# design 1

Design 1, met3 routing:
Bar = 50 um.
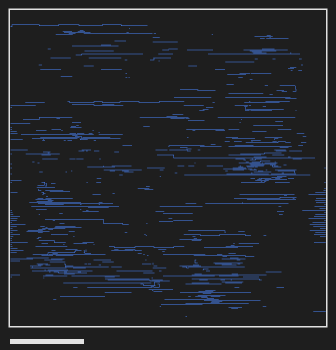

`src/rtl/mult_div_pkg.sv`:
```
// Shared definitions for the multicycle signed MULT/DIV unit: FSM state
// encoding, default operand width, counter width and Booth pair codes.
package mult_div_pkg;

    localparam int MD_WIDTH = 32;
    localparam int MD_CNT_W = $clog2(MD_WIDTH);

    typedef enum logic [2:0] {
        ST_IDLE = 3'd0,
        ST_MULT = 3'd1,
        ST_DIV  = 3'd2,
        ST_FIX  = 3'd3,
        ST_DONE = 3'd4
    } md_state_t;

    // Booth recoding of {q0, q-1}: 00/11 hold, 01 add, 10 subtract
    localparam logic [1:0] BOOTH_HOLD0 = 2'b00;
    localparam logic [1:0] BOOTH_ADD   = 2'b01;
    localparam logic [1:0] BOOTH_SUB   = 2'b10;
    localparam logic [1:0] BOOTH_HOLD1 = 2'b11;

endpackage

```
`src/rtl/mult_div_unit_booth_step.sv`:
```
// One radix-2 Booth iteration: add/subtract the multiplicand into the upper
// half of the {P_hi, P_lo, q-1} accumulator, then shift the whole thing right
// arithmetically. The add is done one bit wider so the most negative
// multiplicand cannot overflow the partial product.
import mult_div_pkg::*;

module booth_step #(
    parameter int WIDTH = MD_WIDTH
) (
    input  logic [2*WIDTH:0] acc,
    input  logic [WIDTH-1:0] mcand,
    output logic [2*WIDTH:0] acc_next
);

    logic [WIDTH:0] hi_ext_s;
    logic [WIDTH:0] mc_ext_s;
    logic [WIDTH:0] sum_s;

    assign hi_ext_s = {acc[2*WIDTH], acc[2*WIDTH:WIDTH+1]};
    assign mc_ext_s = {mcand[WIDTH-1], mcand};

    // Choose hold/add/subtract from the current Booth pair
    always_comb begin
        sum_s = hi_ext_s;
        case (acc[1:0])
            BOOTH_ADD: sum_s = hi_ext_s + mc_ext_s;
            BOOTH_SUB: sum_s = hi_ext_s - mc_ext_s;
            default:   sum_s = hi_ext_s;
        endcase
    end

    // Arithmetic shift right: sum[W:1] -> P_hi, sum[0] -> P_lo msb, P_lo[0] -> q-1
    assign acc_next = {sum_s, acc[WIDTH:1]};

endmodule

```
`src/rtl/mult_div_unit.sv`:
```
// Multicycle signed MULT (radix-2 Booth) / DIV (restoring, on magnitudes)
// responder for the HI/LO handshake. hi/lo change only when done pulses.
// Optional feature macro: MD_DIVZERO_EXC_EN -- divide by zero short-circuits
// to done with div_zero=1 and leaves hi/lo untouched.
import mult_div_pkg::*;

module mult_div_unit #(
    parameter int WIDTH = MD_WIDTH
) (
    input  logic             clk,
    input  logic             reset_in,
    input  logic             start_mult,
    input  logic             start_div,
    input  logic [WIDTH-1:0] a,
    input  logic [WIDTH-1:0] b,
    output logic             busy,
    output logic             done,
`ifdef MD_DIVZERO_EXC_EN
    output logic             div_zero,
`endif
    output logic [WIDTH-1:0] hi,
    output logic [WIDTH-1:0] lo
);

    localparam int CNT_W = $clog2(WIDTH);

    md_state_t          state_r;
    logic [CNT_W-1:0]   cnt_r;
    logic               busy_r;
    logic               done_r;
    logic               op_div_r;
    logic [WIDTH-1:0]   hi_r;
    logic [WIDTH-1:0]   lo_r;
    logic [2*WIDTH:0]   acc_r;
    logic [WIDTH-1:0]   mcand_r;
    logic [WIDTH-1:0]   quo_r;
    logic [WIDTH-1:0]   rem_r;
    logic [WIDTH:0]     divisor_r;
    logic               sign_a_r;
    logic               sign_b_r;
    logic [2*WIDTH:0]   booth_next_s;
    logic [WIDTH:0]     shifted_s;
    logic               ge_s;
    logic [WIDTH-1:0]   rem_next_s;
`ifdef MD_DIVZERO_EXC_EN
    logic               dz_r;
    logic               div_zero_r;
`endif

    // Two's complement negate when neg is set
    function automatic logic [WIDTH-1:0] cond_neg(input logic [WIDTH-1:0] v, input logic neg);
        if (neg) begin
            return (~v) + {{(WIDTH-1){1'b0}}, 1'b1};
        end else begin
            return v;
        end
    endfunction

    booth_step #(.WIDTH(WIDTH)) u_booth_step (
        .acc      (acc_r),
        .mcand    (mcand_r),
        .acc_next (booth_next_s)
    );

    // Restoring divider step: shift in next dividend bit, subtract if it fits.
    // A fitting difference is below the divisor, so W bits hold it exactly.
    always_comb begin
        shifted_s = {rem_r, quo_r[WIDTH-1]};
        ge_s      = (shifted_s >= divisor_r);
        if (ge_s) begin
            rem_next_s = shifted_s[WIDTH-1:0] - divisor_r[WIDTH-1:0];
        end else begin
            rem_next_s = shifted_s[WIDTH-1:0];
        end
    end

    // Control FSM with datapath registers and registered outputs
    always_ff @(posedge clk or negedge reset_in) begin
        if (!reset_in) begin
            state_r   <= ST_IDLE;
            cnt_r     <= {CNT_W{1'b0}};
            busy_r    <= 1'b0;
            done_r    <= 1'b0;
            op_div_r  <= 1'b0;
            hi_r      <= {WIDTH{1'b0}};
            lo_r      <= {WIDTH{1'b0}};
            acc_r     <= {(2*WIDTH+1){1'b0}};
            mcand_r   <= {WIDTH{1'b0}};
            quo_r     <= {WIDTH{1'b0}};
            rem_r     <= {WIDTH{1'b0}};
            divisor_r <= {(WIDTH+1){1'b0}};
            sign_a_r  <= 1'b0;
            sign_b_r  <= 1'b0;
`ifdef MD_DIVZERO_EXC_EN
            dz_r       <= 1'b0;
            div_zero_r <= 1'b0;
`endif
        end else begin
            done_r <= 1'b0;
`ifdef MD_DIVZERO_EXC_EN
            div_zero_r <= 1'b0;
`endif
            case (state_r)
                ST_IDLE: begin
                    if (start_mult) begin
                        acc_r    <= {{WIDTH{1'b0}}, b, 1'b0};
                        mcand_r  <= a;
                        cnt_r    <= {CNT_W{1'b0}};
                        busy_r   <= 1'b1;
                        op_div_r <= 1'b0;
`ifdef MD_DIVZERO_EXC_EN
                        dz_r     <= 1'b0;
`endif
                        state_r  <= ST_MULT;
                    end else if (start_div) begin
                        sign_a_r  <= a[WIDTH-1];
                        sign_b_r  <= b[WIDTH-1];
                        quo_r     <= cond_neg(a, a[WIDTH-1]);
                        rem_r     <= {WIDTH{1'b0}};
                        divisor_r <= {1'b0, cond_neg(b, b[WIDTH-1])};
                        cnt_r     <= {CNT_W{1'b0}};
                        busy_r    <= 1'b1;
                        op_div_r  <= 1'b1;
`ifdef MD_DIVZERO_EXC_EN
                        if (b == {WIDTH{1'b0}}) begin
                            dz_r    <= 1'b1;
                            state_r <= ST_DONE;
                        end else begin
                            dz_r    <= 1'b0;
                            state_r <= ST_DIV;
                        end
`else
                        state_r   <= ST_DIV;
`endif
                    end
                end
                ST_MULT: begin
                    acc_r <= booth_next_s;
                    if (cnt_r == CNT_W'(WIDTH-1)) begin
                        cnt_r   <= {CNT_W{1'b0}};
                        state_r <= ST_DONE;
                    end else begin
                        cnt_r <= cnt_r + CNT_W'(1);
                    end
                end
                ST_DIV: begin
                    rem_r <= rem_next_s;
                    quo_r <= {quo_r[WIDTH-2:0], ge_s};
                    if (cnt_r == CNT_W'(WIDTH-1)) begin
                        cnt_r   <= {CNT_W{1'b0}};
                        state_r <= ST_FIX;
                    end else begin
                        cnt_r <= cnt_r + CNT_W'(1);
                    end
                end
                ST_FIX: begin
                    // Truncate toward zero: quotient sign a^b, remainder sign of a
                    quo_r   <= cond_neg(quo_r, sign_a_r ^ sign_b_r);
                    rem_r   <= cond_neg(rem_r, sign_a_r);
                    state_r <= ST_DONE;
                end
                ST_DONE: begin
                    done_r  <= 1'b1;
                    busy_r  <= 1'b0;
                    state_r <= ST_IDLE;
`ifdef MD_DIVZERO_EXC_EN
                    if (dz_r) begin
                        div_zero_r <= 1'b1;
                    end else
`endif
                    if (op_div_r) begin
                        hi_r <= rem_r;
                        lo_r <= quo_r;
                    end else begin
                        hi_r <= acc_r[2*WIDTH:WIDTH+1];
                        lo_r <= acc_r[WIDTH:1];
                    end
                end
                default: begin
                    busy_r  <= 1'b0;
                    state_r <= ST_IDLE;
                end
            endcase
        end
    end

    assign busy = busy_r;
    assign done = done_r;
    assign hi   = hi_r;
    assign lo   = lo_r;
`ifdef MD_DIVZERO_EXC_EN
    assign div_zero = div_zero_r;
`endif

endmodule
```
`config.mk`:
```
export PLATFORM = sky130hd
export DESIGN_NAME = mult_div_unit
export DESIGN_NICKNAME = d
export VERILOG_FILES = /design/src/rtl/mult_div_pkg.sv /design/src/rtl/mult_div_unit_booth_step.sv /design/src/rtl/mult_div_unit.sv
export SDC_FILE = /design/constraint.sdc
export NUM_CORES = 1
export LEC_CHECK = 0
export ABC_AREA = 1
export CAP_MARGIN = 5
export CORE_MARGIN = 4
export CORE_UTILIZATION = 50
export CTS_CLUSTER_SIZE = 14
export DETAILED_ROUTE_END_ITERATION = 8
export GPL_ROUTABILITY_DRIVEN = 0
export PLACE_DENSITY_LB_ADDON = 0.08
export SLEW_MARGIN = 20
export SYNTH_ARGS = -nofsm -noshare
export SYNTH_HDL_FRONTEND = slang
export SYNTH_SLANG_ARGS = --single-unit
```
`constraint.sdc`:
```
create_clock -name clk -period 3.4 [get_ports clk]
set_clock_uncertainty 0.05 [all_clocks]
set_input_delay 0.68 -clock clk [delete_from_list [all_inputs] [get_ports clk]]
set_output_delay 0.68 -clock clk [all_outputs]
set_load 0.05 [all_outputs]
```
# design 2

==> config.mk <==
export PLATFORM = sky130hd
export DESIGN_NAME = fpu_cmd_sequencer
export DESIGN_NICKNAME = d
export VERILOG_FILES = /design/src/rtl/fpu_cmd_sequencer_pkg.sv /design/src/rtl/fpu_cmd_fifo.sv /design/src/rtl/fpu_cmd_sequencer.sv
export SDC_FILE = /design/constraint.sdc
export NUM_CORES = 1
export LEC_CHECK = 0
export ABC_AREA = 1
export CORE_MARGIN = 1
export CORE_UTILIZATION = 55
export CTS_CLUSTER_DIAMETER = 120
export DETAILED_ROUTE_END_ITERATION = 10
export PLACE_DENSITY = 0.78
export REMOVE_ABC_BUFFERS = 1
export SLEW_MARGIN = 20
export SYNTH_ARGS = -nofsm -noshare
export SYNTH_HDL_FRONTEND = slang
export SYNTH_SLANG_ARGS = --single-unit
==> constraint.sdc <==
create_clock -name clk -period 5.55 [get_ports clk]
set_input_delay 1.11 -clock clk [delete_from_list [all_inputs] [get_ports clk]]
set_output_delay 1.11 -clock clk [all_outputs]
set_load 0.02 [all_outputs]
==> src/rtl/fpu_cmd_sequencer_pkg.sv <==
// Shared definitions for the FPU command sequencer: operand/opcode/tag widths and FSM encoding.
// Optional per-command tag storage is enabled by defining FPU_SEQ_TAG_EN.
`ifndef FPU_CMD_SEQUENCER_DEFS
`define FPU_CMD_SEQUENCER_DEFS
`define REG_SIZE 32
`define OP_BITS 4
`define FPU_TAG_BITS 2
`endif

package fpu_cmd_sequencer_pkg;
  typedef enum logic [1:0] {
    IDLE  = 2'd0,
    ISSUE = 2'd1,
    WAIT  = 2'd2,
    HOLD  = 2'd3
  } seq_state_t;
endpackage

==> src/rtl/fpu_cmd_fifo.sv <==
// Command FIFO for the FPU sequencer: power-of-two ring buffer with combinational head read.
module fpu_cmd_fifo #(
  parameter int DEPTH = 4,
  parameter int DW    = 8
) (
  input  logic                       clk,
  input  logic                       rst,
  input  logic                       push,
  input  logic [DW-1:0]              din,
  input  logic                       pop,
  output logic [DW-1:0]              head,
  output logic                       full,
  output logic                       empty,
  output logic [$clog2(DEPTH+1)-1:0] count
);
  localparam int AW = $clog2(DEPTH);
  localparam int CW = $clog2(DEPTH+1);

  logic [DW-1:0] mem [DEPTH];
  logic [AW-1:0] wr_ptr, rd_ptr;

  // Pointers are exactly AW bits wide, so the increment wraps modulo DEPTH.
  always_ff @(posedge clk) begin
    if (rst) begin
      wr_ptr <= '0;
      rd_ptr <= '0;
      count  <= '0;
    end else begin
      if (push) wr_ptr <= wr_ptr + 1'b1;
      if (pop)  rd_ptr <= rd_ptr + 1'b1;
      case ({push, pop})
        2'b10:   count <= count + 1'b1;
        2'b01:   count <= count - 1'b1;
        default: count <= count;
      endcase
    end
  end

  always_ff @(posedge clk) begin
    if (push) mem[wr_ptr] <= din;
  end

  assign head  = mem[rd_ptr];
  assign full  = (count == CW'(DEPTH));
  assign empty = (count == '0);
endmodule

==> src/rtl/fpu_cmd_sequencer.sv <==
// Buffers FPU commands, issues them one at a time in order, and holds each result until popped.
// Define FPU_SEQ_TAG_EN to carry a per-command tag through to the response.
module fpu_cmd_sequencer
  import fpu_cmd_sequencer_pkg::*;
#(
  parameter int DEPTH = 4,
  parameter int W     = `REG_SIZE
) (
  input  logic                       clk,
  input  logic                       rst,
  input  logic                       cmd_valid,
  output logic                       cmd_ready,
  input  logic [W-1:0]               cmd_a,
  input  logic [W-1:0]               cmd_b,
  input  logic [`OP_BITS-1:0]        cmd_op,
`ifdef FPU_SEQ_TAG_EN
  input  logic [`FPU_TAG_BITS-1:0]   cmd_tag,
  output logic [`FPU_TAG_BITS-1:0]   rsp_tag,
`endif
  output logic                       fpu_start,
  output logic [W-1:0]               fpu_a,
  output logic [W-1:0]               fpu_b,
  output logic [`OP_BITS-1:0]        fpu_op,
  input  logic [W-1:0]               fpu_res,
  input  logic                       fpu_ready,
  output logic                       rsp_valid,
  input  logic                       rsp_ready,
  output logic [W-1:0]               rsp_data,
  output logic [`OP_BITS-1:0]        rsp_op,
  output logic [$clog2(DEPTH+1)-1:0] count
);
`ifdef FPU_SEQ_TAG_EN
  localparam int TW = `FPU_TAG_BITS;
`else
  localparam int TW = 0;
`endif
  localparam int DW = 2*W + `OP_BITS + TW;

  seq_state_t    state, state_nx;
  logic          push, full, empty;
  logic          load_issue, capture, release_rsp;
  logic [DW-1:0] push_data, head, issue_src;

  assign cmd_ready = !full;
  assign push      = cmd_valid && cmd_ready;

`ifdef FPU_SEQ_TAG_EN
  assign push_data = {cmd_tag, cmd_op, cmd_b, cmd_a};
`else
  assign push_data = {cmd_op, cmd_b, cmd_a};
`endif

  fpu_cmd_fifo #(.DEPTH(DEPTH), .DW(DW)) u_fifo (
    .clk   (clk),
    .rst   (rst),
    .push  (push),
    .din   (push_data),
    .pop   (capture),
    .head  (head),
    .full  (full),
    .empty (empty),
    .count (count)
  );

  // Leaving HOLD with an empty FIFO and a same-edge push: the entry is not
  // readable yet, so the issue registers take it straight from the push port.
  assign issue_src = empty ? push_data : head;

  always_ff @(posedge clk) begin
    if (rst) state <= IDLE;
    else     state <= state_nx;
  end

  always_comb begin
    state_nx    = state;
    load_issue  = 1'b0;
    capture     = 1'b0;
    release_rsp = 1'b0;
    case (state)
      IDLE: if (!empty) begin
        state_nx   = ISSUE;
        load_issue = 1'b1;
      end
      ISSUE: state_nx = WAIT;
      WAIT: if (fpu_ready) begin
        capture  = 1'b1;
        state_nx = HOLD;
      end
      HOLD: if (rsp_ready) begin
        release_rsp = 1'b1;
        if (!empty || push) begin
          state_nx   = ISSUE;
          load_issue = 1'b1;
        end else begin
          state_nx = IDLE;
        end
      end
      default: state_nx = IDLE;
    endcase
  end

  assign fpu_start = (state == ISSUE);

  always_ff @(posedge clk) begin
    if (rst) begin
      fpu_a     <= '0;
      fpu_b     <= '0;
      fpu_op    <= '0;
      rsp_valid <= 1'b0;
      rsp_data  <= '0;
      rsp_op    <= '0;
    end else begin
      if (load_issue) begin
        fpu_a  <= issue_src[W-1:0];
        fpu_b  <= issue_src[2*W-1:W];
        fpu_op <= issue_src[2*W +: `OP_BITS];
      end
      if (capture) begin
        rsp_valid <= 1'b1;
        rsp_data  <= fpu_res;
        rsp_op    <= fpu_op;
      end else if (release_rsp) begin
        rsp_valid <= 1'b0;
      end
    end
  end

`ifdef FPU_SEQ_TAG_EN
  logic [TW-1:0] issue_tag;

  always_ff @(posedge clk) begin
    if (rst) begin
      issue_tag <= '0;
      rsp_tag   <= '0;
    end else begin
      if (load_issue) issue_tag <= issue_src[DW-1 -: TW];
      if (capture)    rsp_tag   <= issue_tag;
    end
  end
`endif
endmodule

# design 3

--- src/rtl/la_rrarb3_pkg.sv ---
// Shared definitions for the la_rrarb3 arbiter: state encoding and width helpers.
package la_arb_defs;

  typedef enum logic {
    ARB_IDLE = 1'b0,
    ARB_BUSY = 1'b1
  } arb_state_t;

  // Ceiling log2; evaluated at elaboration to size the hold counter.
  function automatic int clog2(input int value);
    int r;
    r = 0;
    for (int i = 0; i < 31; i++) begin
      if ((1 << i) < value) r = i + 1;
    end
    return r;
  endfunction

  function automatic int cnt_width(input int maxhold);
    int w;
    w = clog2(maxhold + 1);
    return (w < 1) ? 1 : w;
  endfunction

  function automatic logic [1:0] next_id(input logic [1:0] id);
    return (id >= 2'd2) ? 2'd0 : id + 2'd1;
  endfunction

endpackage

--- src/rtl/la_rrpick3.sv ---
// Combinational round-robin pick over three candidates, scanning ptr, ptr+1, ptr+2 mod 3.
module la_rrpick3
  import la_arb_defs::*;
(
  input  logic [2:0] mask,
  input  logic [1:0] ptr,
  output logic [2:0] onehot,
  output logic [1:0] id,
  output logic       any
);

  logic [1:0] c0;
  logic [1:0] c1;
  logic [1:0] c2;

  // An out-of-range pointer is treated as 0 so the scan order stays well defined.
  always_comb begin
    c0 = (ptr == 2'd3) ? 2'd0 : ptr;
    c1 = next_id(c0);
    c2 = next_id(c1);
  end

  always_comb begin
    onehot = 3'b000;
    id     = 2'd0;
    any    = |mask;
    if (mask[c0]) begin
      onehot[c0] = 1'b1;
      id         = c0;
    end else if (mask[c1]) begin
      onehot[c1] = 1'b1;
      id         = c1;
    end else if (mask[c2]) begin
      onehot[c2] = 1'b1;
      id         = c2;
    end
  end

endmodule

--- src/rtl/la_rrarb3.sv ---
// 3-requester round-robin arbiter with grant hold and max-hold preemption.
// Registered one-hot grant with zero-bubble handoff between owners.
module la_rrarb3
  import la_arb_defs::*;
#(
  parameter string PROP    = "DEFAULT",
  parameter int    MAXHOLD = 8
) (
  input  logic       clk,
  input  logic       rst,
  input  logic       en,
  input  logic [2:0] req,
  output logic [2:0] grant,
  output logic       gnt_vld,
  output logic [1:0] gnt_id,
  output logic       preempt
);

  localparam int            CW      = cnt_width(MAXHOLD);
  localparam logic [CW-1:0] CNT_MAX = CW'(MAXHOLD);
  localparam logic [CW-1:0] CNT_ONE = CW'(1);

  // PROP is a pass-through tag; there are no implementation variants to select.
  if (PROP == "") begin : g_prop_unset
  end

  arb_state_t    state;
  arb_state_t    state_nxt;
  logic [1:0]    ptr;
  logic [1:0]    ptr_nxt;
  logic [CW-1:0] cnt;
  logic [CW-1:0] cnt_nxt;
  logic [2:0]    grant_nxt;
  logic [1:0]    id_nxt;
  logic          pre_nxt;

  logic [2:0]    pick_mask;
  logic [2:0]    pick_onehot;
  logic [1:0]    pick_id;
  logic          pick_any;
  logic          owner_hit;
  logic          cnt_at_max;
  logic          do_preempt;
  logic          take_new;

  // grant is zero in IDLE, so masking with it only ever excludes a live owner.
  always_comb begin
    owner_hit  = |(req & grant);
    pick_mask  = (state == ARB_IDLE) ? req : (req & ~grant);
    cnt_at_max = (MAXHOLD != 0) && (cnt == CNT_MAX);
    do_preempt = (state == ARB_BUSY) && owner_hit && cnt_at_max && en && pick_any;
    take_new   = en && pick_any && ((state == ARB_IDLE) || !owner_hit || do_preempt);
  end

  la_rrpick3 u_pick (
    .mask   (pick_mask),
    .ptr    (ptr),
    .onehot (pick_onehot),
    .id     (pick_id),
    .any    (pick_any)
  );

  always_ff @(posedge clk) begin
    if (rst) state <= ARB_IDLE;
    else     state <= state_nxt;
  end

  always_comb begin
    state_nxt = state;
    case (state)
      ARB_IDLE: if (take_new) state_nxt = ARB_BUSY;
      ARB_BUSY: if (!owner_hit && !take_new) state_nxt = ARB_IDLE;
      default:  state_nxt = ARB_IDLE;
    endcase
  end

  always_comb begin
    grant_nxt = grant;
    id_nxt    = gnt_id;
    pre_nxt   = 1'b0;
    cnt_nxt   = cnt;
    ptr_nxt   = ptr;
    if (take_new) begin
      grant_nxt = pick_onehot;
      id_nxt    = pick_id;
      pre_nxt   = do_preempt;
      cnt_nxt   = CNT_ONE;
      ptr_nxt   = next_id(pick_id);
    end else if ((state == ARB_BUSY) && owner_hit) begin
      if (MAXHOLD == 0)     cnt_nxt = CNT_ONE;
      else if (!cnt_at_max) cnt_nxt = cnt + CNT_ONE;
    end else begin
      grant_nxt = 3'b000;
      cnt_nxt   = '0;
    end
  end

  always_ff @(posedge clk) begin
    if (rst) begin
      grant   <= 3'b000;
      gnt_vld <= 1'b0;
      gnt_id  <= 2'd0;
      preempt <= 1'b0;
      ptr     <= 2'd0;
      cnt     <= '0;
    end else begin
      grant   <= grant_nxt;
      gnt_vld <= |grant_nxt;
      gnt_id  <= id_nxt;
      preempt <= pre_nxt;
      ptr     <= ptr_nxt;
      cnt     <= cnt_nxt;
    end
  end

endmodule

--- config.mk ---
export PLATFORM = sky130hd
export DESIGN_NAME = la_rrarb3
export DESIGN_NICKNAME = d
export VERILOG_FILES = /design/src/rtl/la_rrarb3_pkg.sv /design/src/rtl/la_rrpick3.sv /design/src/rtl/la_rrarb3.sv
export SDC_FILE = /design/constraint.sdc
export NUM_CORES = 1
export LEC_CHECK = 0
export ABC_AREA = 1
export ABC_CLOCK_PERIOD_IN_PS = 5300
export CORE_MARGIN = 2
export CORE_UTILIZATION = 30
export DETAILED_ROUTE_END_ITERATION = 8
export PLACE_DENSITY_LB_ADDON = 0.3
export SLEW_MARGIN = 20
export SYNTH_ARGS = -nofsm -noshare
export SYNTH_HDL_FRONTEND = slang
export SYNTH_SLANG_ARGS = --single-unit
--- constraint.sdc ---
create_clock -name clk -period 5.3 [get_ports clk]
set_input_delay 0.795 -clock clk [delete_from_list [all_inputs] [get_ports clk]]
set_output_delay 0.795 -clock clk [all_outputs]
set_load 0.05 [all_outputs]
# design 4

File: src/rtl/rv32i_types.sv
// Shared RV32I pipeline types used by the CDB arbiter.
// Holds the branch tag type, the CDB broadcast packet and the pointer helper.
package rv32i_types;

  localparam int unsigned BR_TAG_WIDTH  = 4;
  localparam int unsigned ROB_WIDTH_MAX = 64;

  typedef logic [BR_TAG_WIDTH-1:0] branch_tag_t;

  // One CDB broadcast. The rob field is sized for the widest ROB tag; narrower
  // configurations use its low bits and keep the rest at zero.
  typedef struct packed {
    logic [31:0]              data;
    logic [31:0]              pc_addr;
    logic                     br_taken;
    logic                     is_br;
    branch_tag_t              br_tag;
    logic [ROB_WIDTH_MAX-1:0] rob;
  } cdb_pkt_t;

  // Advance an index by one, wrapping from n-1 back to 0.
  function automatic int unsigned wrap_inc(input int unsigned v, input int unsigned n);
    return (v + 1 >= n) ? 0 : v + 1;
  endfunction

endpackage

File: src/rtl/cdb_arbiter_rr_picker.sv
// rr_picker: circular first-request search starting at start_ptr.
// Produces a one-hot grant, the binary index of the winner and an any-request
// flag. Tying start_ptr to zero turns it into a fixed lowest-index picker.
module rr_picker #(
  parameter  int unsigned NUM_SRC = 4,
  localparam int unsigned IDX_W   = (NUM_SRC > 1) ? $clog2(NUM_SRC) : 1
) (
  input  logic [NUM_SRC-1:0] req,
  input  logic [IDX_W-1:0]   start_ptr,
  output logic [NUM_SRC-1:0] grant,
  output logic [IDX_W-1:0]   idx,
  output logic               any
);

  logic [31:0] cand;

  // Walk the requests from start_ptr, wrapping; the first set request wins.
  always_comb begin
    grant = '0;
    idx   = '0;
    any   = 1'b0;
    cand  = '0;
    for (int unsigned k = 0; k < NUM_SRC; k++) begin
      cand = 32'(start_ptr) + k;
      if (cand >= NUM_SRC) begin
        cand = cand - NUM_SRC;
      end
      if (!any && req[cand[IDX_W-1:0]]) begin
        any                      = 1'b1;
        grant[cand[IDX_W-1:0]]   = 1'b1;
        idx                      = cand[IDX_W-1:0];
      end
    end
  end

endmodule

File: src/rtl/cdb_arbiter.sv
// cdb_arbiter: Common Data Bus arbiter/broadcaster.
// Picks one pending FU result per cycle, returns a combinational one-hot
// taken pulse to the winner and broadcasts its payload one cycle later.
// Build option: define CDB_RR_EN for round-robin arbitration; otherwise the
// lowest-index valid source always wins.
module cdb_arbiter
  import rv32i_types::*;
#(
  parameter  int unsigned NUM_SRC   = 4,
  parameter  int unsigned ROB_WIDTH = 64,
  localparam int unsigned IDX_W     = (NUM_SRC > 1) ? $clog2(NUM_SRC) : 1
) (
  input  logic                 clk,
  input  logic                 rst,
  input  logic                 flush,
  input  logic [NUM_SRC-1:0]   src_valid,
  input  logic [31:0]          src_data     [NUM_SRC],
  input  logic [31:0]          src_pc_addr  [NUM_SRC],
  input  logic [NUM_SRC-1:0]   src_br_taken,
  input  logic [NUM_SRC-1:0]   src_is_br,
  input  branch_tag_t          src_br_tag   [NUM_SRC],
  input  logic [ROB_WIDTH-1:0] src_rob      [NUM_SRC],
  output logic [NUM_SRC-1:0]   src_taken,
  output logic                 cdb_valid,
  output logic [31:0]          cdb_data,
  output logic [31:0]          cdb_pc_addr,
  output logic                 cdb_br_taken,
  output logic                 cdb_is_br,
  output branch_tag_t          cdb_br_tag,
  output logic [ROB_WIDTH-1:0] cdb_rob,
  output logic [IDX_W-1:0]     cdb_src
);

  logic [NUM_SRC-1:0] grant;
  logic [IDX_W-1:0]   pick_idx;
  logic [IDX_W-1:0]   start_ptr;
  logic               pick_any;
  logic               kill;
  cdb_pkt_t           pick_pkt;
  cdb_pkt_t           pkt_q;
  logic               valid_q;
  logic [IDX_W-1:0]   src_q;

  assign kill = rst | flush;

`ifdef CDB_RR_EN
  logic [IDX_W-1:0] rr_ptr;

  // Priority pointer: moves just past the winner on each grant, held when idle.
  always_ff @(posedge clk) begin
    if (kill) begin
      rr_ptr <= '0;
    end else if (pick_any) begin
      rr_ptr <= IDX_W'(wrap_inc(32'(pick_idx), NUM_SRC));
    end
  end

  assign start_ptr = rr_ptr;
`else
  assign start_ptr = '0;
`endif

  rr_picker #(
    .NUM_SRC (NUM_SRC)
  ) u_picker (
    .req       (src_valid),
    .start_ptr (start_ptr),
    .grant     (grant),
    .idx       (pick_idx),
    .any       (pick_any)
  );

  // A cycle that is being reset or flushed must not consume any FU result.
  assign src_taken = kill ? '0 : grant;

  // Payload mux: gather the winner's fields into one broadcast packet.
  always_comb begin
    pick_pkt                       = '0;
    pick_pkt.data                  = src_data[pick_idx];
    pick_pkt.pc_addr               = src_pc_addr[pick_idx];
    pick_pkt.br_taken              = src_br_taken[pick_idx];
    pick_pkt.is_br                 = src_is_br[pick_idx];
    pick_pkt.br_tag                = src_br_tag[pick_idx];
    pick_pkt.rob[ROB_WIDTH-1:0]    = src_rob[pick_idx];
  end

  // Broadcast register: winner captured at the edge, zeros when idle or killed.
  always_ff @(posedge clk) begin
    if (kill || !pick_any) begin
      valid_q <= 1'b0;
      pkt_q   <= '0;
      src_q   <= '0;
    end else begin
      valid_q <= 1'b1;
      pkt_q   <= pick_pkt;
      src_q   <= pick_idx;
    end
  end

  assign cdb_valid    = valid_q;
  assign cdb_data     = pkt_q.data;
  assign cdb_pc_addr  = pkt_q.pc_addr;
  assign cdb_br_taken = pkt_q.br_taken;
  assign cdb_is_br    = pkt_q.is_br;
  assign cdb_br_tag   = pkt_q.br_tag;
  assign cdb_rob      = pkt_q.rob[ROB_WIDTH-1:0];
  assign cdb_src      = src_q;

endmodule

File: config.mk
export PLATFORM = sky130hd
export DESIGN_NAME = cdb_arbiter
export DESIGN_NICKNAME = d
export VERILOG_FILES = /design/src/rtl/rv32i_types.sv /design/src/rtl/cdb_arbiter_rr_picker.sv /design/src/rtl/cdb_arbiter.sv
export SDC_FILE = /design/constraint.sdc
export NUM_CORES = 1
export LEC_CHECK = 0
export ABC_AREA = 1
export CAP_MARGIN = 20
export CORE_AREA = 5 5 263 265
export DETAILED_ROUTE_END_ITERATION = 7
export DIE_AREA = 0 0 268 270
export HOLD_SLACK_MARGIN = 0.1
export PLACE_DENSITY_LB_ADDON = 0.1
export SYNTH_ARGS = -nofsm -noshare
export SYNTH_HDL_FRONTEND = slang
export SYNTH_SLANG_ARGS = --single-unit
File: constraint.sdc
create_clock -name clk -period 1.4 [get_ports clk]
set_clock_uncertainty 0.05 [all_clocks]
set_input_delay 0.21 -clock clk [delete_from_list [all_inputs] [get_ports clk]]
set_output_delay 0.21 -clock clk [all_outputs]
set_load 0.05 [all_outputs]
Design 2, signal wires on met2:
Bar = 50 um.
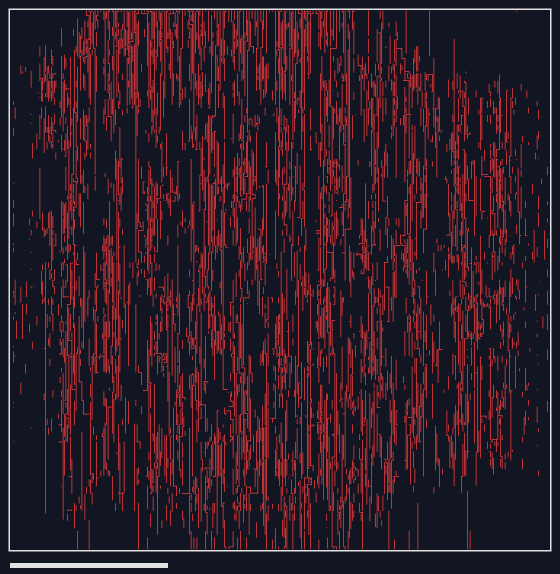
share of all routed wire: 49%
longest straight run: 79.2 um
wire length on this layer: 17200 um
main direction: vertical
nets with wire on the layer: 1369
GR Util met2: 40.7%
routed wire length: 35.2 mm
routed vias: 11500

==> impl_metrics.env, design 2 <==
# physical design summary
export IMPL_power_density_nw_per_um2=460
export IMPL_pwr_share_seq_pct=41.7
export IMPL_row_count=61
export IMPL_fin_nets=1912
export IMPL_outcome="completed"
export IMPL_rsz0062_at_grt="false"
export IMPL_combAreaFraction_pct=23.0
export IMPL_flops=388
export IMPL_syn_inst=1617
export IMPL_cts_resized=0
export IMPL_end_kind="register"
export IMPL_postCtsHoldBufs=0
export IMPL_setup_violations=0
export IMPL_tap_cells=378
export IMPL_path_max_fanout=34
export IMPL_regMostFlops="u_fifo.mem"
export IMPL_power_total_uw=8860
export IMPL_buffers_excl_clock=227
export IMPL_pg_seq_uw=3690
export IMPL_final_seq_area_um2=10500
export IMPL_crit_slowest_cell="nand2_1"
export IMPL_synth_top_cell_by_area="edfxtp_1"
export IMPL_first_pass_iters=5
export IMPL_path_cells="clkdlybuf4s50_1 > nand2_1 > clkinv_1 > ha_1 > inv_1 > fa_1 > a21oi_1 > o21ai_0 > o21ai_0 > a21oi_1"
export IMPL_syn_cell_area_um2=15700
export IMPL_ys_cells=1617
export IMPL_grtUsageTotal_pct=24.3
export IMPL_cts_sinks=388
export IMPL_intPower_uw=6020
export IMPL_rr_worst_depth=9
## design 2: logic make-up (layout without fill, tap and decap cells)
family                   after synthesis  count (layout)  synth area share, %
AND-OR/OR-AND                         59              59                 1.90
XOR/XNOR                               1               1               0.0559
adder cells (fa/ha/maj)               11              11                0.926
buffers and inverters                181             390                 5.04
flip-flops                           388             388                 66.9
other                                  0               2                    0
AND/OR/NAND/NOR                      977             977                 25.2
## design 2: final timing paths
path	start	to
worst max register to register	u_fifo.count[1]	fpu_b[10]
worst max-delay path	fpu_ready	u_fifo.count[2]
worst min-delay path	rsp_valid	rsp_valid
worst min register to register	rsp_valid	rsp_valid
Design 4, met3 routing:
Bar = 100 um.
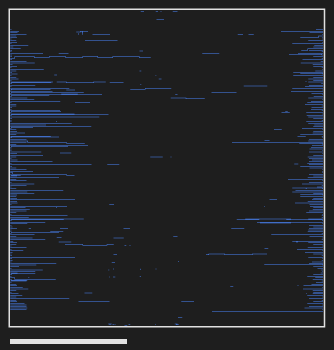
main direction: horizontal
nets with wire on the layer: 396
share of all routed wire: 9.4%
wire length on this layer: 5790 um
routed vias: 13100
routed wire length: 61.7 mm

==> impl_metrics.env, design 4 <==
# physical design summary
export IMPL_outcome="completed"
export IMPL_area_growth_pct=112
export IMPL_hold_path_class="in2reg"
export IMPL_slew_headroom_pct=78.8
export IMPL_layoutNonFillerInstCount=3362
export IMPL_layout_top_cell="inv_1"
export IMPL_crit_arrival_ns=1.10
export IMPL_setup_ws_ns=0.0407
export IMPL_cts_clk_slew_worst_paths_ns=0.06
export IMPL_dpl_cell_area_um2=19900
export IMPL_drtIter0Drc=559
export IMPL_synth_top_cell_by_area="dfxtp_1"
export IMPL_cts_setup_buffers=7
export IMPL_simple_gate_share_pct=30.8
export IMPL_power_density_nw_per_um2=736
export IMPL_timing_fmax_ghz=0.736
export IMPL_cp_endpoint="src_taken[3]"
export IMPL_synthXorXnorAreaFrac_pct=0
export IMPL_end_kind="output pin"
export IMPL_fin_nets=3010
export IMPL_tightest_slew_ns=0.318
export IMPL_cp_num_cells=7
export IMPL_path_max_fanout=3
export IMPL_drive_above_1_share_pct=14.2
export IMPL_slew_violations=0
export IMPL_postCtsHoldBufs=0
design 4: cell type report:
class | instances | share of cell area [%]
Antenna cell | 9 | 0.109
Clock buffer | 22 | 2.24
Clock inverter | 10 | 0.918
Inverter | 543 | 9.88
Multi-Input combinational cell | 952 | 21.6
Sequential cell | 137 | 13.3
Tap cell | 873 | 5.27
Timing Repair Buffer | 816 | 46.7
design 4: metal layers:
metal | part of all wire, % | GRT usage [%] | vias to the layer above
met1 | 37 | 17.5 | 5944
met2 | 50 | 29.3 | 472
li1 | - | - | 6608
met5 | 0.19 | 0 | -
met4 | 2.5 | 5.28 | 18
met3 | 9.4 | 6.48 | 76
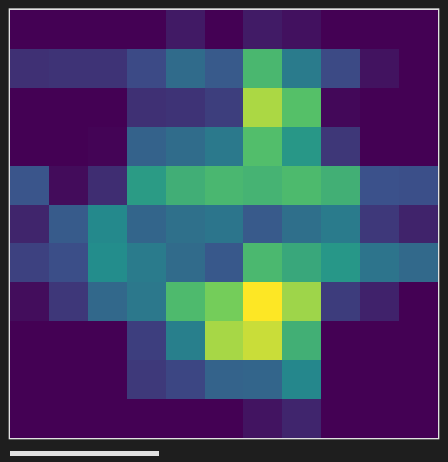
Design 3: signal metal coverage by tile
Bar = 20 um. 11 x 11 tiles, from dark purple (low) to yellow (high), scaled to the fullest tile. Values are wire area over tile area, all layers added.
fullest tile: 0.37
tiles over half the peak: 17%
densest ninth of the die: centre
nearly empty tiles: 34%
mean over tiles: 0.090
routed wire length: 1.84 mm
routed vias: 880
WL/cell: 10.4 um
Total GRT Usage: 12.7%

==> impl_metrics.env, design 3 <==
# physical design summary
export IMPL_outcome="completed"
export IMPL_buf_share_pct=11.4
export IMPL_crit_family="buffers and inverters"
export IMPL_slew_violations=0
export IMPL_synthTopCellsByCount="50 x nand2_1, 19 x nand3_1, 17 x inv_1, 14 x dfxtp_1, 7 x a21oi_1"
export IMPL_ys_top_logic_family="simple AND/OR/NAND/NOR gates"
export IMPL_regMostFlops="cnt"
export IMPL_setup_ws_ns=2.98
export IMPL_p_comb_share_pct=36.8
export IMPL_postCtsHoldBufs=0
export IMPL_dpl_cell_area_um2=1020
export IMPL_wl_met1_um=914
export IMPL_clock_cell_area_share_pct=3.45
export IMPL_drv_cap=0
export IMPL_hpwlAfterDp_mm=1.46
export IMPL_top_usage_layer="met2"
export IMPL_period_minus_slack_ns=2.32
export IMPL_rr_worst_depth=13
export IMPL_crit_buf_inv=1
export IMPL_ys_flops=14
export IMPL_r2r_start="ptr[0]"
export IMPL_area_growth_pct=22.8
export IMPL_inverters_excl_clock=18
export IMPL_peakVddDrop_uv=149
export IMPL_path_max_fanout=4
export IMPL_met1_usage_pct=16.1
export IMPL_seq_share_pct=26.6
export IMPL_grt_pass1_wl_mm=3.35
export IMPL_timing_fmax_ghz=0.432
export IMPL_final_seq_area_um2=280
export IMPL_synth_async_reset_ratio_pct=0
export IMPL_ys_sh_aoi_pct=8.47
export IMPL_diodes=0
export IMPL_cts_htree_levels=1
export IMPL_fin_crit_sh_pct=43.7
export IMPL_yosys_most_used_dff="dfxtp_1"
export IMPL_leakage_uw=0.000523
export IMPL_gp_congestion=0.744
export IMPL_worstSetupPathType="reg2out"
export IMPL_synthXorXnorAreaFrac_pct=1.02
export IMPL_cts_clk_slew_worst_paths_ns=0.08
export IMPL_fp_utilization_pct=31.4
export IMPL_utilization_pct=38.5
export IMPL_use_met3_pct=4.31
export IMPL_ant_nets=0
design 3: power by group through the flow:
stage                     clock (uW)  combinational [uW]  sequential (uW)
after global routing            87.4                 131              123
final                           78.5                 117              122
after floorplan                    0                66.4              142
after global placement             0                 115              124
after CTS                       81.4                 117              122
after detailed placement           0                 116              124
design 3: worst max-delay path by stage:
stage	start	to	slack, ns	cells past startpoint
floorplan	ptr[0]	ptr[0]	3.62	13
global placement	req[1]	ptr[0]	3.00	9
detailed placement	req[1]	ptr[0]	3.00	9
CTS	grant[1]	grant[1]	2.97	1
global route	grant[1]	grant[1]	2.92	1
finish	grant[1]	grant[1]	2.98	1
Design 1, signal wires on met2:
Bar = 50 um.
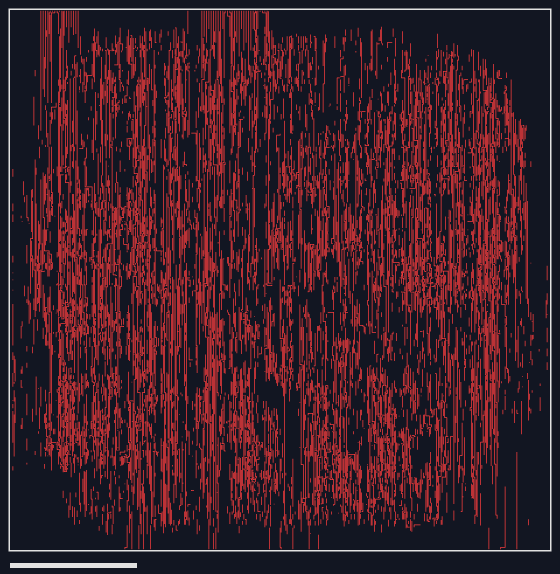
wire length on this layer: 31.4 mm
main direction: vertical
longest straight run: 77.9 um
routed wire length: 71.2 mm
routed vias: 22500
GR Util met2: 48.5%

Design 1, clock routing:
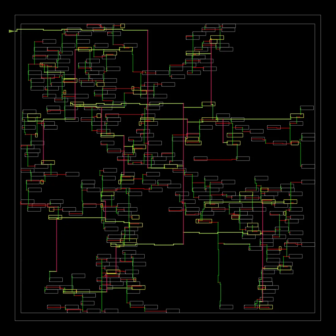
CTS Buf Count: 35
total clock sinks: 270
clk_buf instances: 53
worst skew pair latency: 0.57 ns

## Picture notes: 'met3 routing' of design 1
wire length on this layer: 5570 um
longest straight run: 95.0 um
share of all routed wire: 7.8%
main direction: horizontal
GR met3 Demand/Resource: 4.78%

==> impl_metrics.env, design 1 <==
# physical design summary
export IMPL_outcome="completed"
export IMPL_power_density_nw_per_um2=1220
export IMPL_peakVddDrop_uv=639
export IMPL_logic_area_um2=12200
export IMPL_worst_setup_path_start_kind="register"
export IMPL_p_comb_share_pct=64.6
export IMPL_synth_async_reset_ratio_pct=100
export IMPL_grt_pass1_wl_mm=113
export IMPL_synthTopCellsByCount="917 x nand2_1, 453 x inv_1, 376 x nor2_1, 276 x nand3_1, 270 x dfrtp_1"
export IMPL_dieArea_um2=45300
export IMPL_dpl_cell_area_um2=22900
export IMPL_synth_chip_area_um2=21000
export IMPL_grt_overflow=0
export IMPL_ys_seq_share_pct=32.2
export IMPL_grtUsageTotal_pct=31.0
export IMPL_wire_per_inst_um=18.0
export IMPL_nFillCells=3985
export IMPL_synthXorXnorAreaFrac_pct=3.25
export IMPL_cp_required_ns=3.79
design 1: power by group through the flow:
stage	sequential (uW)	clock (uW)	combinational, uW
CTS	6590	3860	18700
detailed placement	6630	0	18500
global placement	6600	0	18200
global route	6830	4000	21300
finish	6670	3800	19100
floorplan	7220	0	12200
design 1: layer usage:
| metal | vias to the layer above | global-route usage, % | routed length, um |
|---|---|---|---|
| met1 | 10500 | 43.7 | 31100 |
| met3 | 163 | 4.78 | 5570 |
| met5 | - | 0 | 0 |
| met2 | 974 | 48.5 | 31400 |
| met4 | 0 | 11.7 | 3050 |
| li1 | 10900 | - | - |

==> layout pictures side by side <==
Met1 routing.
picture 1
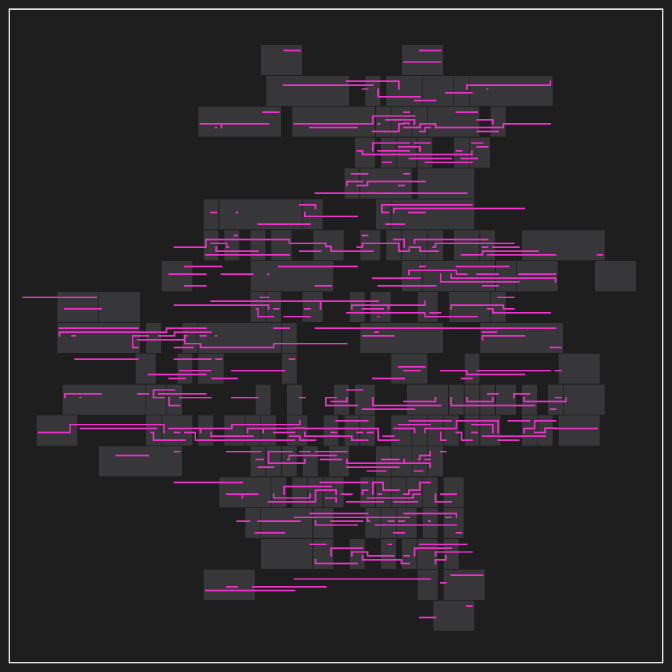
picture 2
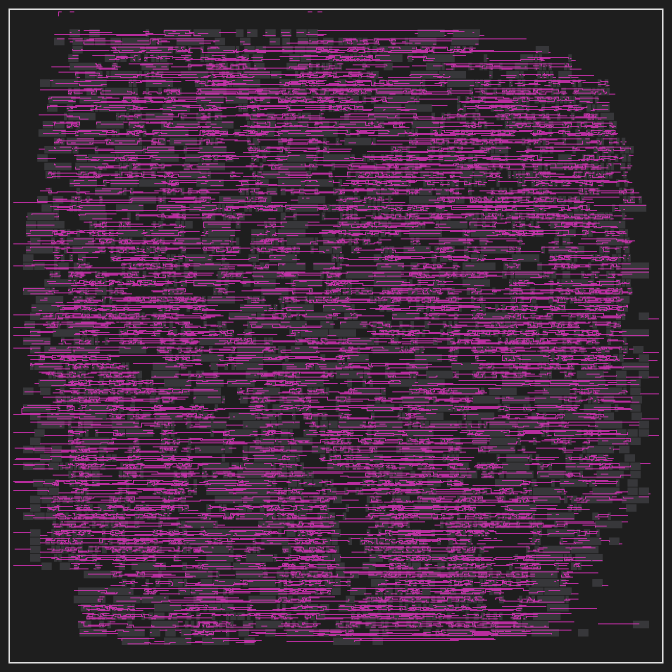
picture 3
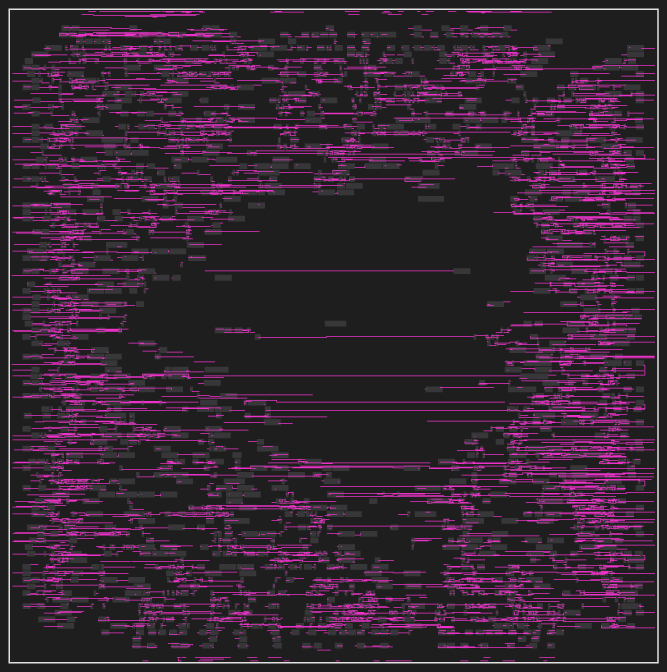
picture 4
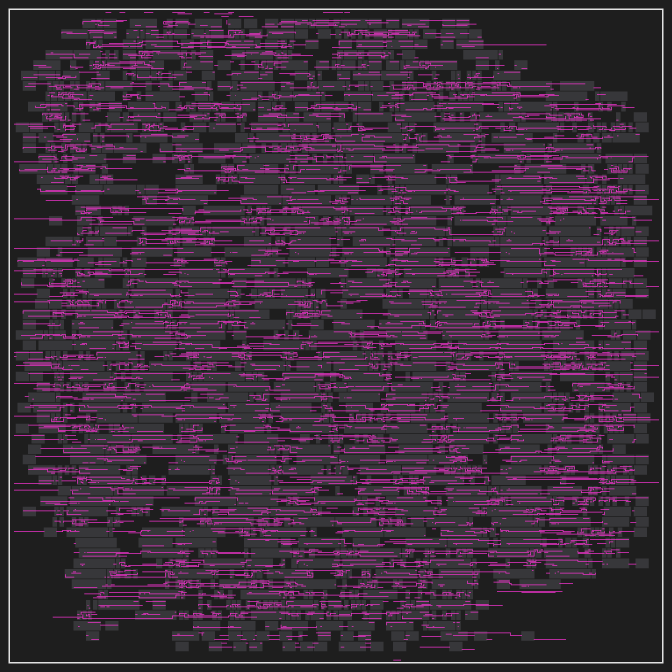
- design 2 = picture 4
- design 4 = picture 3
- design 1 = picture 2
- design 3 = picture 1


# design 5

Design 5, met3 routing:
Bar = 20 um.
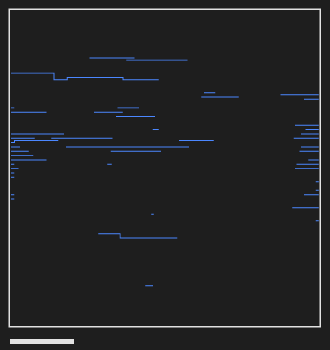

### config.mk
export PLATFORM = sky130hd
export DESIGN_NAME = tree_feature_loader_flat
export DESIGN_NICKNAME = d
export VERILOG_FILES = /design/src/rtl/tree_feat_pkg.sv /design/src/rtl/tree_feature_loader_if.sv /design/src/rtl/tree_feat_shreg.sv /design/src/rtl/tree_feature_loader.sv /design/src/flat_wrapper.sv
export SDC_FILE = /design/constraint.sdc
export NUM_CORES = 1
export LEC_CHECK = 0
export CAP_MARGIN = 20
export CORE_AREA = 2 2 95 97
export DETAILED_ROUTE_END_ITERATION = 10
export DIE_AREA = 0 0 97 99
export PLACE_DENSITY = 0.65
export RECOVER_POWER = 50
export SYNTH_ARGS = -nofsm -noshare
export SYNTH_HDL_FRONTEND = slang
export SYNTH_SLANG_ARGS = --single-unit
### constraint.sdc
create_clock -name clk -period 3.74 [get_ports clk]
set_input_delay 0.748 -clock clk [delete_from_list [all_inputs] [get_ports clk]]
set_output_delay 0.748 -clock clk [all_outputs]
set_load 0.05 [all_outputs]
### src/rtl/tree_feat_pkg.sv
// tree_feat_pkg: shared constants, FSM state and feature-vector type for tree_feature_loader
package tree_feat_pkg;
    localparam int N_FEAT_DEF = 51;
    localparam int NB_BYTES = (N_FEAT_DEF + 7) / 8;
    typedef enum logic [1:0] {LOAD, DRAIN, SETTLE, OUT} state_t;
    typedef logic [N_FEAT_DEF-1:0] feat_vec_t;
endpackage

### src/rtl/tree_feature_loader_if.sv
// tree_feature_loader_if: byte stream in (s_valid/s_ready/s_data/s_last) and result out (m_valid/m_ready/m_class/m_err); slave = loader, master = host
interface tree_feature_loader_if #(parameter int N_OUT = 1);
    logic s_valid, s_ready, s_last, m_valid, m_ready, m_err;
    logic [7:0] s_data;
    logic [N_OUT-1:0] m_class;
    modport slave(input s_valid, s_data, s_last, m_ready, output s_ready, m_valid, m_class, m_err);
    modport master(output s_valid, s_data, s_last, m_ready, input s_ready, m_valid, m_class, m_err);
endinterface

### src/rtl/tree_feat_shreg.sv
// tree_feat_shreg: byte-slot writer holding feat_o; ports clk, rst_n, we/idx/data (write slot idx), zf (also clear slots above idx), feat_o
module tree_feat_shreg #(
    parameter int N_FEAT = 51,
    parameter int IW = 3
) (
    input  logic              clk,
    input  logic              rst_n,
    input  logic              we,
    input  logic              zf,
    input  logic [IW-1:0]     idx,
    input  logic [7:0]        data,
    output logic [N_FEAT-1:0] feat_o
);
    // Only N_FEAT bits are stored; bits of the last byte above N_FEAT-1 have no flop.
    for (genvar i = 0; i < N_FEAT; i++) begin : g_bit
        always_ff @(posedge clk or negedge rst_n)
            if (!rst_n) feat_o[i] <= 1'b0;
            else if (we && idx == IW'(i / 8)) feat_o[i] <= data[i % 8];
            else if (we && zf && idx < IW'(i / 8)) feat_o[i] <= 1'b0;
    end
endmodule

### src/rtl/tree_feature_loader.sv
// tree_feature_loader: assembles a byte frame into feat_o, samples class_i after SETTLE_CYCLES, returns it on the result channel
// Ports: clk, rst_n (async, active low), bus (slave: byte stream + result channel), feat_o (to classifier), class_i (from classifier)
// Option: FEATURE_PARITY_EN adds a trailing XOR byte per frame; a mismatch sets m_err
module tree_feature_loader
    import tree_feat_pkg::*;
#(
    parameter int N_FEAT = N_FEAT_DEF,
    parameter int N_OUT = 1,
    parameter int SETTLE_CYCLES = 1
) (
    input  logic                      clk,
    input  logic                      rst_n,
    tree_feature_loader_if.slave      bus,
    output logic [N_FEAT-1:0]         feat_o,
    input  logic [N_OUT-1:0]          class_i
);
    localparam int NB = (N_FEAT + 7) / 8;
`ifdef FEATURE_PARITY_EN
    localparam int FL = NB + 1;
`else
    localparam int FL = NB;
`endif
    localparam int CW = $clog2(FL + 1);
    localparam int SW = $clog2(SETTLE_CYCLES + 1);
    state_t state, state_n;
    logic [CW-1:0] cnt, cnt_n;
    logic [SW-1:0] sc, sc_n;
    logic [N_OUT-1:0] cls, cls_n;
    logic err, err_n, merr, merr_n, xfer, fin, we, bad;
    // rst_n gates s_ready so no byte is offered as accepted while reset is held.
    assign bus.s_ready = rst_n && (state == LOAD || state == DRAIN);
    assign bus.m_valid = state == OUT;
    assign bus.m_class = cls;
    assign bus.m_err = merr;
    assign xfer = bus.s_valid && bus.s_ready;
    assign fin = cnt == CW'(FL - 1);
    assign we = state == LOAD && xfer && cnt < CW'(NB);
`ifdef FEATURE_PARITY_EN
    logic [7:0] par;
    always_ff @(posedge clk or negedge rst_n)
        if (!rst_n) par <= '0;
        else if (bus.m_valid && bus.m_ready) par <= '0;
        else if (we) par <= par ^ bus.s_data;
    assign bad = cnt == CW'(NB) && bus.s_data != par;
`else
    assign bad = 1'b0;
`endif
    tree_feat_shreg #(.N_FEAT(N_FEAT), .IW(CW)) u_shreg (
        .clk(clk), .rst_n(rst_n), .we(we), .zf(bus.s_last), .idx(cnt), .data(bus.s_data), .feat_o(feat_o)
    );
    always_comb begin
        state_n = state;
        cnt_n = cnt;
        err_n = err;
        sc_n = sc;
        cls_n = cls;
        merr_n = merr;
        // s_last != fin covers both an early s_last and a missing s_last on the final byte.
        if (state == LOAD && xfer) begin
            cnt_n = cnt + 1'b1;
            err_n = err | bad | (bus.s_last != fin);
            state_n = bus.s_last ? SETTLE : fin ? DRAIN : LOAD;
        end
        if (state == DRAIN && xfer && bus.s_last) state_n = SETTLE;
        if (state == SETTLE) begin
            sc_n = sc + 1'b1;
            if (sc == SW'(SETTLE_CYCLES - 1)) begin
                sc_n = '0;
                cls_n = class_i;
                merr_n = err;
                state_n = OUT;
            end
        end
        if (state == OUT && bus.m_ready) begin
            cnt_n = '0;
            err_n = 1'b0;
            state_n = LOAD;
        end
    end
    always_ff @(posedge clk or negedge rst_n)
        if (!rst_n) begin
            state <= LOAD;
            cnt <= '0;
            err <= 1'b0;
            sc <= '0;
            cls <= '0;
            merr <= 1'b0;
        end else begin
            state <= state_n;
            cnt <= cnt_n;
            err <= err_n;
            sc <= sc_n;
            cls <= cls_n;
            merr <= merr_n;
        end
endmodule

### src/flat_wrapper.sv
// flat-port wrapper written by rule: the top's interface ports become plain ports
module tree_feature_loader_flat import tree_feat_pkg::*;
#(
    parameter int N_FEAT = N_FEAT_DEF,
    parameter int N_OUT = 1,
    parameter int SETTLE_CYCLES = 1
)
  (clk, rst_n, feat_o, class_i, bus_s_valid, bus_s_data, bus_s_last, bus_m_ready, bus_s_ready, bus_m_valid, bus_m_class, bus_m_err);
  tree_feature_loader_if #(.N_OUT(N_OUT)) bus_i ();
  input  logic clk;
  input  logic rst_n;
  output logic [N_FEAT-1:0] feat_o;
  input  logic [N_OUT-1:0] class_i;
  input wire logic [$bits(bus_i.s_valid)-1:0] bus_s_valid;
  input wire logic [$bits(bus_i.s_data)-1:0] bus_s_data;
  input wire logic [$bits(bus_i.s_last)-1:0] bus_s_last;
  input wire logic [$bits(bus_i.m_ready)-1:0] bus_m_ready;
  output wire logic [$bits(bus_i.s_ready)-1:0] bus_s_ready;
  output wire logic [$bits(bus_i.m_valid)-1:0] bus_m_valid;
  output wire logic [$bits(bus_i.m_class)-1:0] bus_m_class;
  output wire logic [$bits(bus_i.m_err)-1:0] bus_m_err;
  assign bus_i.s_valid = bus_s_valid;
  assign bus_i.s_data = bus_s_data;
  assign bus_i.s_last = bus_s_last;
  assign bus_i.m_ready = bus_m_ready;
  assign bus_s_ready = bus_i.s_ready;
  assign bus_m_valid = bus_i.m_valid;
  assign bus_m_class = bus_i.m_class;
  assign bus_m_err = bus_i.m_err;
  tree_feature_loader #(.N_FEAT(N_FEAT), .N_OUT(N_OUT), .SETTLE_CYCLES(SETTLE_CYCLES)) u_core (.clk(clk), .rst_n(rst_n), .bus(bus_i), .feat_o(feat_o), .class_i(class_i));
endmodule
# design 6

### config.mk
export PLATFORM = sky130hd
export DESIGN_NAME = mem_port_arbiter
export DESIGN_NICKNAME = d
export VERILOG_FILES = /design/src/rtl/mem_port_arbiter.sv
export SDC_FILE = /design/constraint.sdc
export NUM_CORES = 1
export LEC_CHECK = 0
export ABC_AREA = 1
export CORE_ASPECT_RATIO = 1.5
export CORE_MARGIN = 2
export CORE_UTILIZATION = 43
export CTS_BUF_LIST = sky130_fd_sc_hd__clkbuf_4 sky130_fd_sc_hd__clkbuf_8
export DETAILED_ROUTE_END_ITERATION = 12
export PLACE_DENSITY = 0.86
export SYNTH_ARGS = -nofsm -noshare
export SYNTH_HDL_FRONTEND = slang
export SYNTH_SLANG_ARGS = --single-unit
### constraint.sdc
create_clock -name clk -period 1.57 [get_ports clk]
set_input_delay 0.157 -clock clk [delete_from_list [all_inputs] [get_ports clk]]
set_output_delay 0.157 -clock clk [all_outputs]
set_load 0.05 [all_outputs]
### src/rtl/mem_port_arbiter.sv
// Two-port (fetch/data) arbiter onto one single-ported memory, data priority with a fetch starvation guard.
// Define MEM_ARB_PERF_CNT_EN to add grant and conflict-cycle performance counters.
module mem_port_arbiter #(
    parameter int ADDR_W       = 32,
    parameter int DATA_W       = 32,
    parameter int STARVE_LIMIT = 4
) (
    input  logic              clk,
    input  logic              reset,
    input  logic              if_req,
    input  logic [ADDR_W-1:0] if_addr,
    output logic              if_gnt,
    output logic              if_valid,
    output logic [DATA_W-1:0] if_rdata,
    input  logic              dm_req,
    input  logic              dm_we,
    input  logic [ADDR_W-1:0] dm_addr,
    input  logic [DATA_W-1:0] dm_wdata,
    output logic              dm_gnt,
    output logic              dm_valid,
    output logic [DATA_W-1:0] dm_rdata,
    output logic              mem_req,
    output logic              mem_we,
    output logic [ADDR_W-1:0] mem_addr,
    output logic [DATA_W-1:0] mem_wdata,
    input  logic [DATA_W-1:0] mem_rdata,
    input  logic              mem_ready,
    output logic              stall_if,
    output logic              stall_dm
`ifdef MEM_ARB_PERF_CNT_EN
    ,
    output logic [31:0]       perf_if_grants,
    output logic [31:0]       perf_dm_grants,
    output logic [31:0]       perf_conflict_cycles
`endif
);

    typedef enum logic [1:0] {
        IDLE,
        BUSY_IF,
        BUSY_DM
    } state_t;

    localparam logic [3:0] LIMIT = 4'(STARVE_LIMIT);

    state_t            r_state;
    logic [3:0]        r_starve_cnt;
    logic              r_if_gnt;
    logic              r_dm_gnt;
    logic              r_if_valid;
    logic              r_dm_valid;
    logic [DATA_W-1:0] r_if_rdata;
    logic [DATA_W-1:0] r_dm_rdata;
    logic              r_mem_req;
    logic              r_mem_we;
    logic [ADDR_W-1:0] r_mem_addr;
    logic [DATA_W-1:0] r_mem_wdata;

    logic w_starve_hit;
    logic w_pick_if;

    assign w_starve_hit = (r_starve_cnt == LIMIT);
    // Fetch wins when it is alone, or when data has beaten it STARVE_LIMIT times in a row.
    assign w_pick_if    = if_req & (~dm_req | w_starve_hit);

    always_ff @(posedge clk) begin
        if (reset) begin
            r_state      <= IDLE;
            r_starve_cnt <= '0;
            r_if_gnt     <= 1'b0;
            r_dm_gnt     <= 1'b0;
            r_if_valid   <= 1'b0;
            r_dm_valid   <= 1'b0;
            r_if_rdata   <= '0;
            r_dm_rdata   <= '0;
            r_mem_req    <= 1'b0;
            r_mem_we     <= 1'b0;
            r_mem_addr   <= '0;
            r_mem_wdata  <= '0;
        end else begin
            // NOTE: pulse outputs get a non-blocking default here; a later assignment in the same edge wins.
            r_if_gnt   <= 1'b0;
            r_dm_gnt   <= 1'b0;
            r_if_valid <= 1'b0;
            r_dm_valid <= 1'b0;
            case (r_state)
                IDLE: begin
                    if (w_pick_if) begin
                        r_state      <= BUSY_IF;
                        r_if_gnt     <= 1'b1;
                        r_mem_req    <= 1'b1;
                        r_mem_we     <= 1'b0;
                        r_mem_addr   <= if_addr;
                        r_starve_cnt <= '0;
                    end else if (dm_req) begin
                        r_state     <= BUSY_DM;
                        r_dm_gnt    <= 1'b1;
                        r_mem_req   <= 1'b1;
                        r_mem_we    <= dm_we;
                        r_mem_addr  <= dm_addr;
                        r_mem_wdata <= dm_wdata;
                        if (if_req && (r_starve_cnt < LIMIT))
                            r_starve_cnt <= r_starve_cnt + 4'd1;
                    end
                end
                BUSY_IF: begin
                    if (mem_ready) begin
                        r_if_rdata <= mem_rdata;
                        r_if_valid <= 1'b1;
                        r_mem_req  <= 1'b0;
                        r_state    <= IDLE;
                    end
                end
                BUSY_DM: begin
                    if (mem_ready) begin
                        if (!r_mem_we)
                            r_dm_rdata <= mem_rdata;
                        r_dm_valid <= 1'b1;
                        r_mem_req  <= 1'b0;
                        r_state    <= IDLE;
                    end
                end
                default: r_state <= IDLE;
            endcase
        end
    end

    assign if_gnt    = r_if_gnt;
    assign dm_gnt    = r_dm_gnt;
    assign if_valid  = r_if_valid;
    assign dm_valid  = r_dm_valid;
    assign if_rdata  = r_if_rdata;
    assign dm_rdata  = r_dm_rdata;
    assign mem_req   = r_mem_req;
    assign mem_we    = r_mem_we;
    assign mem_addr  = r_mem_addr;
    assign mem_wdata = r_mem_wdata;

    assign stall_if = if_req & ~r_if_valid;
    assign stall_dm = dm_req & ~r_dm_valid;

`ifdef MEM_ARB_PERF_CNT_EN
    logic [31:0] r_perf_if;
    logic [31:0] r_perf_dm;
    logic [31:0] r_perf_conf;

    // Counters wrap naturally at 2^32.
    always_ff @(posedge clk) begin
        if (reset) begin
            r_perf_if   <= '0;
            r_perf_dm   <= '0;
            r_perf_conf <= '0;
        end else begin
            if (r_if_gnt)
                r_perf_if <= r_perf_if + 32'd1;
            if (r_dm_gnt)
                r_perf_dm <= r_perf_dm + 32'd1;
            if (stall_if && stall_dm)
                r_perf_conf <= r_perf_conf + 32'd1;
        end
    end

    assign perf_if_grants       = r_perf_if;
    assign perf_dm_grants       = r_perf_dm;
    assign perf_conflict_cycles = r_perf_conf;
`endif

endmodule

Design 5, clock routing:
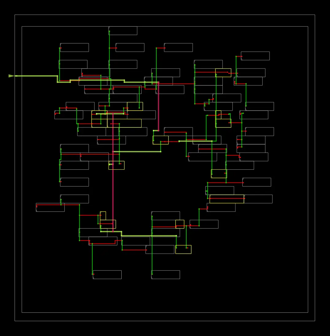
flip-flops: 59
Clock net power: 634 uW
clk_buf instances: 10

About 'met3 routing' of design 5:
share of all routed wire: 6.5%
longest straight run: 38.2 um
routed vias: 1819
GR met3 Demand/Resource: 4.11%
routed wire length: 6.15 mm

==> impl_metrics.env, design 5 <==
# physical design summary
export IMPL_setup_violations=0
export IMPL_crit_slowest_cell="clkdlybuf4s50_1"
export IMPL_top_cell_area_share_pct=58.4
export IMPL_buf_share_pct=19.4
export IMPL_powerComb_uw=1650
export IMPL_largest_registers="u_core.u_shreg.feat_o (51), u_core.cnt (3), u_core.state (2)"
export IMPL_period_minus_slack_ns=2.58
export IMPL_drtIter0Drc=79
export IMPL_min_path_cells=1
export IMPL_tap_cells=108
export IMPL_cts_setup_buffers=0
export IMPL_row_count=34
export IMPL_grt_overflow=0
export IMPL_synthXorXnorAreaFrac_pct=0
export IMPL_clockPowerShare_pct=18.8
export IMPL_dpl_cell_area_um2=3290
export IMPL_path_cells="clkbuf_1 > and2b_1 > clkdlybuf4s50_1"
export IMPL_inverters_excl_clock=4
export IMPL_fin_crit_sh_pct=69.0
export IMPL_buffers_excl_clock=69
export IMPL_cts_sinks=59
export IMPL_hold_path_class="reg2reg"
export IMPL_fin_worst_skew_ns=0.00613
export IMPL_rr_worst_depth=3
export IMPL_dieArea_um2=9600
export IMPL_cp_num_cells=3
export IMPL_grt_pass1_vias=1858
export IMPL_logic_gates=118
export IMPL_ant_nets=0
export IMPL_fa_ha_area_share_pct=2.97
export IMPL_ys_top_logic_family="AND-OR/OR-AND gates"
export IMPL_fp_utilization_pct=29.6
export IMPL_outcome="completed"
export IMPL_cts_tree="done"
export IMPL_intPower_uw=1850
export IMPL_leakage_uw=0.00161
export IMPL_cts_clk_slew_worst_paths_ns=0.07
-- design 5: synthesized netlist by cell type, drive strengths merged --
library cell / count
dfrtp: 59
a22o: 45
nand2: 16
mux2: 10
nor2: 8
o21ai: 8
buf: 7
ha: 6
a21oi: 5
nand2b: 5
inv: 4
and3: 3
a211oi: 2
and2: 2
a31oi: 1
and2b: 1
and4bb: 1
nand4bb: 1
nor3: 1
nor4: 1
o211a: 1
o22ai: 1
-- design 5: metal layers --
layer | track usage (%) | share of wire (%)
met3 | 4.11 | 6.5
met4 | 5.63 | 1.2
met5 | 0 | 0
met1 | 19.4 | 48
met2 | 19.6 | 45
Design 6, met3 routing:
Bar = 20 um.
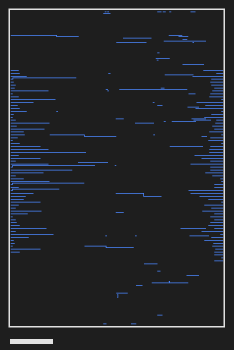
wire length on this layer: 1370 um
main direction: horizontal
routed wire length: 17.3 mm
routed vias: 6027
GR met3 Demand/Resource: 7.04%

Design 6, met1 routing:
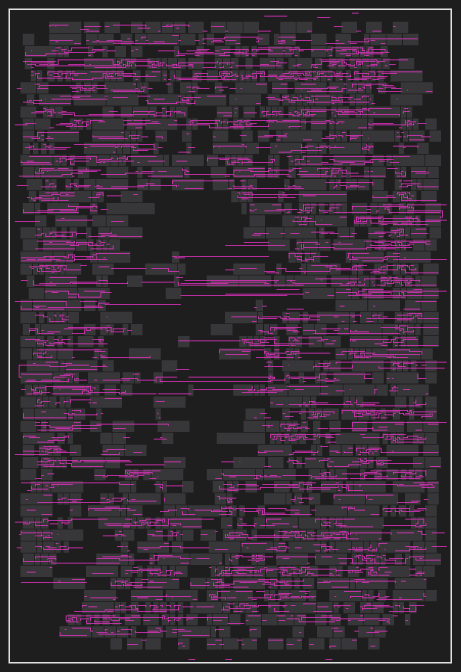
wire length on this layer: 6530 um
share of all routed wire: 38%
nets with wire on the layer: 1034
longest straight run: 28.1 um
met1 Use GR: 25.5%

==> impl_metrics.env, design 6 <==
# physical design summary
export IMPL_outcome="completed"
export IMPL_met2_usage_pct=40.0
export IMPL_combAreaFraction_pct=28.7
export IMPL_pg_clk_uw=3130
export IMPL_crit_arrival_ns=1.33
export IMPL_crit_family="buffers and inverters"
export IMPL_synth_async_reset_ratio_pct=0
export IMPL_fp_utilization_pct=43.6
export IMPL_area_growth_pct=53.0
export IMPL_synth_top_cell_by_area="dfxtp_1"
export IMPL_ys_cells=814
export IMPL_tns_ns=0
export IMPL_rr_worst_depth=10
export IMPL_ant_nets=0
export IMPL_hold_slack_ns=0.293
export IMPL_end_kind="output pin"
export IMPL_r2r_start="r_starve_cnt[0]"
export IMPL_final_seq_area_um2=2800
export IMPL_cts_resized=0
export IMPL_antenna_found_initial=0
export IMPL_synth_cell_types=20
export IMPL_cp_required_ns=1.41
export IMPL_vias_per_cell=4.83
export IMPL_drc=0
export IMPL_finalHoldViolCount=0
export IMPL_timing_rr_end="mem_addr[3]"
export IMPL_fin_crit_sh_pct=94.6
## design 6: flip-flops by register name, indices dropped and copies added, names as in the netlist
register,count
if_gnt,1
mem_addr,32
if_rdata,32
r_starve_cnt,4
mem_we,1
r_state,2
dm_gnt,1
mem_wdata,32
dm_valid,1
mem_req,1
dm_rdata,32
if_valid,1
## design 6: cell families after synthesis
| logic type | count (synthesis) | share of synthesized area [%] |
|---|---|---|
| fa+ha+maj | 5 | 1.07 |
| flops | 140 | 48.0 |
| buf+inv | 107 | 8.21 |
| compound gates | 104 | 8.98 |
| simple gates | 458 | 33.7 |

==> screenshots <==
Signal wires on met2.
Bar = 20 um.
Plate I
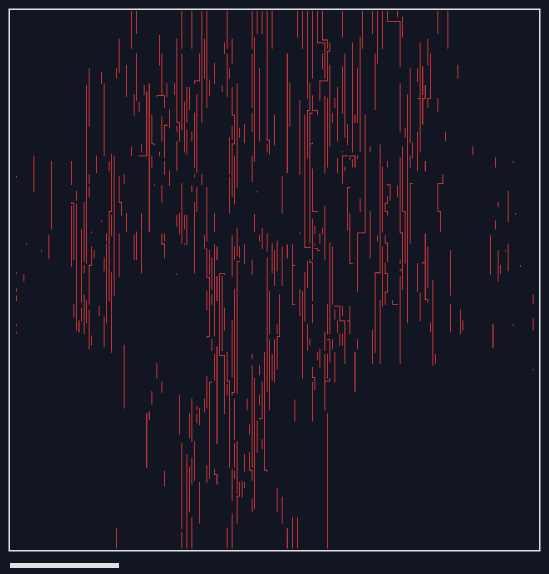
Plate II
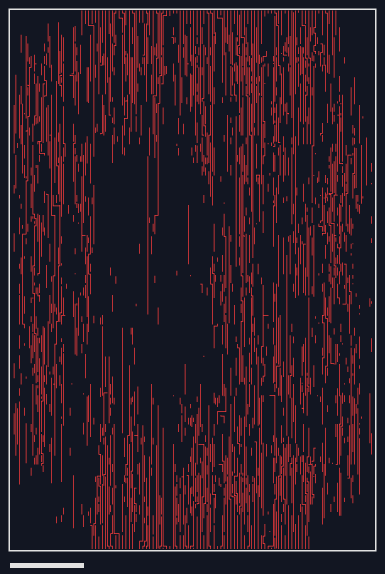
- largest die: Plate II
Plate I comes from design 5.
Plate II comes from design 6.


# design 7

Design 7, signal wires on met2:
Bar = 50 um.
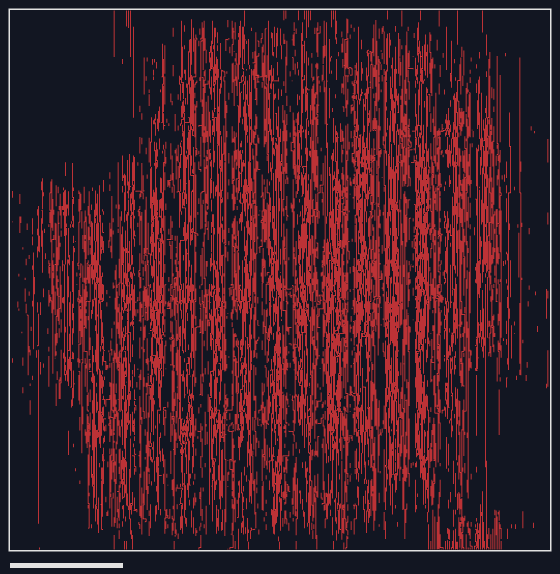

[src/rtl/apb_slave_if.sv]
// rtl/apb_slave_if.sv - APB bus signals shared by the master and one completer
interface apb_slave_if;
   logic [1:0]  pselx;
   logic        penable;
   logic        pwrite;
   logic [31:0] paddr;
   logic [31:0] pwdata;
   logic        pready;
   logic [31:0] prdata;
   logic        pslverr;

   modport master (
      output pselx, penable, pwrite, paddr, pwdata,
      input  pready, prdata, pslverr
   );

   modport slave (
      input  pselx, penable, pwrite, paddr, pwdata,
      output pready, prdata, pslverr
   );
endinterface

[src/rtl/apb_slave.sv]
// rtl/apb_slave.sv - APB completer with a flop register file, wait states and error decode
module apb_slave #(
   parameter int          SEL_INDEX   = 0,
   parameter logic [31:0] BASE_ADDR   = 32'h0000_0000,
   parameter int          DEPTH       = 16,
   parameter int          WAIT_CYCLES = 0
) (
   input  logic       pclk,
   input  logic       prst,
   apb_slave_if.slave bus
);
   localparam int          IW       = $clog2(DEPTH);
   localparam logic [1:0]  SEL_MASK = 2'(1 << SEL_INDEX);
   localparam logic [32:0] LIMIT    = {1'b0, BASE_ADDR} + 33'(4 * DEPTH);
   localparam logic [3:0]  WAIT_LD  = 4'(WAIT_CYCLES);

   typedef enum logic [1:0] {S_IDLE, S_WAIT, S_READY} state_t;

   state_t        state_q, state_d;
   logic [3:0]    cnt_q, cnt_d;
   logic          wr_q, wr_d;
   logic [IW-1:0] idx_q, idx_d;
   logic [31:0]   wdata_q, wdata_d;
   logic          err_q, err_d;
   logic          pready_q, pready_d;
   logic [31:0]   prdata_q, prdata_d;
   logic          pslverr_q, pslverr_d;
   logic [31:0]   mem_q [DEPTH];

   logic          sel;
   logic [IW-1:0] idx_in;
   logic          err_in;
   logic          ld_wr;
   logic          ld_err;
   logic [IW-1:0] ld_idx;
   logic          complete;
   logic          mem_we;

   assign sel    = |(bus.pselx & SEL_MASK);
   assign idx_in = IW'((bus.paddr - BASE_ADDR) >> 2);
   // 33-bit compares keep the upper bound from wrapping when the window ends at 2^32
   assign err_in = (bus.paddr[1:0] != 2'b00)
                || ({1'b0, bus.paddr} < {1'b0, BASE_ADDR})
                || ({1'b0, bus.paddr} >= LIMIT);

   // A zero-wait completion happens on the setup edge, so it must use the live bus values
   assign ld_wr  = (state_q == S_IDLE) ? bus.pwrite : wr_q;
   assign ld_err = (state_q == S_IDLE) ? err_in     : err_q;
   assign ld_idx = (state_q == S_IDLE) ? idx_in     : idx_q;

   assign bus.pready  = pready_q;
   assign bus.prdata  = prdata_q;
   assign bus.pslverr = pslverr_q;

   // Next-state, setup latching, completion loading and write commit
   always_comb begin
      state_d   = state_q;
      cnt_d     = cnt_q;
      wr_d      = wr_q;
      idx_d     = idx_q;
      wdata_d   = wdata_q;
      err_d     = err_q;
      pready_d  = 1'b0;
      pslverr_d = 1'b0;
      prdata_d  = '0;
      complete  = 1'b0;
      mem_we    = 1'b0;
      case (state_q)
         S_IDLE: begin
            if (sel && !bus.penable) begin
               wr_d    = bus.pwrite;
               idx_d   = idx_in;
               wdata_d = bus.pwdata;
               err_d   = err_in;
               if (WAIT_CYCLES == 0) begin
                  state_d  = S_READY;
                  complete = 1'b1;
               end else begin
                  state_d = S_WAIT;
                  cnt_d   = WAIT_LD;
               end
            end
         end
         S_WAIT: begin
            if (!sel) begin
               state_d = S_IDLE;
            end else begin
               cnt_d = cnt_q - 4'd1;
               if (cnt_q == 4'd1) begin
                  state_d  = S_READY;
                  complete = 1'b1;
               end
            end
         end
         S_READY: begin
            if (sel && bus.penable && wr_q && !err_q) begin
               mem_we = 1'b1;
            end
            state_d = S_IDLE;
         end
         default: state_d = S_IDLE;
      endcase
      if (complete) begin
         pready_d  = 1'b1;
         pslverr_d = ld_err;
         prdata_d  = (!ld_wr && !ld_err) ? mem_q[ld_idx] : '0;
      end
   end

   // Control state, latched request and registered response
   always_ff @(posedge pclk or negedge prst) begin
      if (!prst) begin
         state_q   <= S_IDLE;
         cnt_q     <= '0;
         wr_q      <= 1'b0;
         idx_q     <= '0;
         wdata_q   <= '0;
         err_q     <= 1'b0;
         pready_q  <= 1'b0;
         prdata_q  <= '0;
         pslverr_q <= 1'b0;
      end else begin
         state_q   <= state_d;
         cnt_q     <= cnt_d;
         wr_q      <= wr_d;
         idx_q     <= idx_d;
         wdata_q   <= wdata_d;
         err_q     <= err_d;
         pready_q  <= pready_d;
         prdata_q  <= prdata_d;
         pslverr_q <= pslverr_d;
      end
   end

   // Register file; reset clears every entry so an in-flight write is lost
   always_ff @(posedge pclk or negedge prst) begin
      if (!prst) begin
         for (int i = 0; i < DEPTH; i++) begin
            mem_q[i] <= '0;
         end
      end else if (mem_we) begin
         mem_q[idx_q] <= wdata_q;
      end
   end
endmodule

[src/flat_wrapper.sv]
// flat-port wrapper written by rule: the top's interface ports become plain ports
module apb_slave_flat 
#(
   parameter int          SEL_INDEX   = 0,
   parameter logic [31:0] BASE_ADDR   = 32'h0000_0000,
   parameter int          DEPTH       = 16,
   parameter int          WAIT_CYCLES = 0
)
  (pclk, prst, bus_pselx, bus_penable, bus_pwrite, bus_paddr, bus_pwdata, bus_pready, bus_prdata, bus_pslverr);
  apb_slave_if bus_i ();
  input  logic pclk;
  input  logic prst;
  input wire logic [$bits(bus_i.pselx)-1:0] bus_pselx;
  input wire logic [$bits(bus_i.penable)-1:0] bus_penable;
  input wire logic [$bits(bus_i.pwrite)-1:0] bus_pwrite;
  input wire logic [$bits(bus_i.paddr)-1:0] bus_paddr;
  input wire logic [$bits(bus_i.pwdata)-1:0] bus_pwdata;
  output wire logic [$bits(bus_i.pready)-1:0] bus_pready;
  output wire logic [$bits(bus_i.prdata)-1:0] bus_prdata;
  output wire logic [$bits(bus_i.pslverr)-1:0] bus_pslverr;
  assign bus_i.pselx = bus_pselx;
  assign bus_i.penable = bus_penable;
  assign bus_i.pwrite = bus_pwrite;
  assign bus_i.paddr = bus_paddr;
  assign bus_i.pwdata = bus_pwdata;
  assign bus_pready = bus_i.pready;
  assign bus_prdata = bus_i.prdata;
  assign bus_pslverr = bus_i.pslverr;
  apb_slave #(.SEL_INDEX(SEL_INDEX), .BASE_ADDR(BASE_ADDR), .DEPTH(DEPTH), .WAIT_CYCLES(WAIT_CYCLES)) u_core (.pclk(pclk), .prst(prst), .bus(bus_i));
endmodule
[config.mk]
export PLATFORM = sky130hd
export DESIGN_NAME = apb_slave_flat
export DESIGN_NICKNAME = d
export VERILOG_FILES = /design/src/rtl/apb_slave_if.sv /design/src/rtl/apb_slave.sv /design/src/flat_wrapper.sv
export SDC_FILE = /design/constraint.sdc
export NUM_CORES = 1
export LEC_CHECK = 0
export CAP_MARGIN = 20
export CORE_MARGIN = 2
export CORE_UTILIZATION = 46
export DETAILED_ROUTE_END_ITERATION = 8
export PLACE_DENSITY = 0.66
export SLEW_MARGIN = 20
export SYNTH_ARGS = -nofsm -noshare
export SYNTH_HDL_FRONTEND = slang
export SYNTH_SLANG_ARGS = --single-unit
[constraint.sdc]
create_clock -name pclk -period 1.9 [get_ports pclk]
set_clock_uncertainty 0.05 [all_clocks]
set_input_delay 0.285 -clock pclk [delete_from_list [all_inputs] [get_ports pclk]]
set_output_delay 0.285 -clock pclk [all_outputs]
set_load 0.05 [all_outputs]
# design 8

[src/rtl/ras_pkg.sv]
// Shared types and constants for the return-address-stack front end.
package ras_pkg;

   localparam int unsigned RAS_DATA  = 64;
   localparam int unsigned RAS_WAY   = 2;
   localparam int unsigned RAS_DEPTH = 8;

   // One stack entry is reserved, so usable capacity is one less than DEPTH.
   localparam int unsigned CAP   = RAS_DEPTH - 1;
   localparam int unsigned OCC_W = $clog2(RAS_DEPTH) + 1;

   typedef enum logic [1:0] {
      IDLE,
      ACTIVE,
      FLUSH
   } ras_state_t;

   typedef struct packed {
      logic                hit;
      logic [RAS_DATA-1:0] addr;
   } ras_pred_t;

   // Population count of a mask, zero-extended to 32 bits by the caller.
   function automatic int unsigned cnt_bits(input logic [31:0] m);
      int unsigned n;
      n = 0;
      for (int i = 0; i < 32; i++) begin
         n = n + 32'(m[i]);
      end
      return n;
   endfunction

endpackage

[src/rtl/ras_ctrl_pair.sv]
// Intra-bundle call/ret pairing: matches each ret to the nearest earlier unmatched call,
// then reports what is left over for the stack.
module ras_ctrl_pair
   import ras_pkg::*;
#(
   parameter int unsigned DATA  = RAS_DATA,
   parameter int unsigned WAY   = RAS_WAY,
   parameter int unsigned IDX_W = (WAY > 1) ? $clog2(WAY) : 1,
   parameter int unsigned CNT_W = $clog2(WAY + 1)
) (
   input  logic [WAY-1:0]            is_call,
   input  logic [WAY-1:0]            is_ret,
   input  logic [WAY-1:0][DATA-1:0]  call_addr,
   output logic [WAY-1:0]            matched,
   output logic [WAY-1:0][IDX_W-1:0] match_idx,
   output logic [WAY-1:0][IDX_W-1:0] pop_idx,
   output logic [WAY-1:0]            res_ret,
   output logic [WAY-1:0]            res_call,
   output logic [WAY-1:0][DATA-1:0]  push_addr,
   output logic [CNT_W-1:0]          ret_cnt,
   output logic [CNT_W-1:0]          push_cnt
);

   // Walk slots oldest first, keeping unmatched calls on a small LIFO.
   always_comb begin : p_pair
      logic [WAY-1:0][IDX_W-1:0] stk;
      logic [WAY-1:0]            call_used;
      int unsigned               sp;
      int unsigned               n_pop;
      int unsigned               n_push;
      stk       = '0;
      call_used = '0;
      sp        = 0;
      n_pop     = 0;
      n_push    = 0;
      matched   = '0;
      match_idx = '0;
      pop_idx   = '0;
      res_ret   = '0;
      res_call  = '0;
      push_addr = '0;
      for (int i = 0; i < WAY; i++) begin
         if (is_call[i]) begin
            stk[IDX_W'(sp)] = IDX_W'(i);
            sp = sp + 1;
         end else if (is_ret[i]) begin
            if (sp != 0) begin
               sp = sp - 1;
               matched[i]   = 1'b1;
               match_idx[i] = stk[IDX_W'(sp)];
               call_used[stk[IDX_W'(sp)]] = 1'b1;
            end else begin
               // k-th unmatched ret consumes the k-th stack read port
               res_ret[i] = 1'b1;
               pop_idx[i] = IDX_W'(n_pop);
               n_pop = n_pop + 1;
            end
         end
      end
      res_call = is_call & ~call_used;
      for (int i = 0; i < WAY; i++) begin
         if (res_call[i]) begin
            push_addr[IDX_W'(n_push)] = call_addr[i];
            n_push = n_push + 1;
         end
      end
   end

   assign ret_cnt  = CNT_W'(cnt_bits(32'(res_ret)));
   assign push_cnt = CNT_W'(cnt_bits(32'(res_call)));

endmodule

[src/rtl/ras_ctrl.sv]
// Return-address-stack front end: pairs calls/rets in a bundle, drives the multi-port stack,
// and registers one predicted return address per ret slot.
module ras_ctrl
   import ras_pkg::*;
#(
   parameter int unsigned DATA  = RAS_DATA,
   parameter int unsigned WAY   = RAS_WAY,
   parameter int unsigned DEPTH = RAS_DEPTH
) (
   input  logic                     clk,
   input  logic                     reset,
   input  logic                     in_v,
   output logic                     in_ready,
   input  logic [WAY-1:0]           is_call,
   input  logic [WAY-1:0]           is_ret,
   input  logic [WAY-1:0][DATA-1:0] call_addr,
   input  logic                     redirect_,
   output logic                     st_flush_,
   output logic [WAY-1:0]           st_push_,
   output logic [WAY-1:0][DATA-1:0] st_wd,
   output logic [WAY-1:0]           st_pop_,
   input  logic [WAY-1:0][DATA-1:0] st_rd,
   input  logic [WAY-1:0]           st_v,
   output logic                     pred_v,
   input  logic                     pred_ready,
   output logic [WAY-1:0]           pred_hit,
   output logic [WAY-1:0][DATA-1:0] pred_addr,
   output logic                     ovf
);

   localparam int unsigned Cap  = DEPTH - 1;
   localparam int unsigned OccW = $clog2(DEPTH) + 1;
   localparam int unsigned IdxW = (WAY > 1) ? $clog2(WAY) : 1;
   localparam int unsigned CntW = $clog2(WAY + 1);

   ras_state_t            state_q, state_d;
   logic [OccW-1:0]       occ_q, occ_d, occ_acc;
   logic                  ovf_q, ovf_d, clip;
   logic                  pred_v_q, pred_v_d;
   ras_pred_t [WAY-1:0]   pred_q, pred_d, slot_pred;
   logic                  accept, order_ok;

   logic [WAY-1:0]            matched, res_ret, res_call;
   logic [WAY-1:0][IdxW-1:0]  match_idx, pop_idx;
   logic [CntW-1:0]           ret_cnt, push_cnt;

   ras_ctrl_pair #(
      .DATA  (DATA),
      .WAY   (WAY),
      .IDX_W (IdxW),
      .CNT_W (CntW)
   ) u_pair (
      .is_call   (is_call),
      .is_ret    (is_ret),
      .call_addr (call_addr),
      .matched   (matched),
      .match_idx (match_idx),
      .pop_idx   (pop_idx),
      .res_ret   (res_ret),
      .res_call  (res_call),
      .push_addr (st_wd),
      .ret_cnt   (ret_cnt),
      .push_cnt  (push_cnt)
   );

   // Handshake: redirect and reset both override readiness so no bundle slips past a flush.
   always_comb begin
      in_ready = 1'b0;
      if (reset && redirect_) begin
         case (state_q)
            IDLE:    in_ready = 1'b1;
            ACTIVE:  in_ready = !pred_v_q || pred_ready;
            default: in_ready = 1'b0;
         endcase
      end
   end

   assign accept    = in_v && in_ready;
   assign st_flush_ = (state_q != FLUSH) || !reset;

   // Stack commands: pops first, then pushes clamped to the room left after those pops.
   always_comb begin : p_stack
      int unsigned occ_i, r, c, occ_pop, room, n_push;
      occ_i   = 32'(occ_q);
      r       = 32'(ret_cnt);
      c       = 32'(push_cnt);
      occ_pop = (occ_i > r) ? occ_i - r : 0;
      room    = Cap - occ_pop;
      n_push  = (c < room) ? c : room;
      clip    = c > room;
      occ_acc = OccW'(occ_pop + n_push);
      st_pop_  = '1;
      st_push_ = '1;
      if (accept) begin
         for (int unsigned k = 0; k < WAY; k++) begin
            st_pop_[k]  = !(k < r);
            st_push_[k] = !(k < n_push);
         end
      end
   end

   // Per-slot prediction: paired rets forward their call address, others read the stack.
   always_comb begin
      slot_pred = '0;
      for (int i = 0; i < WAY; i++) begin
         if (matched[i]) begin
            slot_pred[i].hit  = 1'b1;
            slot_pred[i].addr = RAS_DATA'(call_addr[match_idx[i]]);
         end else if (res_ret[i]) begin
            slot_pred[i].hit  = st_v[pop_idx[i]];
            slot_pred[i].addr = st_v[pop_idx[i]] ? RAS_DATA'(st_rd[pop_idx[i]]) : '0;
         end
      end
   end

   // FSM next state and prediction/occupancy/overflow next values.
   always_comb begin
      state_d  = state_q;
      occ_d    = occ_q;
      ovf_d    = ovf_q;
      pred_v_d = pred_v_q;
      pred_d   = pred_q;
      case (state_q)
         IDLE: begin
            if (!redirect_)  state_d = FLUSH;
            else if (accept) state_d = ACTIVE;
         end
         ACTIVE: begin
            if (!redirect_)                              state_d = FLUSH;
            else if (!in_v && (!pred_v_q || pred_ready)) state_d = IDLE;
         end
         FLUSH:   state_d = redirect_ ? IDLE : FLUSH;
         default: state_d = FLUSH;
      endcase
      if (!redirect_ || state_q == FLUSH) begin
         occ_d    = '0;
         ovf_d    = 1'b0;
         pred_v_d = 1'b0;
         pred_d   = '0;
      end else if (accept) begin
         occ_d    = occ_acc;
         ovf_d    = ovf_q || clip;
         pred_v_d = 1'b1;
         pred_d   = slot_pred;
      end else if (pred_ready) begin
         pred_v_d = 1'b0;
      end
   end

   // State registers; reset lands in FLUSH so the stack is cleared on release.
   always_ff @(posedge clk or negedge reset) begin
      if (!reset) begin
         state_q  <= FLUSH;
         occ_q    <= '0;
         ovf_q    <= 1'b0;
         pred_v_q <= 1'b0;
         pred_q   <= '0;
      end else begin
         state_q  <= state_d;
         occ_q    <= occ_d;
         ovf_q    <= ovf_d;
         pred_v_q <= pred_v_d;
         pred_q   <= pred_d;
      end
   end

   // Unpack the prediction register onto the decode-facing ports.
   always_comb begin
      for (int i = 0; i < WAY; i++) begin
         pred_hit[i]  = pred_q[i].hit;
         pred_addr[i] = DATA'(pred_q[i].addr);
      end
   end

   assign pred_v = pred_v_q;
   assign ovf    = ovf_q;

   // Residue must be rets then calls, otherwise pop-before-push would reorder the stack.
   always_comb begin
      order_ok = 1'b1;
      for (int unsigned i = 0; i < WAY; i++) begin
         for (int unsigned j = 0; j < i; j++) begin
            if (res_call[j] && res_ret[i]) order_ok = 1'b0;
         end
      end
   end

   // Flag any residue ordering violation during normal operation.
   always_ff @(posedge clk) begin
      if (reset) assert (order_ok);
   end

endmodule

[config.mk]
export PLATFORM = sky130hd
export DESIGN_NAME = ras_ctrl
export DESIGN_NICKNAME = d
export VERILOG_FILES = /design/src/rtl/ras_pkg.sv /design/src/rtl/ras_ctrl_pair.sv /design/src/rtl/ras_ctrl.sv
export SDC_FILE = /design/constraint.sdc
export NUM_CORES = 1
export LEC_CHECK = 0
export ABC_AREA = 1
export CELL_PAD_IN_SITES_DETAIL_PLACEMENT = 0
export CELL_PAD_IN_SITES_GLOBAL_PLACEMENT = 1
export CORE_AREA = 2 2 206 208
export DETAILED_ROUTE_END_ITERATION = 8
export DIE_AREA = 0 0 208 210
export PLACE_DENSITY_LB_ADDON = 0.3
export SLEW_MARGIN = 0
export SYNTH_ARGS = -nofsm -noshare
export SYNTH_HDL_FRONTEND = slang
export SYNTH_SLANG_ARGS = --single-unit
[constraint.sdc]
create_clock -name clk -period 12.4 [get_ports clk]
set_clock_uncertainty 0.15 [all_clocks]
set_input_delay 2.48 -clock clk [delete_from_list [all_inputs] [get_ports clk]]
set_output_delay 2.48 -clock clk [all_outputs]
set_load 0.02 [all_outputs]
# design 9

===== src/rtl/output_pkg.sv =====
// Shared constants and state encoding for the Output Register, its drain stage and the
// control unit.
package output_pkg;

  localparam int unsigned OUT_DATA_W = 8;
  localparam int unsigned OUT_IDX_W  = 5;
  localparam int unsigned OUT_DEPTH  = 32;

  typedef enum logic [1:0] {
    ST_IDLE  = 2'd0,
    ST_FETCH = 2'd1,
    ST_SEND  = 2'd2,
    ST_DONE  = 2'd3
  } state_e;

  // A drain never sends more than one full pass over the register file.
  function automatic logic [OUT_IDX_W:0] clamp_count(input logic [OUT_IDX_W:0] c);
    return (c > (OUT_IDX_W + 1)'(OUT_DEPTH)) ? (OUT_IDX_W + 1)'(OUT_DEPTH) : c;
  endfunction

endpackage


===== src/rtl/output_streamer_if.sv =====
// Output Register read port plus the outgoing valid/ready byte stream.
interface output_streamer_if #(
  parameter int unsigned DATA_W = 8,
  parameter int unsigned IDX_W  = 5
) ();

  logic              rd_en;
  logic [IDX_W-1:0]  rd_index;
  logic [DATA_W-1:0] rd_data;
  logic [DATA_W-1:0] tx_data;
  logic              tx_valid;
  logic              tx_ready;

  modport master (
    output rd_en, rd_index, tx_data, tx_valid,
    input  rd_data, tx_ready
  );

  modport slave (
    input  rd_en, rd_index, tx_data, tx_valid,
    output rd_data, tx_ready
  );

endinterface


===== src/rtl/output_streamer.sv =====
// Drains a contiguous run of Output Register slots onto a valid/ready byte stream,
// one FETCH cycle per byte followed by a SEND cycle held until the handshake.
module output_streamer
  import output_pkg::*;
#(
  parameter int unsigned DATA_W = OUT_DATA_W,
  parameter int unsigned IDX_W  = OUT_IDX_W,
  parameter int unsigned DEPTH  = OUT_DEPTH
) (
  input  logic               clk,
  input  logic               rst,
  input  logic               start,
  input  logic [IDX_W-1:0]   first_index,
  input  logic [IDX_W:0]     count,
  output logic               busy,
  output logic               done,
  output_streamer_if.master  bus
);

  state_e            state;
  logic [IDX_W-1:0]  idx;
  logic [IDX_W:0]    remaining;
  logic [DATA_W-1:0] tx_data_q;
  logic [IDX_W:0]    count_clamped;

  assign count_clamped = (count > (IDX_W + 1)'(DEPTH)) ? (IDX_W + 1)'(DEPTH) : count;

  always_ff @(posedge clk) begin
    if (rst) begin
      state     <= ST_IDLE;
      idx       <= '0;
      remaining <= '0;
      tx_data_q <= '0;
    end else begin
      unique case (state)
        ST_IDLE: begin
          if (start) begin
            if (count_clamped != '0) begin
              idx       <= first_index;
              remaining <= count_clamped;
              state     <= ST_FETCH;
            end else begin
              state <= ST_DONE;
            end
          end
        end
        ST_FETCH: begin
          // Byte is captured here, so later writes to this slot cannot disturb it.
          tx_data_q <= bus.rd_data;
          state     <= ST_SEND;
        end
        ST_SEND: begin
          if (bus.tx_ready) begin
            if (remaining == (IDX_W + 1)'(1)) begin
              state <= ST_DONE;
            end else begin
              remaining <= remaining - (IDX_W + 1)'(1);
              idx       <= idx + IDX_W'(1);
              state     <= ST_FETCH;
            end
          end
        end
        ST_DONE: begin
          state <= ST_IDLE;
        end
        default: begin
          state <= ST_IDLE;
        end
      endcase
    end
  end

  // Outputs are pure decodes of registered state, so they are glitch-free.
  assign bus.rd_en    = (state == ST_FETCH);
  assign bus.rd_index = idx;
  assign bus.tx_data  = tx_data_q;
  assign bus.tx_valid = (state == ST_SEND);
  assign busy         = (state != ST_IDLE);
  assign done         = (state == ST_DONE);

endmodule


===== src/flat_wrapper.sv =====
// flat-port wrapper written by rule: the top's interface ports become plain ports
module output_streamer_flat import output_pkg::*;
#(
  parameter int unsigned DATA_W = OUT_DATA_W,
  parameter int unsigned IDX_W  = OUT_IDX_W,
  parameter int unsigned DEPTH  = OUT_DEPTH
)
  (clk, rst, start, first_index, count, busy, done, bus_rd_en, bus_rd_index, bus_tx_data, bus_tx_valid, bus_rd_data, bus_tx_ready);
  output_streamer_if #(.DATA_W(DATA_W), .IDX_W(IDX_W)) bus_i ();
  input  logic clk;
  input  logic rst;
  input  logic start;
  input  logic [IDX_W-1:0] first_index;
  input  logic [IDX_W:0] count;
  output logic busy;
  output logic done;
  output wire logic [$bits(bus_i.rd_en)-1:0] bus_rd_en;
  output wire logic [$bits(bus_i.rd_index)-1:0] bus_rd_index;
  output wire logic [$bits(bus_i.tx_data)-1:0] bus_tx_data;
  output wire logic [$bits(bus_i.tx_valid)-1:0] bus_tx_valid;
  input wire logic [$bits(bus_i.rd_data)-1:0] bus_rd_data;
  input wire logic [$bits(bus_i.tx_ready)-1:0] bus_tx_ready;
  assign bus_rd_en = bus_i.rd_en;
  assign bus_rd_index = bus_i.rd_index;
  assign bus_tx_data = bus_i.tx_data;
  assign bus_tx_valid = bus_i.tx_valid;
  assign bus_i.rd_data = bus_rd_data;
  assign bus_i.tx_ready = bus_tx_ready;
  output_streamer #(.DATA_W(DATA_W), .IDX_W(IDX_W), .DEPTH(DEPTH)) u_core (.clk(clk), .rst(rst), .start(start), .first_index(first_index), .count(count), .busy(busy), .done(done), .bus(bus_i));
endmodule

===== config.mk =====
export PLATFORM = sky130hd
export DESIGN_NAME = output_streamer_flat
export DESIGN_NICKNAME = d
export VERILOG_FILES = /design/src/rtl/output_pkg.sv /design/src/rtl/output_streamer_if.sv /design/src/rtl/output_streamer.sv /design/src/flat_wrapper.sv
export SDC_FILE = /design/constraint.sdc
export NUM_CORES = 1
export LEC_CHECK = 0
export CAP_MARGIN = 20
export CORE_MARGIN = 1.5
export CORE_UTILIZATION = 44
export DETAILED_ROUTE_END_ITERATION = 6
export PLACE_DENSITY = 0.78
export SLEW_MARGIN = 0
export SYNTH_ARGS = -nofsm -noshare
export SYNTH_HDL_FRONTEND = slang
export SYNTH_SLANG_ARGS = --single-unit
export TNS_END_PERCENT = 100

===== constraint.sdc =====
create_clock -name clk -period 1.8 [get_ports clk]
set_input_delay 0.27 -clock clk [delete_from_list [all_inputs] [get_ports clk]]
set_output_delay 0.27 -clock clk [all_outputs]
set_load 0.05 [all_outputs]

Design 8, metal 4:
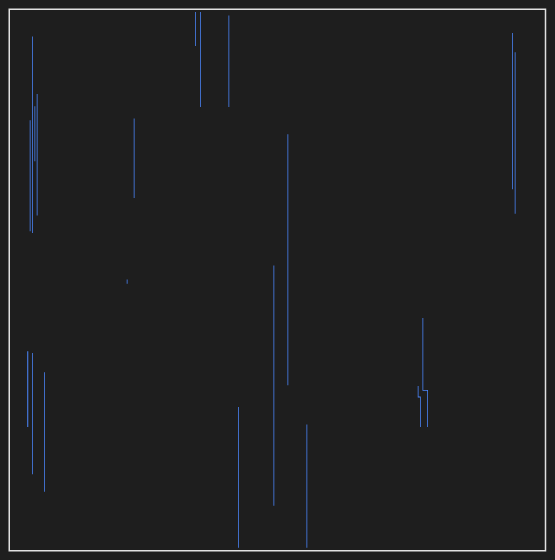
longest straight run: 97.2 um
share of all routed wire: 2.1%
wire length on this layer: 902 um
nets with wire on the layer: 18
routed wire length: 43.8 mm
routed vias: 10200

==> impl_metrics.env, design 8 <==
# physical design summary
export IMPL_seq_share_pct=22.8
export IMPL_ys_cells=1253
export IMPL_synthTopCellsByCount="495 x nand2_1, 152 x inv_1, 137 x dfrtp_1, 73 x nor2_1, 71 x nand3_1"
export IMPL_slew_headroom_pct=36.2
export IMPL_finalHoldViolCount=0
export IMPL_cts_resized=0
export IMPL_ys_seq_share_pct=39.6
export IMPL_hold_path_class="reg2reg"
export IMPL_ys_sh_mux_pct=0
export IMPL_fa_ha_area_share_pct=2.47
export IMPL_warnings=31
export IMPL_leakage_uw=0.00727
export IMPL_dr_wl_met2_mm=21.7
export IMPL_whs_endpoint="pred_hit[0]"
export IMPL_fin_crit_sh_pct=79.5
export IMPL_tap_cells=539
export IMPL_r2r_start="occ_q[0]"
export IMPL_cts_tree="done"
export IMPL_flops=138
export IMPL_power_total_uw=1510
export IMPL_period_minus_slack_ns=9.85
export IMPL_cts_htree_levels=4
export IMPL_coreArea_um2=41500
export IMPL_drc=0
export IMPL_wl_met3_mm=3.20
export IMPL_die_w_um=208
export IMPL_met2_usage_pct=33.9
export IMPL_outcome="completed"
export IMPL_synth_most_common_cell="nand2_1"
export IMPL_postCtsHoldBufs=0
export IMPL_cpPeakStageDelay_ns=0.68
export IMPL_dpl_cell_area_um2=14400
export IMPL_largest_class="non-clock buffers"
export IMPL_cts_clk_slew_worst_paths_ns=0.06
export IMPL_cts_buffer_depth=2
export IMPL_grt_overflow=0
export IMPL_buf_share_pct=35.9
export IMPL_rsz0062_at_grt="false"
export IMPL_yosys_most_used_dff="dfrtp_1"
export IMPL_drv_cap=0
-- design 8: metrics by stage --
step           hold WS (ns)  setup WS, ns
2_1_floorplan         0.311          4.79
3_3_place_gp          0.304          2.60
3_5_place_dp          0.308          2.53
4_1_cts               0.323          2.51
5_1_grt               0.342          2.15
6_report              0.318          2.55
-- design 8: sequential cells by signal (all words and copies together), names as in the netlist --
register / cells
pred_addr: 128
occ_q: 4
pred_v: 1
pred_hit: 2
ovf: 1
state_q: 2
-- design 8: power breakdown --
group	switching [uW]	leakage, uW	internal [uW]
Combinational	242	0.00501	178
Clock	215	0.000337	408
Sequential	7.75	0.00192	463
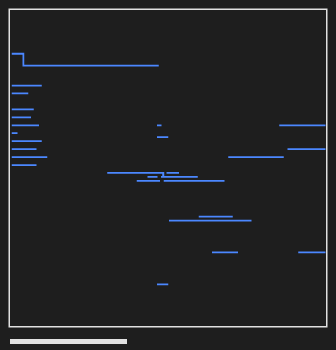
Design 9: met3 routing
Bar = 20 um.
longest straight run: 23.0 um
wire length on this layer: 152 um
main direction: horizontal
routed wire length: 2.99 mm
GR met3 Demand/Resource: 2.50%
routed vias: 1214

==> impl_metrics.env, design 9 <==
# physical design summary
export IMPL_outcome="completed"
export IMPL_period_minus_slack_ns=1.73
export IMPL_ys_flops=21
export IMPL_fp_nets=164
export IMPL_cpPeakStageDelay_ns=0.80
export IMPL_tightest_slew_ns=0.511
export IMPL_fin_worst_skew_ns=0.00652
export IMPL_grt_overflow=0
export IMPL_largest_class="logic gates"
export IMPL_row_count=18
export IMPL_leakage_uw=0.000706
export IMPL_worstSetupPathType="reg2out"
export IMPL_drive_above_1_share_pct=17.8
export IMPL_layoutNonFillerInstCount=215
export IMPL_simple_gate_share_pct=22.2
export IMPL_vias_per_cell=5.65
export IMPL_ys_sh_aoi_pct=27.3
export IMPL_cts_tree="done"
export IMPL_fin_crit_sh_pct=96.1
export IMPL_fin_nets=212
export IMPL_power_total_uw=1160
export IMPL_cts_htree_levels=1
export IMPL_power_density_nw_per_um2=699
export IMPL_cts_resized=0
export IMPL_grt_pass1_wl_mm=4.87
export IMPL_postCtsHoldBufs=0
export IMPL_hold_path_class="reg2reg"
export IMPL_crit_slowest_cell="clkdlybuf4s50_1"
[design 9: worst paths after layout]
check                     endpoint  slack [ns]  depth (start not counted)
max                 bus_tx_data[0]        0.07                          1
min          u_core.bus.tx_data[4]        0.47                          2
max reg2reg    u_core.remaining[0]        0.14                          5
min reg2reg  u_core.bus.tx_data[4]        0.47                          2
[design 9: registers in the layout (all words and copies together), names as in the netlist]
register,count
u_core.remaining,6
u_core.bus.rd_index,5
u_core.state,2
u_core.bus.tx_data,8
[design 9: report_power, final]
group	internal (uW)	switching [uW]
logic	175	223
registers	498	31.7
clock network	86.5	147
total	760	402
Design 7, met1 routing:
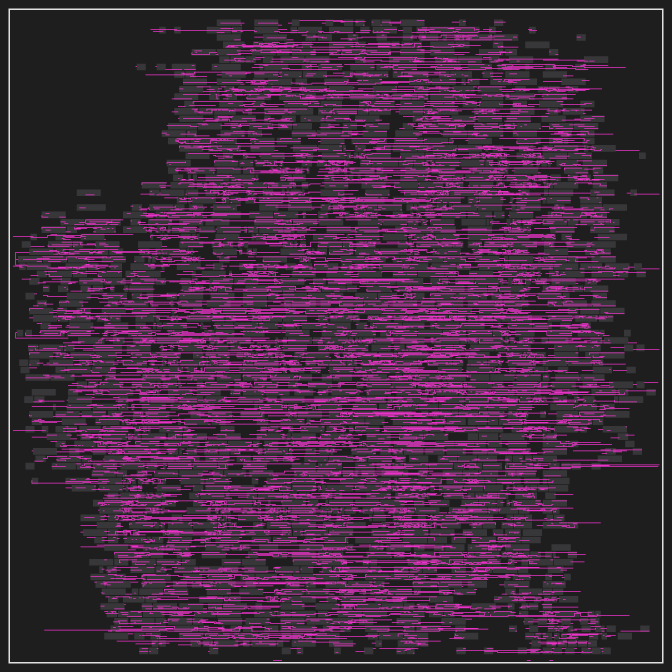
wire length on this layer: 32.0 mm
share of all routed wire: 41%
nets with wire on the layer: 2089
main direction: horizontal
longest straight run: 79.6 um
met1 Use GR: 33.9%
routed wire length: 78.4 mm
routed vias: 17300

Design 7, clock routing:
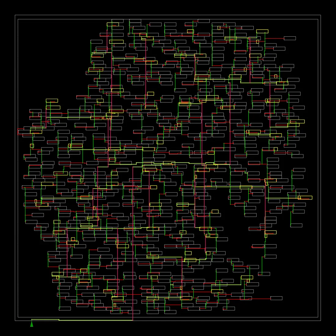
worst skew pair latency: 0.64 ns
Clock net power: 12400 uW
flip-flops: 585
CTS Buf Count: 60

Notes on 'signal wires on met2' of design 7 above:
main direction: vertical
share of all routed wire: 48%
nets with wire on the layer: 2022
longest straight run: 101 um
GR Util met2: 40.5%

==> impl_metrics.env, design 7 <==
# physical design summary
export IMPL_setup_ws_ns=-0.376
export IMPL_setup_violations=539
export IMPL_finalHoldViolCount=0
export IMPL_grt_pass1_vias=17500
export IMPL_cts_setup_buffers=26
export IMPL_violations="negative setup slack"
export IMPL_cts_tree="done"
export IMPL_drv_cap=0
export IMPL_cts_resized=107
export IMPL_grt_pass1_wl_mm=108
export IMPL_cp_endpoint="u_core.mem_q[159]"
export IMPL_leakage_uw=0.0159
export IMPL_clockPowerShare_pct=42.4
export IMPL_warnings=30
export IMPL_powerComb_uw=2880
export IMPL_outcome="finished, violations left"
export IMPL_crit_slowest_cell="dfrtp_2"
export IMPL_area_growth_pct=30.3
export IMPL_cp_num_cells=9
export IMPL_worstSetupPathType="reg2reg"
==> design 7: per-layer routing <==
| metal | global-route usage (%) | wire [um] |
|---|---|---|
| met1 | 33.9 | 32000 |
| met2 | 40.5 | 37600 |
| met3 | 4.45 | 5790 |
| met4 | 9.50 | 3070 |
| met5 | 0 | 0 |
==> design 7: cells in the final DEF, fill, tap and decap left out, drive strengths merged, types with 10 or more instances in the layout <==
cell type / instances
dfrtp: 585
dlygate4sd2: 10
nand3: 134
nand2: 268
clkinv: 15
clkdlybuf4s50: 67
clkbuf: 110
a22oi: 32
nand4: 36
o21ai: 35
mux4: 64
buf: 233
mux2: 550

# design 10

Design 10, signal wires on met2:
Bar = 50 um.
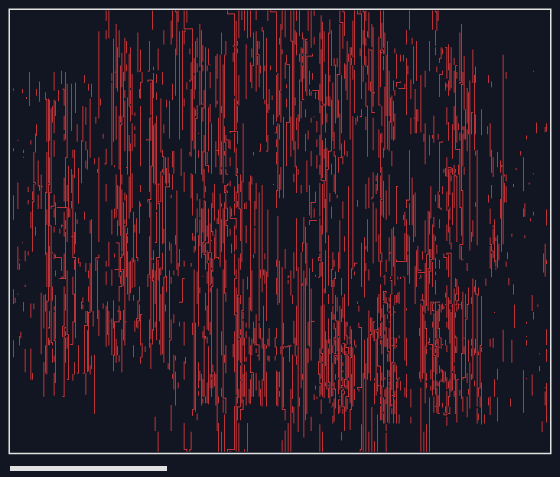

File: config.mk
export PLATFORM = sky130hd
export DESIGN_NAME = writeback_queue
export DESIGN_NICKNAME = d
export VERILOG_FILES = /design/src/rtl/writeback_queue.sv
export SDC_FILE = /design/constraint.sdc
export NUM_CORES = 1
export LEC_CHECK = 0
export ABC_CLOCK_PERIOD_IN_PS = 4150
export CAP_MARGIN = 20
export CORE_AREA = 2 2 170 139
export CTS_CLUSTER_DIAMETER = 120
export CTS_CLUSTER_SIZE = 24
export DETAILED_ROUTE_END_ITERATION = 8
export DIE_AREA = 0 0 172 141
export PLACE_DENSITY_LB_ADDON = 0.25
export SYNTH_ARGS = -nofsm -noshare
export SYNTH_HDL_FRONTEND = slang
export SYNTH_SLANG_ARGS = --single-unit
File: constraint.sdc
create_clock -name clk -period 4.15 [get_ports clk]
set_input_delay 1.0375 -clock clk [delete_from_list [all_inputs] [get_ports clk]]
set_output_delay 1.0375 -clock clk [all_outputs]
set_load 0.05 [all_outputs]
File: src/rtl/writeback_queue.sv
// Writeback queue: merges load and ALU results into an in-order FIFO that drains
// one register-file write per cycle and tracks which registers still have results in flight.
module writeback_queue #(
   parameter int DEPTH = 4
) (
   input  logic        clk,
   input  logic        rst,
   input  logic        mem_valid,
   input  logic [4:0]  mem_rd,
   input  logic [31:0] mem_data,
   output logic        mem_ready,
   input  logic        alu_valid,
   input  logic [4:0]  alu_rd,
   input  logic [31:0] alu_data,
   output logic        alu_ready,
   input  logic        rf_hold,
   output logic        rf_write_en,
   output logic [4:0]  rf_write_id,
   output logic [31:0] rf_write_data,
   output logic [31:0] pending_mask
);
   localparam int PW = $clog2(DEPTH);
   localparam int CW = PW + 1;

   logic [4:0]    r_rd   [DEPTH];
   logic [31:0]   r_data [DEPTH];
   logic [PW-1:0] r_wptr, r_rptr;
   logic [CW-1:0] r_count;

   logic [CW-1:0] w_free;
   logic          w_mem_push, w_alu_push, w_pop, w_head_vld;
   logic [PW-1:0] w_alu_idx;
   logic [31:0]   w_mask;

   // Space comes from the registered count only; a pop this cycle frees nothing yet.
   assign w_free    = CW'(DEPTH) - r_count;
   assign mem_ready = rst | (w_free >= CW'(1));
   assign alu_ready = rst | (w_free >= CW'(2)) | ((w_free >= CW'(1)) & ~mem_valid);

   // x0 results are acknowledged but never occupy a slot.
   assign w_mem_push = ~rst & mem_valid & mem_ready & (mem_rd != 5'd0);
   assign w_alu_push = ~rst & alu_valid & alu_ready & (alu_rd != 5'd0);
   assign w_alu_idx  = r_wptr + PW'(w_mem_push);

   assign w_head_vld    = ~rst & (r_count != '0);
   assign rf_write_en   = w_head_vld & ~rf_hold;
   assign w_pop         = rf_write_en;
   assign rf_write_id   = w_head_vld ? r_rd[r_rptr]   : 5'd0;
   assign rf_write_data = w_head_vld ? r_data[r_rptr] : 32'd0;

   always_ff @(posedge clk) begin
      if (rst) begin
         r_wptr  <= '0;
         r_rptr  <= '0;
         r_count <= '0;
      end else begin
         r_wptr  <= r_wptr + PW'(w_mem_push) + PW'(w_alu_push);
         r_rptr  <= r_rptr + PW'(w_pop);
         r_count <= r_count + CW'(w_mem_push) + CW'(w_alu_push) - CW'(w_pop);
      end
   end

   // mem is the older instruction, so it takes the lower slot.
   always_ff @(posedge clk) begin
      if (w_mem_push) begin
         r_rd[r_wptr]   <= mem_rd;
         r_data[r_wptr] <= mem_data;
      end
      if (w_alu_push) begin
         r_rd[w_alu_idx]   <= alu_rd;
         r_data[w_alu_idx] <= alu_data;
      end
   end

   always_comb begin
      w_mask = '0;
      for (int i = 0; i < DEPTH; i++) begin
         logic [PW-1:0] w_off;
         w_off = PW'(i) - r_rptr;
         if ({1'b0, w_off} < r_count) w_mask[r_rd[i]] = 1'b1;
      end
      w_mask[0] = 1'b0;
   end

   assign pending_mask = rst ? 32'd0 : w_mask;
endmodule

# design 11

$ cat config.mk
export PLATFORM = sky130hd
export DESIGN_NAME = routing_cfg_loader_flat
export DESIGN_NICKNAME = d
export VERILOG_FILES = /design/src/rtl/routing_cfg_loader_pkg.sv /design/src/rtl/routing_cfg_loader_if.sv /design/src/rtl/routing_cfg_loader_checksum.sv /design/src/rtl/routing_cfg_loader.sv /design/src/flat_wrapper.sv
export SDC_FILE = /design/constraint.sdc
export NUM_CORES = 1
export LEC_CHECK = 0
export ABC_AREA = 0
export ABC_CLOCK_PERIOD_IN_PS = 3440
export CORE_MARGIN = 2
export CORE_UTILIZATION = 50
export CTS_BUF_LIST = sky130_fd_sc_hd__clkbuf_8
export DETAILED_ROUTE_END_ITERATION = 8
export PLACE_DENSITY = 0.83
export SYNTH_ARGS = -nofsm -noshare
export SYNTH_HDL_FRONTEND = slang
export SYNTH_SLANG_ARGS = --single-unit
export TNS_END_PERCENT = 1
$ cat constraint.sdc
create_clock -name clk -period 3.44 [get_ports clk]
set_input_delay 0.688 -clock clk [delete_from_list [all_inputs] [get_ports clk]]
set_output_delay 0.688 -clock clk [all_outputs]
set_load 0.05 [all_outputs]
$ cat src/rtl/routing_cfg_loader_pkg.sv
// Shared types and constants for the routing configuration loader.
// Frame layout: sync byte, payload bytes, XOR checksum byte.
package routing_cfg_pkg;

    typedef enum logic [1:0] {
        HUNT,
        PAYLOAD,
        CHKSUM,
        CHECK
    } cfg_state_e;

    localparam logic [7:0] IDENTITY_ROUTE = 8'hE4;
    localparam logic [7:0] SYNC_BYTE_DEF  = 8'hA5;
    localparam logic [7:0] CHK_SEED_DEF   = 8'h5A;
    localparam logic [7:0] RESET_CFG_DEF  = IDENTITY_ROUTE;

    function automatic int cnt_width(input int payload_bytes);
        return $clog2(8 * payload_bytes);
    endfunction

endpackage

$ cat src/rtl/routing_cfg_loader_if.sv
// Bit-serial configuration stream with valid/ready handshake and abort.
// The loader sits on the slave side.
interface routing_cfg_loader_if;

    logic cfg_data;
    logic cfg_valid;
    logic cfg_ready;
    logic cfg_abort;

    modport master (
        output cfg_data,
        output cfg_valid,
        output cfg_abort,
        input  cfg_ready
    );

    modport slave (
        input  cfg_data,
        input  cfg_valid,
        input  cfg_abort,
        output cfg_ready
    );

endinterface

$ cat src/rtl/routing_cfg_loader_checksum.sv
// XOR of a seed with every byte lane of a payload word.
// Purely combinational.
module cfg_checksum #(
    parameter int PAYLOAD_BYTES = 1
) (
    input  logic [7:0]                 seed_i,
    input  logic [8*PAYLOAD_BYTES-1:0] data_i,
    output logic [7:0]                 sum_o
);

    always_comb begin
        sum_o = seed_i;
        for (int i = 0; i < PAYLOAD_BYTES; i++) begin
            sum_o = sum_o ^ data_i[8*i +: 8];
        end
    end

endmodule

$ cat src/rtl/routing_cfg_loader.sv
// Serial loader for the routing BitFile: hunts sync, shifts payload and
// checksum, commits only validated frames to the held cfg_word.
module routing_cfg_loader
    import routing_cfg_pkg::*;
#(
    parameter int                         PAYLOAD_BYTES = 1,
    parameter logic [7:0]                 SYNC_BYTE     = SYNC_BYTE_DEF,
    parameter logic [7:0]                 CHK_SEED      = CHK_SEED_DEF,
    parameter logic [8*PAYLOAD_BYTES-1:0] RESET_CFG     =
        (8*PAYLOAD_BYTES)'(RESET_CFG_DEF)
) (
    input  logic                         clk,
    input  logic                         rst_n,
    routing_cfg_loader_if.slave          cfg,
    output logic [8*PAYLOAD_BYTES-1:0]   cfg_word,
    output logic                         cfg_done,
    output logic                         cfg_err,
    output logic                         cfg_loaded,
    output logic [3:0]                   err_cnt
);

    localparam int PW = 8 * PAYLOAD_BYTES;
    localparam int CW = cnt_width(PAYLOAD_BYTES);
    localparam logic [CW-1:0] PAY_LAST = CW'(PW - 1);
    localparam logic [CW-1:0] CHK_LAST = CW'(7);

    cfg_state_e    state_q, state_d;
    logic [7:0]    win_q, win_d;
    logic [CW-1:0] cnt_q, cnt_d;
    logic [PW-1:0] shadow_q, shadow_d;
    logic [7:0]    chk_q, chk_d;
    logic [PW-1:0] word_q, word_d;
    logic          done_q, done_d;
    logic          err_q, err_d;
    logic          loaded_q, loaded_d;
    logic [3:0]    ecnt_q, ecnt_d;

    logic          ready;
    logic          accept;
    logic [7:0]    calc;
    logic [7:0]    win_nxt;

    cfg_checksum #(
        .PAYLOAD_BYTES(PAYLOAD_BYTES)
    ) u_chk (
        .seed_i (CHK_SEED),
        .data_i (shadow_q),
        .sum_o  (calc)
    );

    assign ready         = (state_q != CHECK);
    assign accept        = cfg.cfg_valid && ready;
    assign win_nxt       = {win_q[6:0], cfg.cfg_data};
    assign cfg.cfg_ready = ready;

    always_comb begin
        state_d  = state_q;
        win_d    = win_q;
        cnt_d    = cnt_q;
        shadow_d = shadow_q;
        chk_d    = chk_q;
        word_d   = word_q;
        done_d   = 1'b0;
        err_d    = 1'b0;
        loaded_d = loaded_q;
        ecnt_d   = ecnt_q;

        // Abort outranks everything, including the commit in CHECK.
        if (cfg.cfg_abort) begin
            state_d = HUNT;
            win_d   = '0;
            cnt_d   = '0;
            chk_d   = '0;
        end else begin
            unique case (state_q)
                HUNT: begin
                    if (accept) begin
                        win_d = win_nxt;
                        if (win_nxt == SYNC_BYTE) begin
                            state_d = PAYLOAD;
                            win_d   = '0;
                            cnt_d   = '0;
                        end
                    end
                end
                PAYLOAD: begin
                    if (accept) begin
                        shadow_d = {shadow_q[PW-2:0], cfg.cfg_data};
                        if (cnt_q == PAY_LAST) begin
                            state_d = CHKSUM;
                            cnt_d   = '0;
                        end else begin
                            cnt_d = cnt_q + 1'b1;
                        end
                    end
                end
                CHKSUM: begin
                    if (accept) begin
                        chk_d = {chk_q[6:0], cfg.cfg_data};
                        if (cnt_q == CHK_LAST) begin
                            state_d = CHECK;
                            cnt_d   = '0;
                        end else begin
                            cnt_d = cnt_q + 1'b1;
                        end
                    end
                end
                CHECK: begin
                    state_d = HUNT;
                    if (chk_q == calc) begin
                        word_d   = shadow_q;
                        done_d   = 1'b1;
                        loaded_d = 1'b1;
                    end else begin
                        err_d = 1'b1;
                        if (ecnt_q != 4'hF) begin
                            ecnt_d = ecnt_q + 4'd1;
                        end
                    end
                end
                default: state_d = HUNT;
            endcase
        end
    end

    always_ff @(posedge clk) begin
        if (!rst_n) begin
            state_q  <= HUNT;
            win_q    <= '0;
            cnt_q    <= '0;
            shadow_q <= '0;
            chk_q    <= '0;
            word_q   <= RESET_CFG;
            done_q   <= 1'b0;
            err_q    <= 1'b0;
            loaded_q <= 1'b0;
            ecnt_q   <= '0;
        end else begin
            state_q  <= state_d;
            win_q    <= win_d;
            cnt_q    <= cnt_d;
            shadow_q <= shadow_d;
            chk_q    <= chk_d;
            word_q   <= word_d;
            done_q   <= done_d;
            err_q    <= err_d;
            loaded_q <= loaded_d;
            ecnt_q   <= ecnt_d;
        end
    end

    assign cfg_word   = word_q;
    assign cfg_done   = done_q;
    assign cfg_err    = err_q;
    assign cfg_loaded = loaded_q;
    assign err_cnt    = ecnt_q;

endmodule

$ cat src/flat_wrapper.sv
// flat-port wrapper written by rule: the top's interface ports become plain ports
module routing_cfg_loader_flat import routing_cfg_pkg::*;
#(
    parameter int                         PAYLOAD_BYTES = 1,
    parameter logic [7:0]                 SYNC_BYTE     = SYNC_BYTE_DEF,
    parameter logic [7:0]                 CHK_SEED      = CHK_SEED_DEF,
    parameter logic [8*PAYLOAD_BYTES-1:0] RESET_CFG     =
        (8*PAYLOAD_BYTES)'(RESET_CFG_DEF)
)
  (clk, rst_n, cfg_word, cfg_done, cfg_err, cfg_loaded, err_cnt, cfg_cfg_data, cfg_cfg_valid, cfg_cfg_abort, cfg_cfg_ready);
  routing_cfg_loader_if cfg_i ();
  input  logic clk;
  input  logic rst_n;
  output logic [8*PAYLOAD_BYTES-1:0] cfg_word;
  output logic cfg_done;
  output logic cfg_err;
  output logic cfg_loaded;
  output logic [3:0] err_cnt;
  input wire logic [$bits(cfg_i.cfg_data)-1:0] cfg_cfg_data;
  input wire logic [$bits(cfg_i.cfg_valid)-1:0] cfg_cfg_valid;
  input wire logic [$bits(cfg_i.cfg_abort)-1:0] cfg_cfg_abort;
  output wire logic [$bits(cfg_i.cfg_ready)-1:0] cfg_cfg_ready;
  assign cfg_i.cfg_data = cfg_cfg_data;
  assign cfg_i.cfg_valid = cfg_cfg_valid;
  assign cfg_i.cfg_abort = cfg_cfg_abort;
  assign cfg_cfg_ready = cfg_i.cfg_ready;
  routing_cfg_loader #(.PAYLOAD_BYTES(PAYLOAD_BYTES), .SYNC_BYTE(SYNC_BYTE), .CHK_SEED(CHK_SEED), .RESET_CFG(RESET_CFG)) u_core (.clk(clk), .rst_n(rst_n), .cfg(cfg_i), .cfg_word(cfg_word), .cfg_done(cfg_done), .cfg_err(cfg_err), .cfg_loaded(cfg_loaded), .err_cnt(err_cnt));
endmodule
Design 10, metal 4:
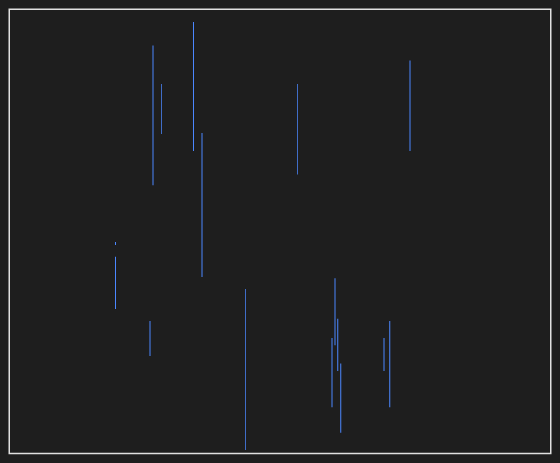
main direction: vertical
wire length on this layer: 401 um
share of all routed wire: 1.6%
routed vias: 6458
routed wire length: 25.3 mm

About 'signal wires on met2' of design 10:
nets with wire on the layer: 825
share of all routed wire: 49%
main direction: vertical
longest straight run: 60.2 um
wire length on this layer: 12300 um
GR Util met2: 35.7%

==> impl_metrics.env, design 10 <==
# physical design summary
export IMPL_outcome="completed"
export IMPL_crit_family="AND-OR/OR-AND gates"
export IMPL_ys_sh_aoi_pct=8.13
export IMPL_dp_cells=1120
export IMPL_cts_tree="done"
export IMPL_grtUsageTotal_pct=21.6
export IMPL_met1_usage_pct=29.0
export IMPL_whs_endpoint="r_count[2]"
export IMPL_fp_utilization_pct=41.9
export IMPL_synthTopCellsByCount="148 x edfxtp_1, 76 x mux2_4, 72 x mux2_2, 42 x nor2b_1, 37 x mux4_2"
export IMPL_ys_sh_mux_pct=29.2
export IMPL_cp_num_cells=7
export IMPL_die_h_um=141
export IMPL_vias_per_cell=5.61
export IMPL_io_pins=151
export IMPL_path_max_fanout=8
[design 10: area by class of cell]
type	count	area, um2	area share (%)
repair buffers	204	2600	20.1
multi-input cells	435	4730	36.6
clock buffers	18	429	3.32
clock inverters	13	120	0.930
well taps	312	390	3.02
flip-flops and latches	155	4590	35.5
inverters	14	52.6	0.407
diodes	1	2.50	0.0194
[design 10: state kept, by name, summed over array words and instances, names as in the netlist]
register,cells
r_data,128
r_rd,20
r_count,3
r_rptr,2
r_wptr,2
[design 10: per-layer routing]
layer  wire [um]  vias up
li1            -     2949
met1       11100     3255
met2       12300      218
met3        1440       34
met4         400        2
met5          11        -
Design 11, signal wires on met2:
Bar = 20 um.
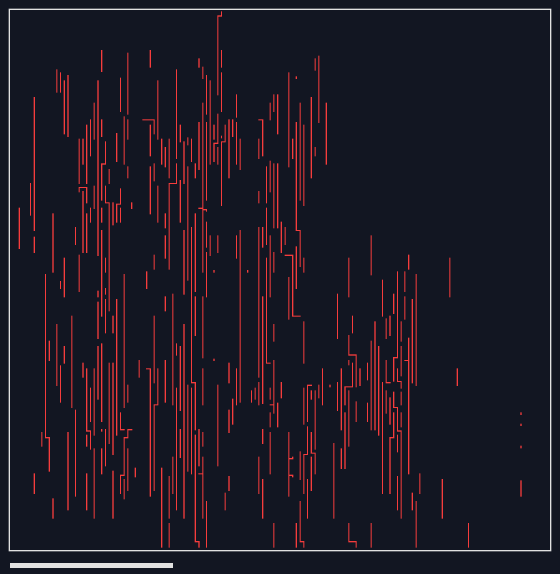
share of all routed wire: 46%
main direction: vertical
nets with wire on the layer: 189
wire length on this layer: 1580 um
GR Util met2: 28.6%
routed vias: 1453
routed wire length: 3.45 mm

==> impl_metrics.env, design 11 <==
# physical design summary
export IMPL_fin_nets=238
export IMPL_synth_async_reset_ratio_pct=0
export IMPL_edf_count=0
export IMPL_outcome="completed"
export IMPL_synthXorXnorAreaFrac_pct=3.60
export IMPL_crit_buf_inv=2
export IMPL_io_pins=21
export IMPL_synth_chip_area_um2=1940
export IMPL_layout_cells_most_common_list="43 x dfxtp_1, 26 x nand2_1, 24 x mux2i_1"
export IMPL_simple_gate_share_pct=21.6
export IMPL_coreArea_um2=3690
export IMPL_dpl_cell_area_um2=2180
export IMPL_rsz0062_at_grt="false"
export IMPL_antenna_found_initial=0
export IMPL_dieArea_um2=4400
==> design 11: per-stage QoR <==
stage                     hold WS, ns  cells  total power, uW  worst slack, ns  utilization, %
after detailed placement        0.454    266              533             1.06            59.2
after global routing            0.485    274             1010            0.914            62.9
after floorplan                 0.432    203              524             1.81               -
after CTS                       0.466    274              990            0.943            62.9
after global placement          0.444    266              533             1.10            59.2
final                           0.458    274              985            0.950            62.9
==> design 11: final cells by class <==
type	count	area [um2]
fill	328	1370
sequential	43	861
timing repair buffer	22	215
inverter	8	30.0
clock inverter	3	67.6
clock buffer	5	68.8
multi-input combinational	145	1020
tap	48	60.1


## Gallery

Met3 routing.
panel A
Bar = 50 um.
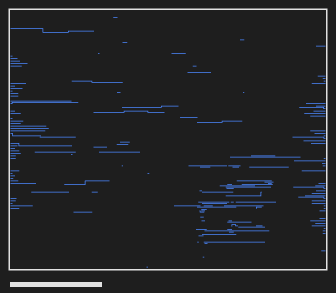
panel B
Bar = 50 um.
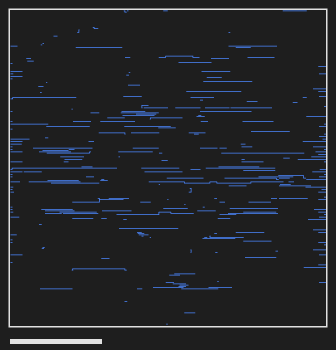
panel C
Bar = 20 um.
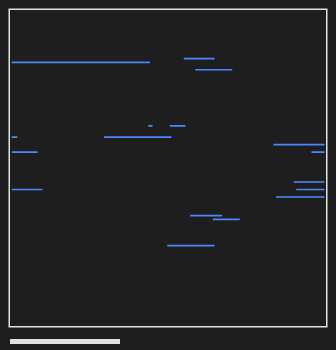
panel D
Bar = 50 um.
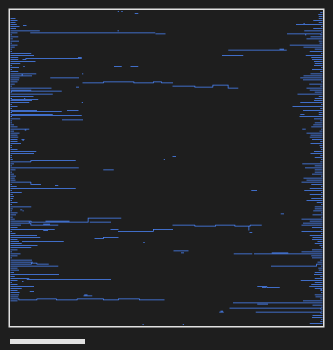
panel E
Bar = 20 um.
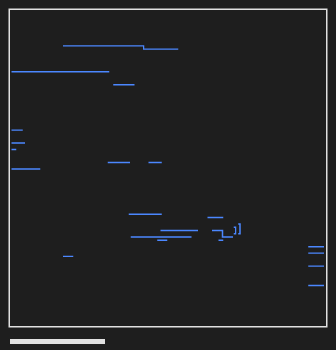
panel F
Bar = 50 um.
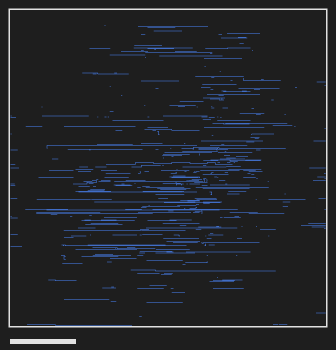
Panel A is design 10.
Panel B is design 2.
Panel D is design 8.
Panel F is design 7.
Panel C is design 3.
Panel E is design 11.
- largest die: panel F
- smallest die: panel C


==> screenshots <==
Signal metal coverage by tile.
(a)
Bar = 20 um. 13 x 13 tiles, from dark purple (low) to yellow (high), scaled to the fullest tile. Values are wire area over tile area, all layers added.
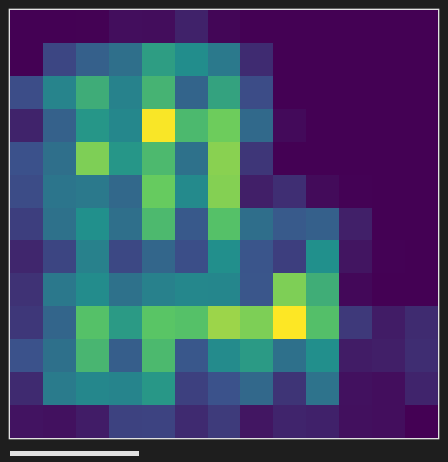
(b)
Bar = 20 um. 11 x 11 tiles, from dark purple (low) to yellow (high), scaled to the fullest tile. Values are wire area over tile area, all layers added.
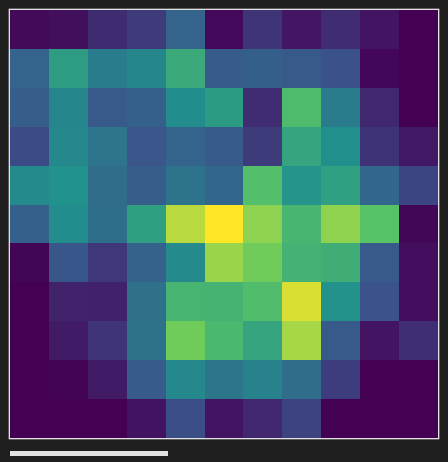
(c)
Bar = 20 um. 19 x 20 tiles, from dark purple (low) to yellow (high), scaled to the fullest tile. Values are wire area over tile area, all layers added.
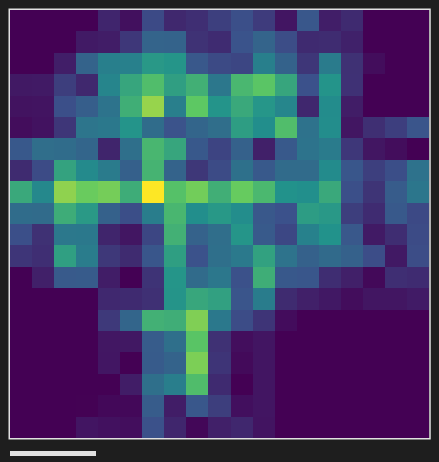
The one with the smallest die is (b).
The one with the largest die is (c).
| from | picture |
|---|---|
| design 5 | (c) |
| design 11 | (a) |
| design 9 | (b) |

Power and IR drop assume default switching activity.
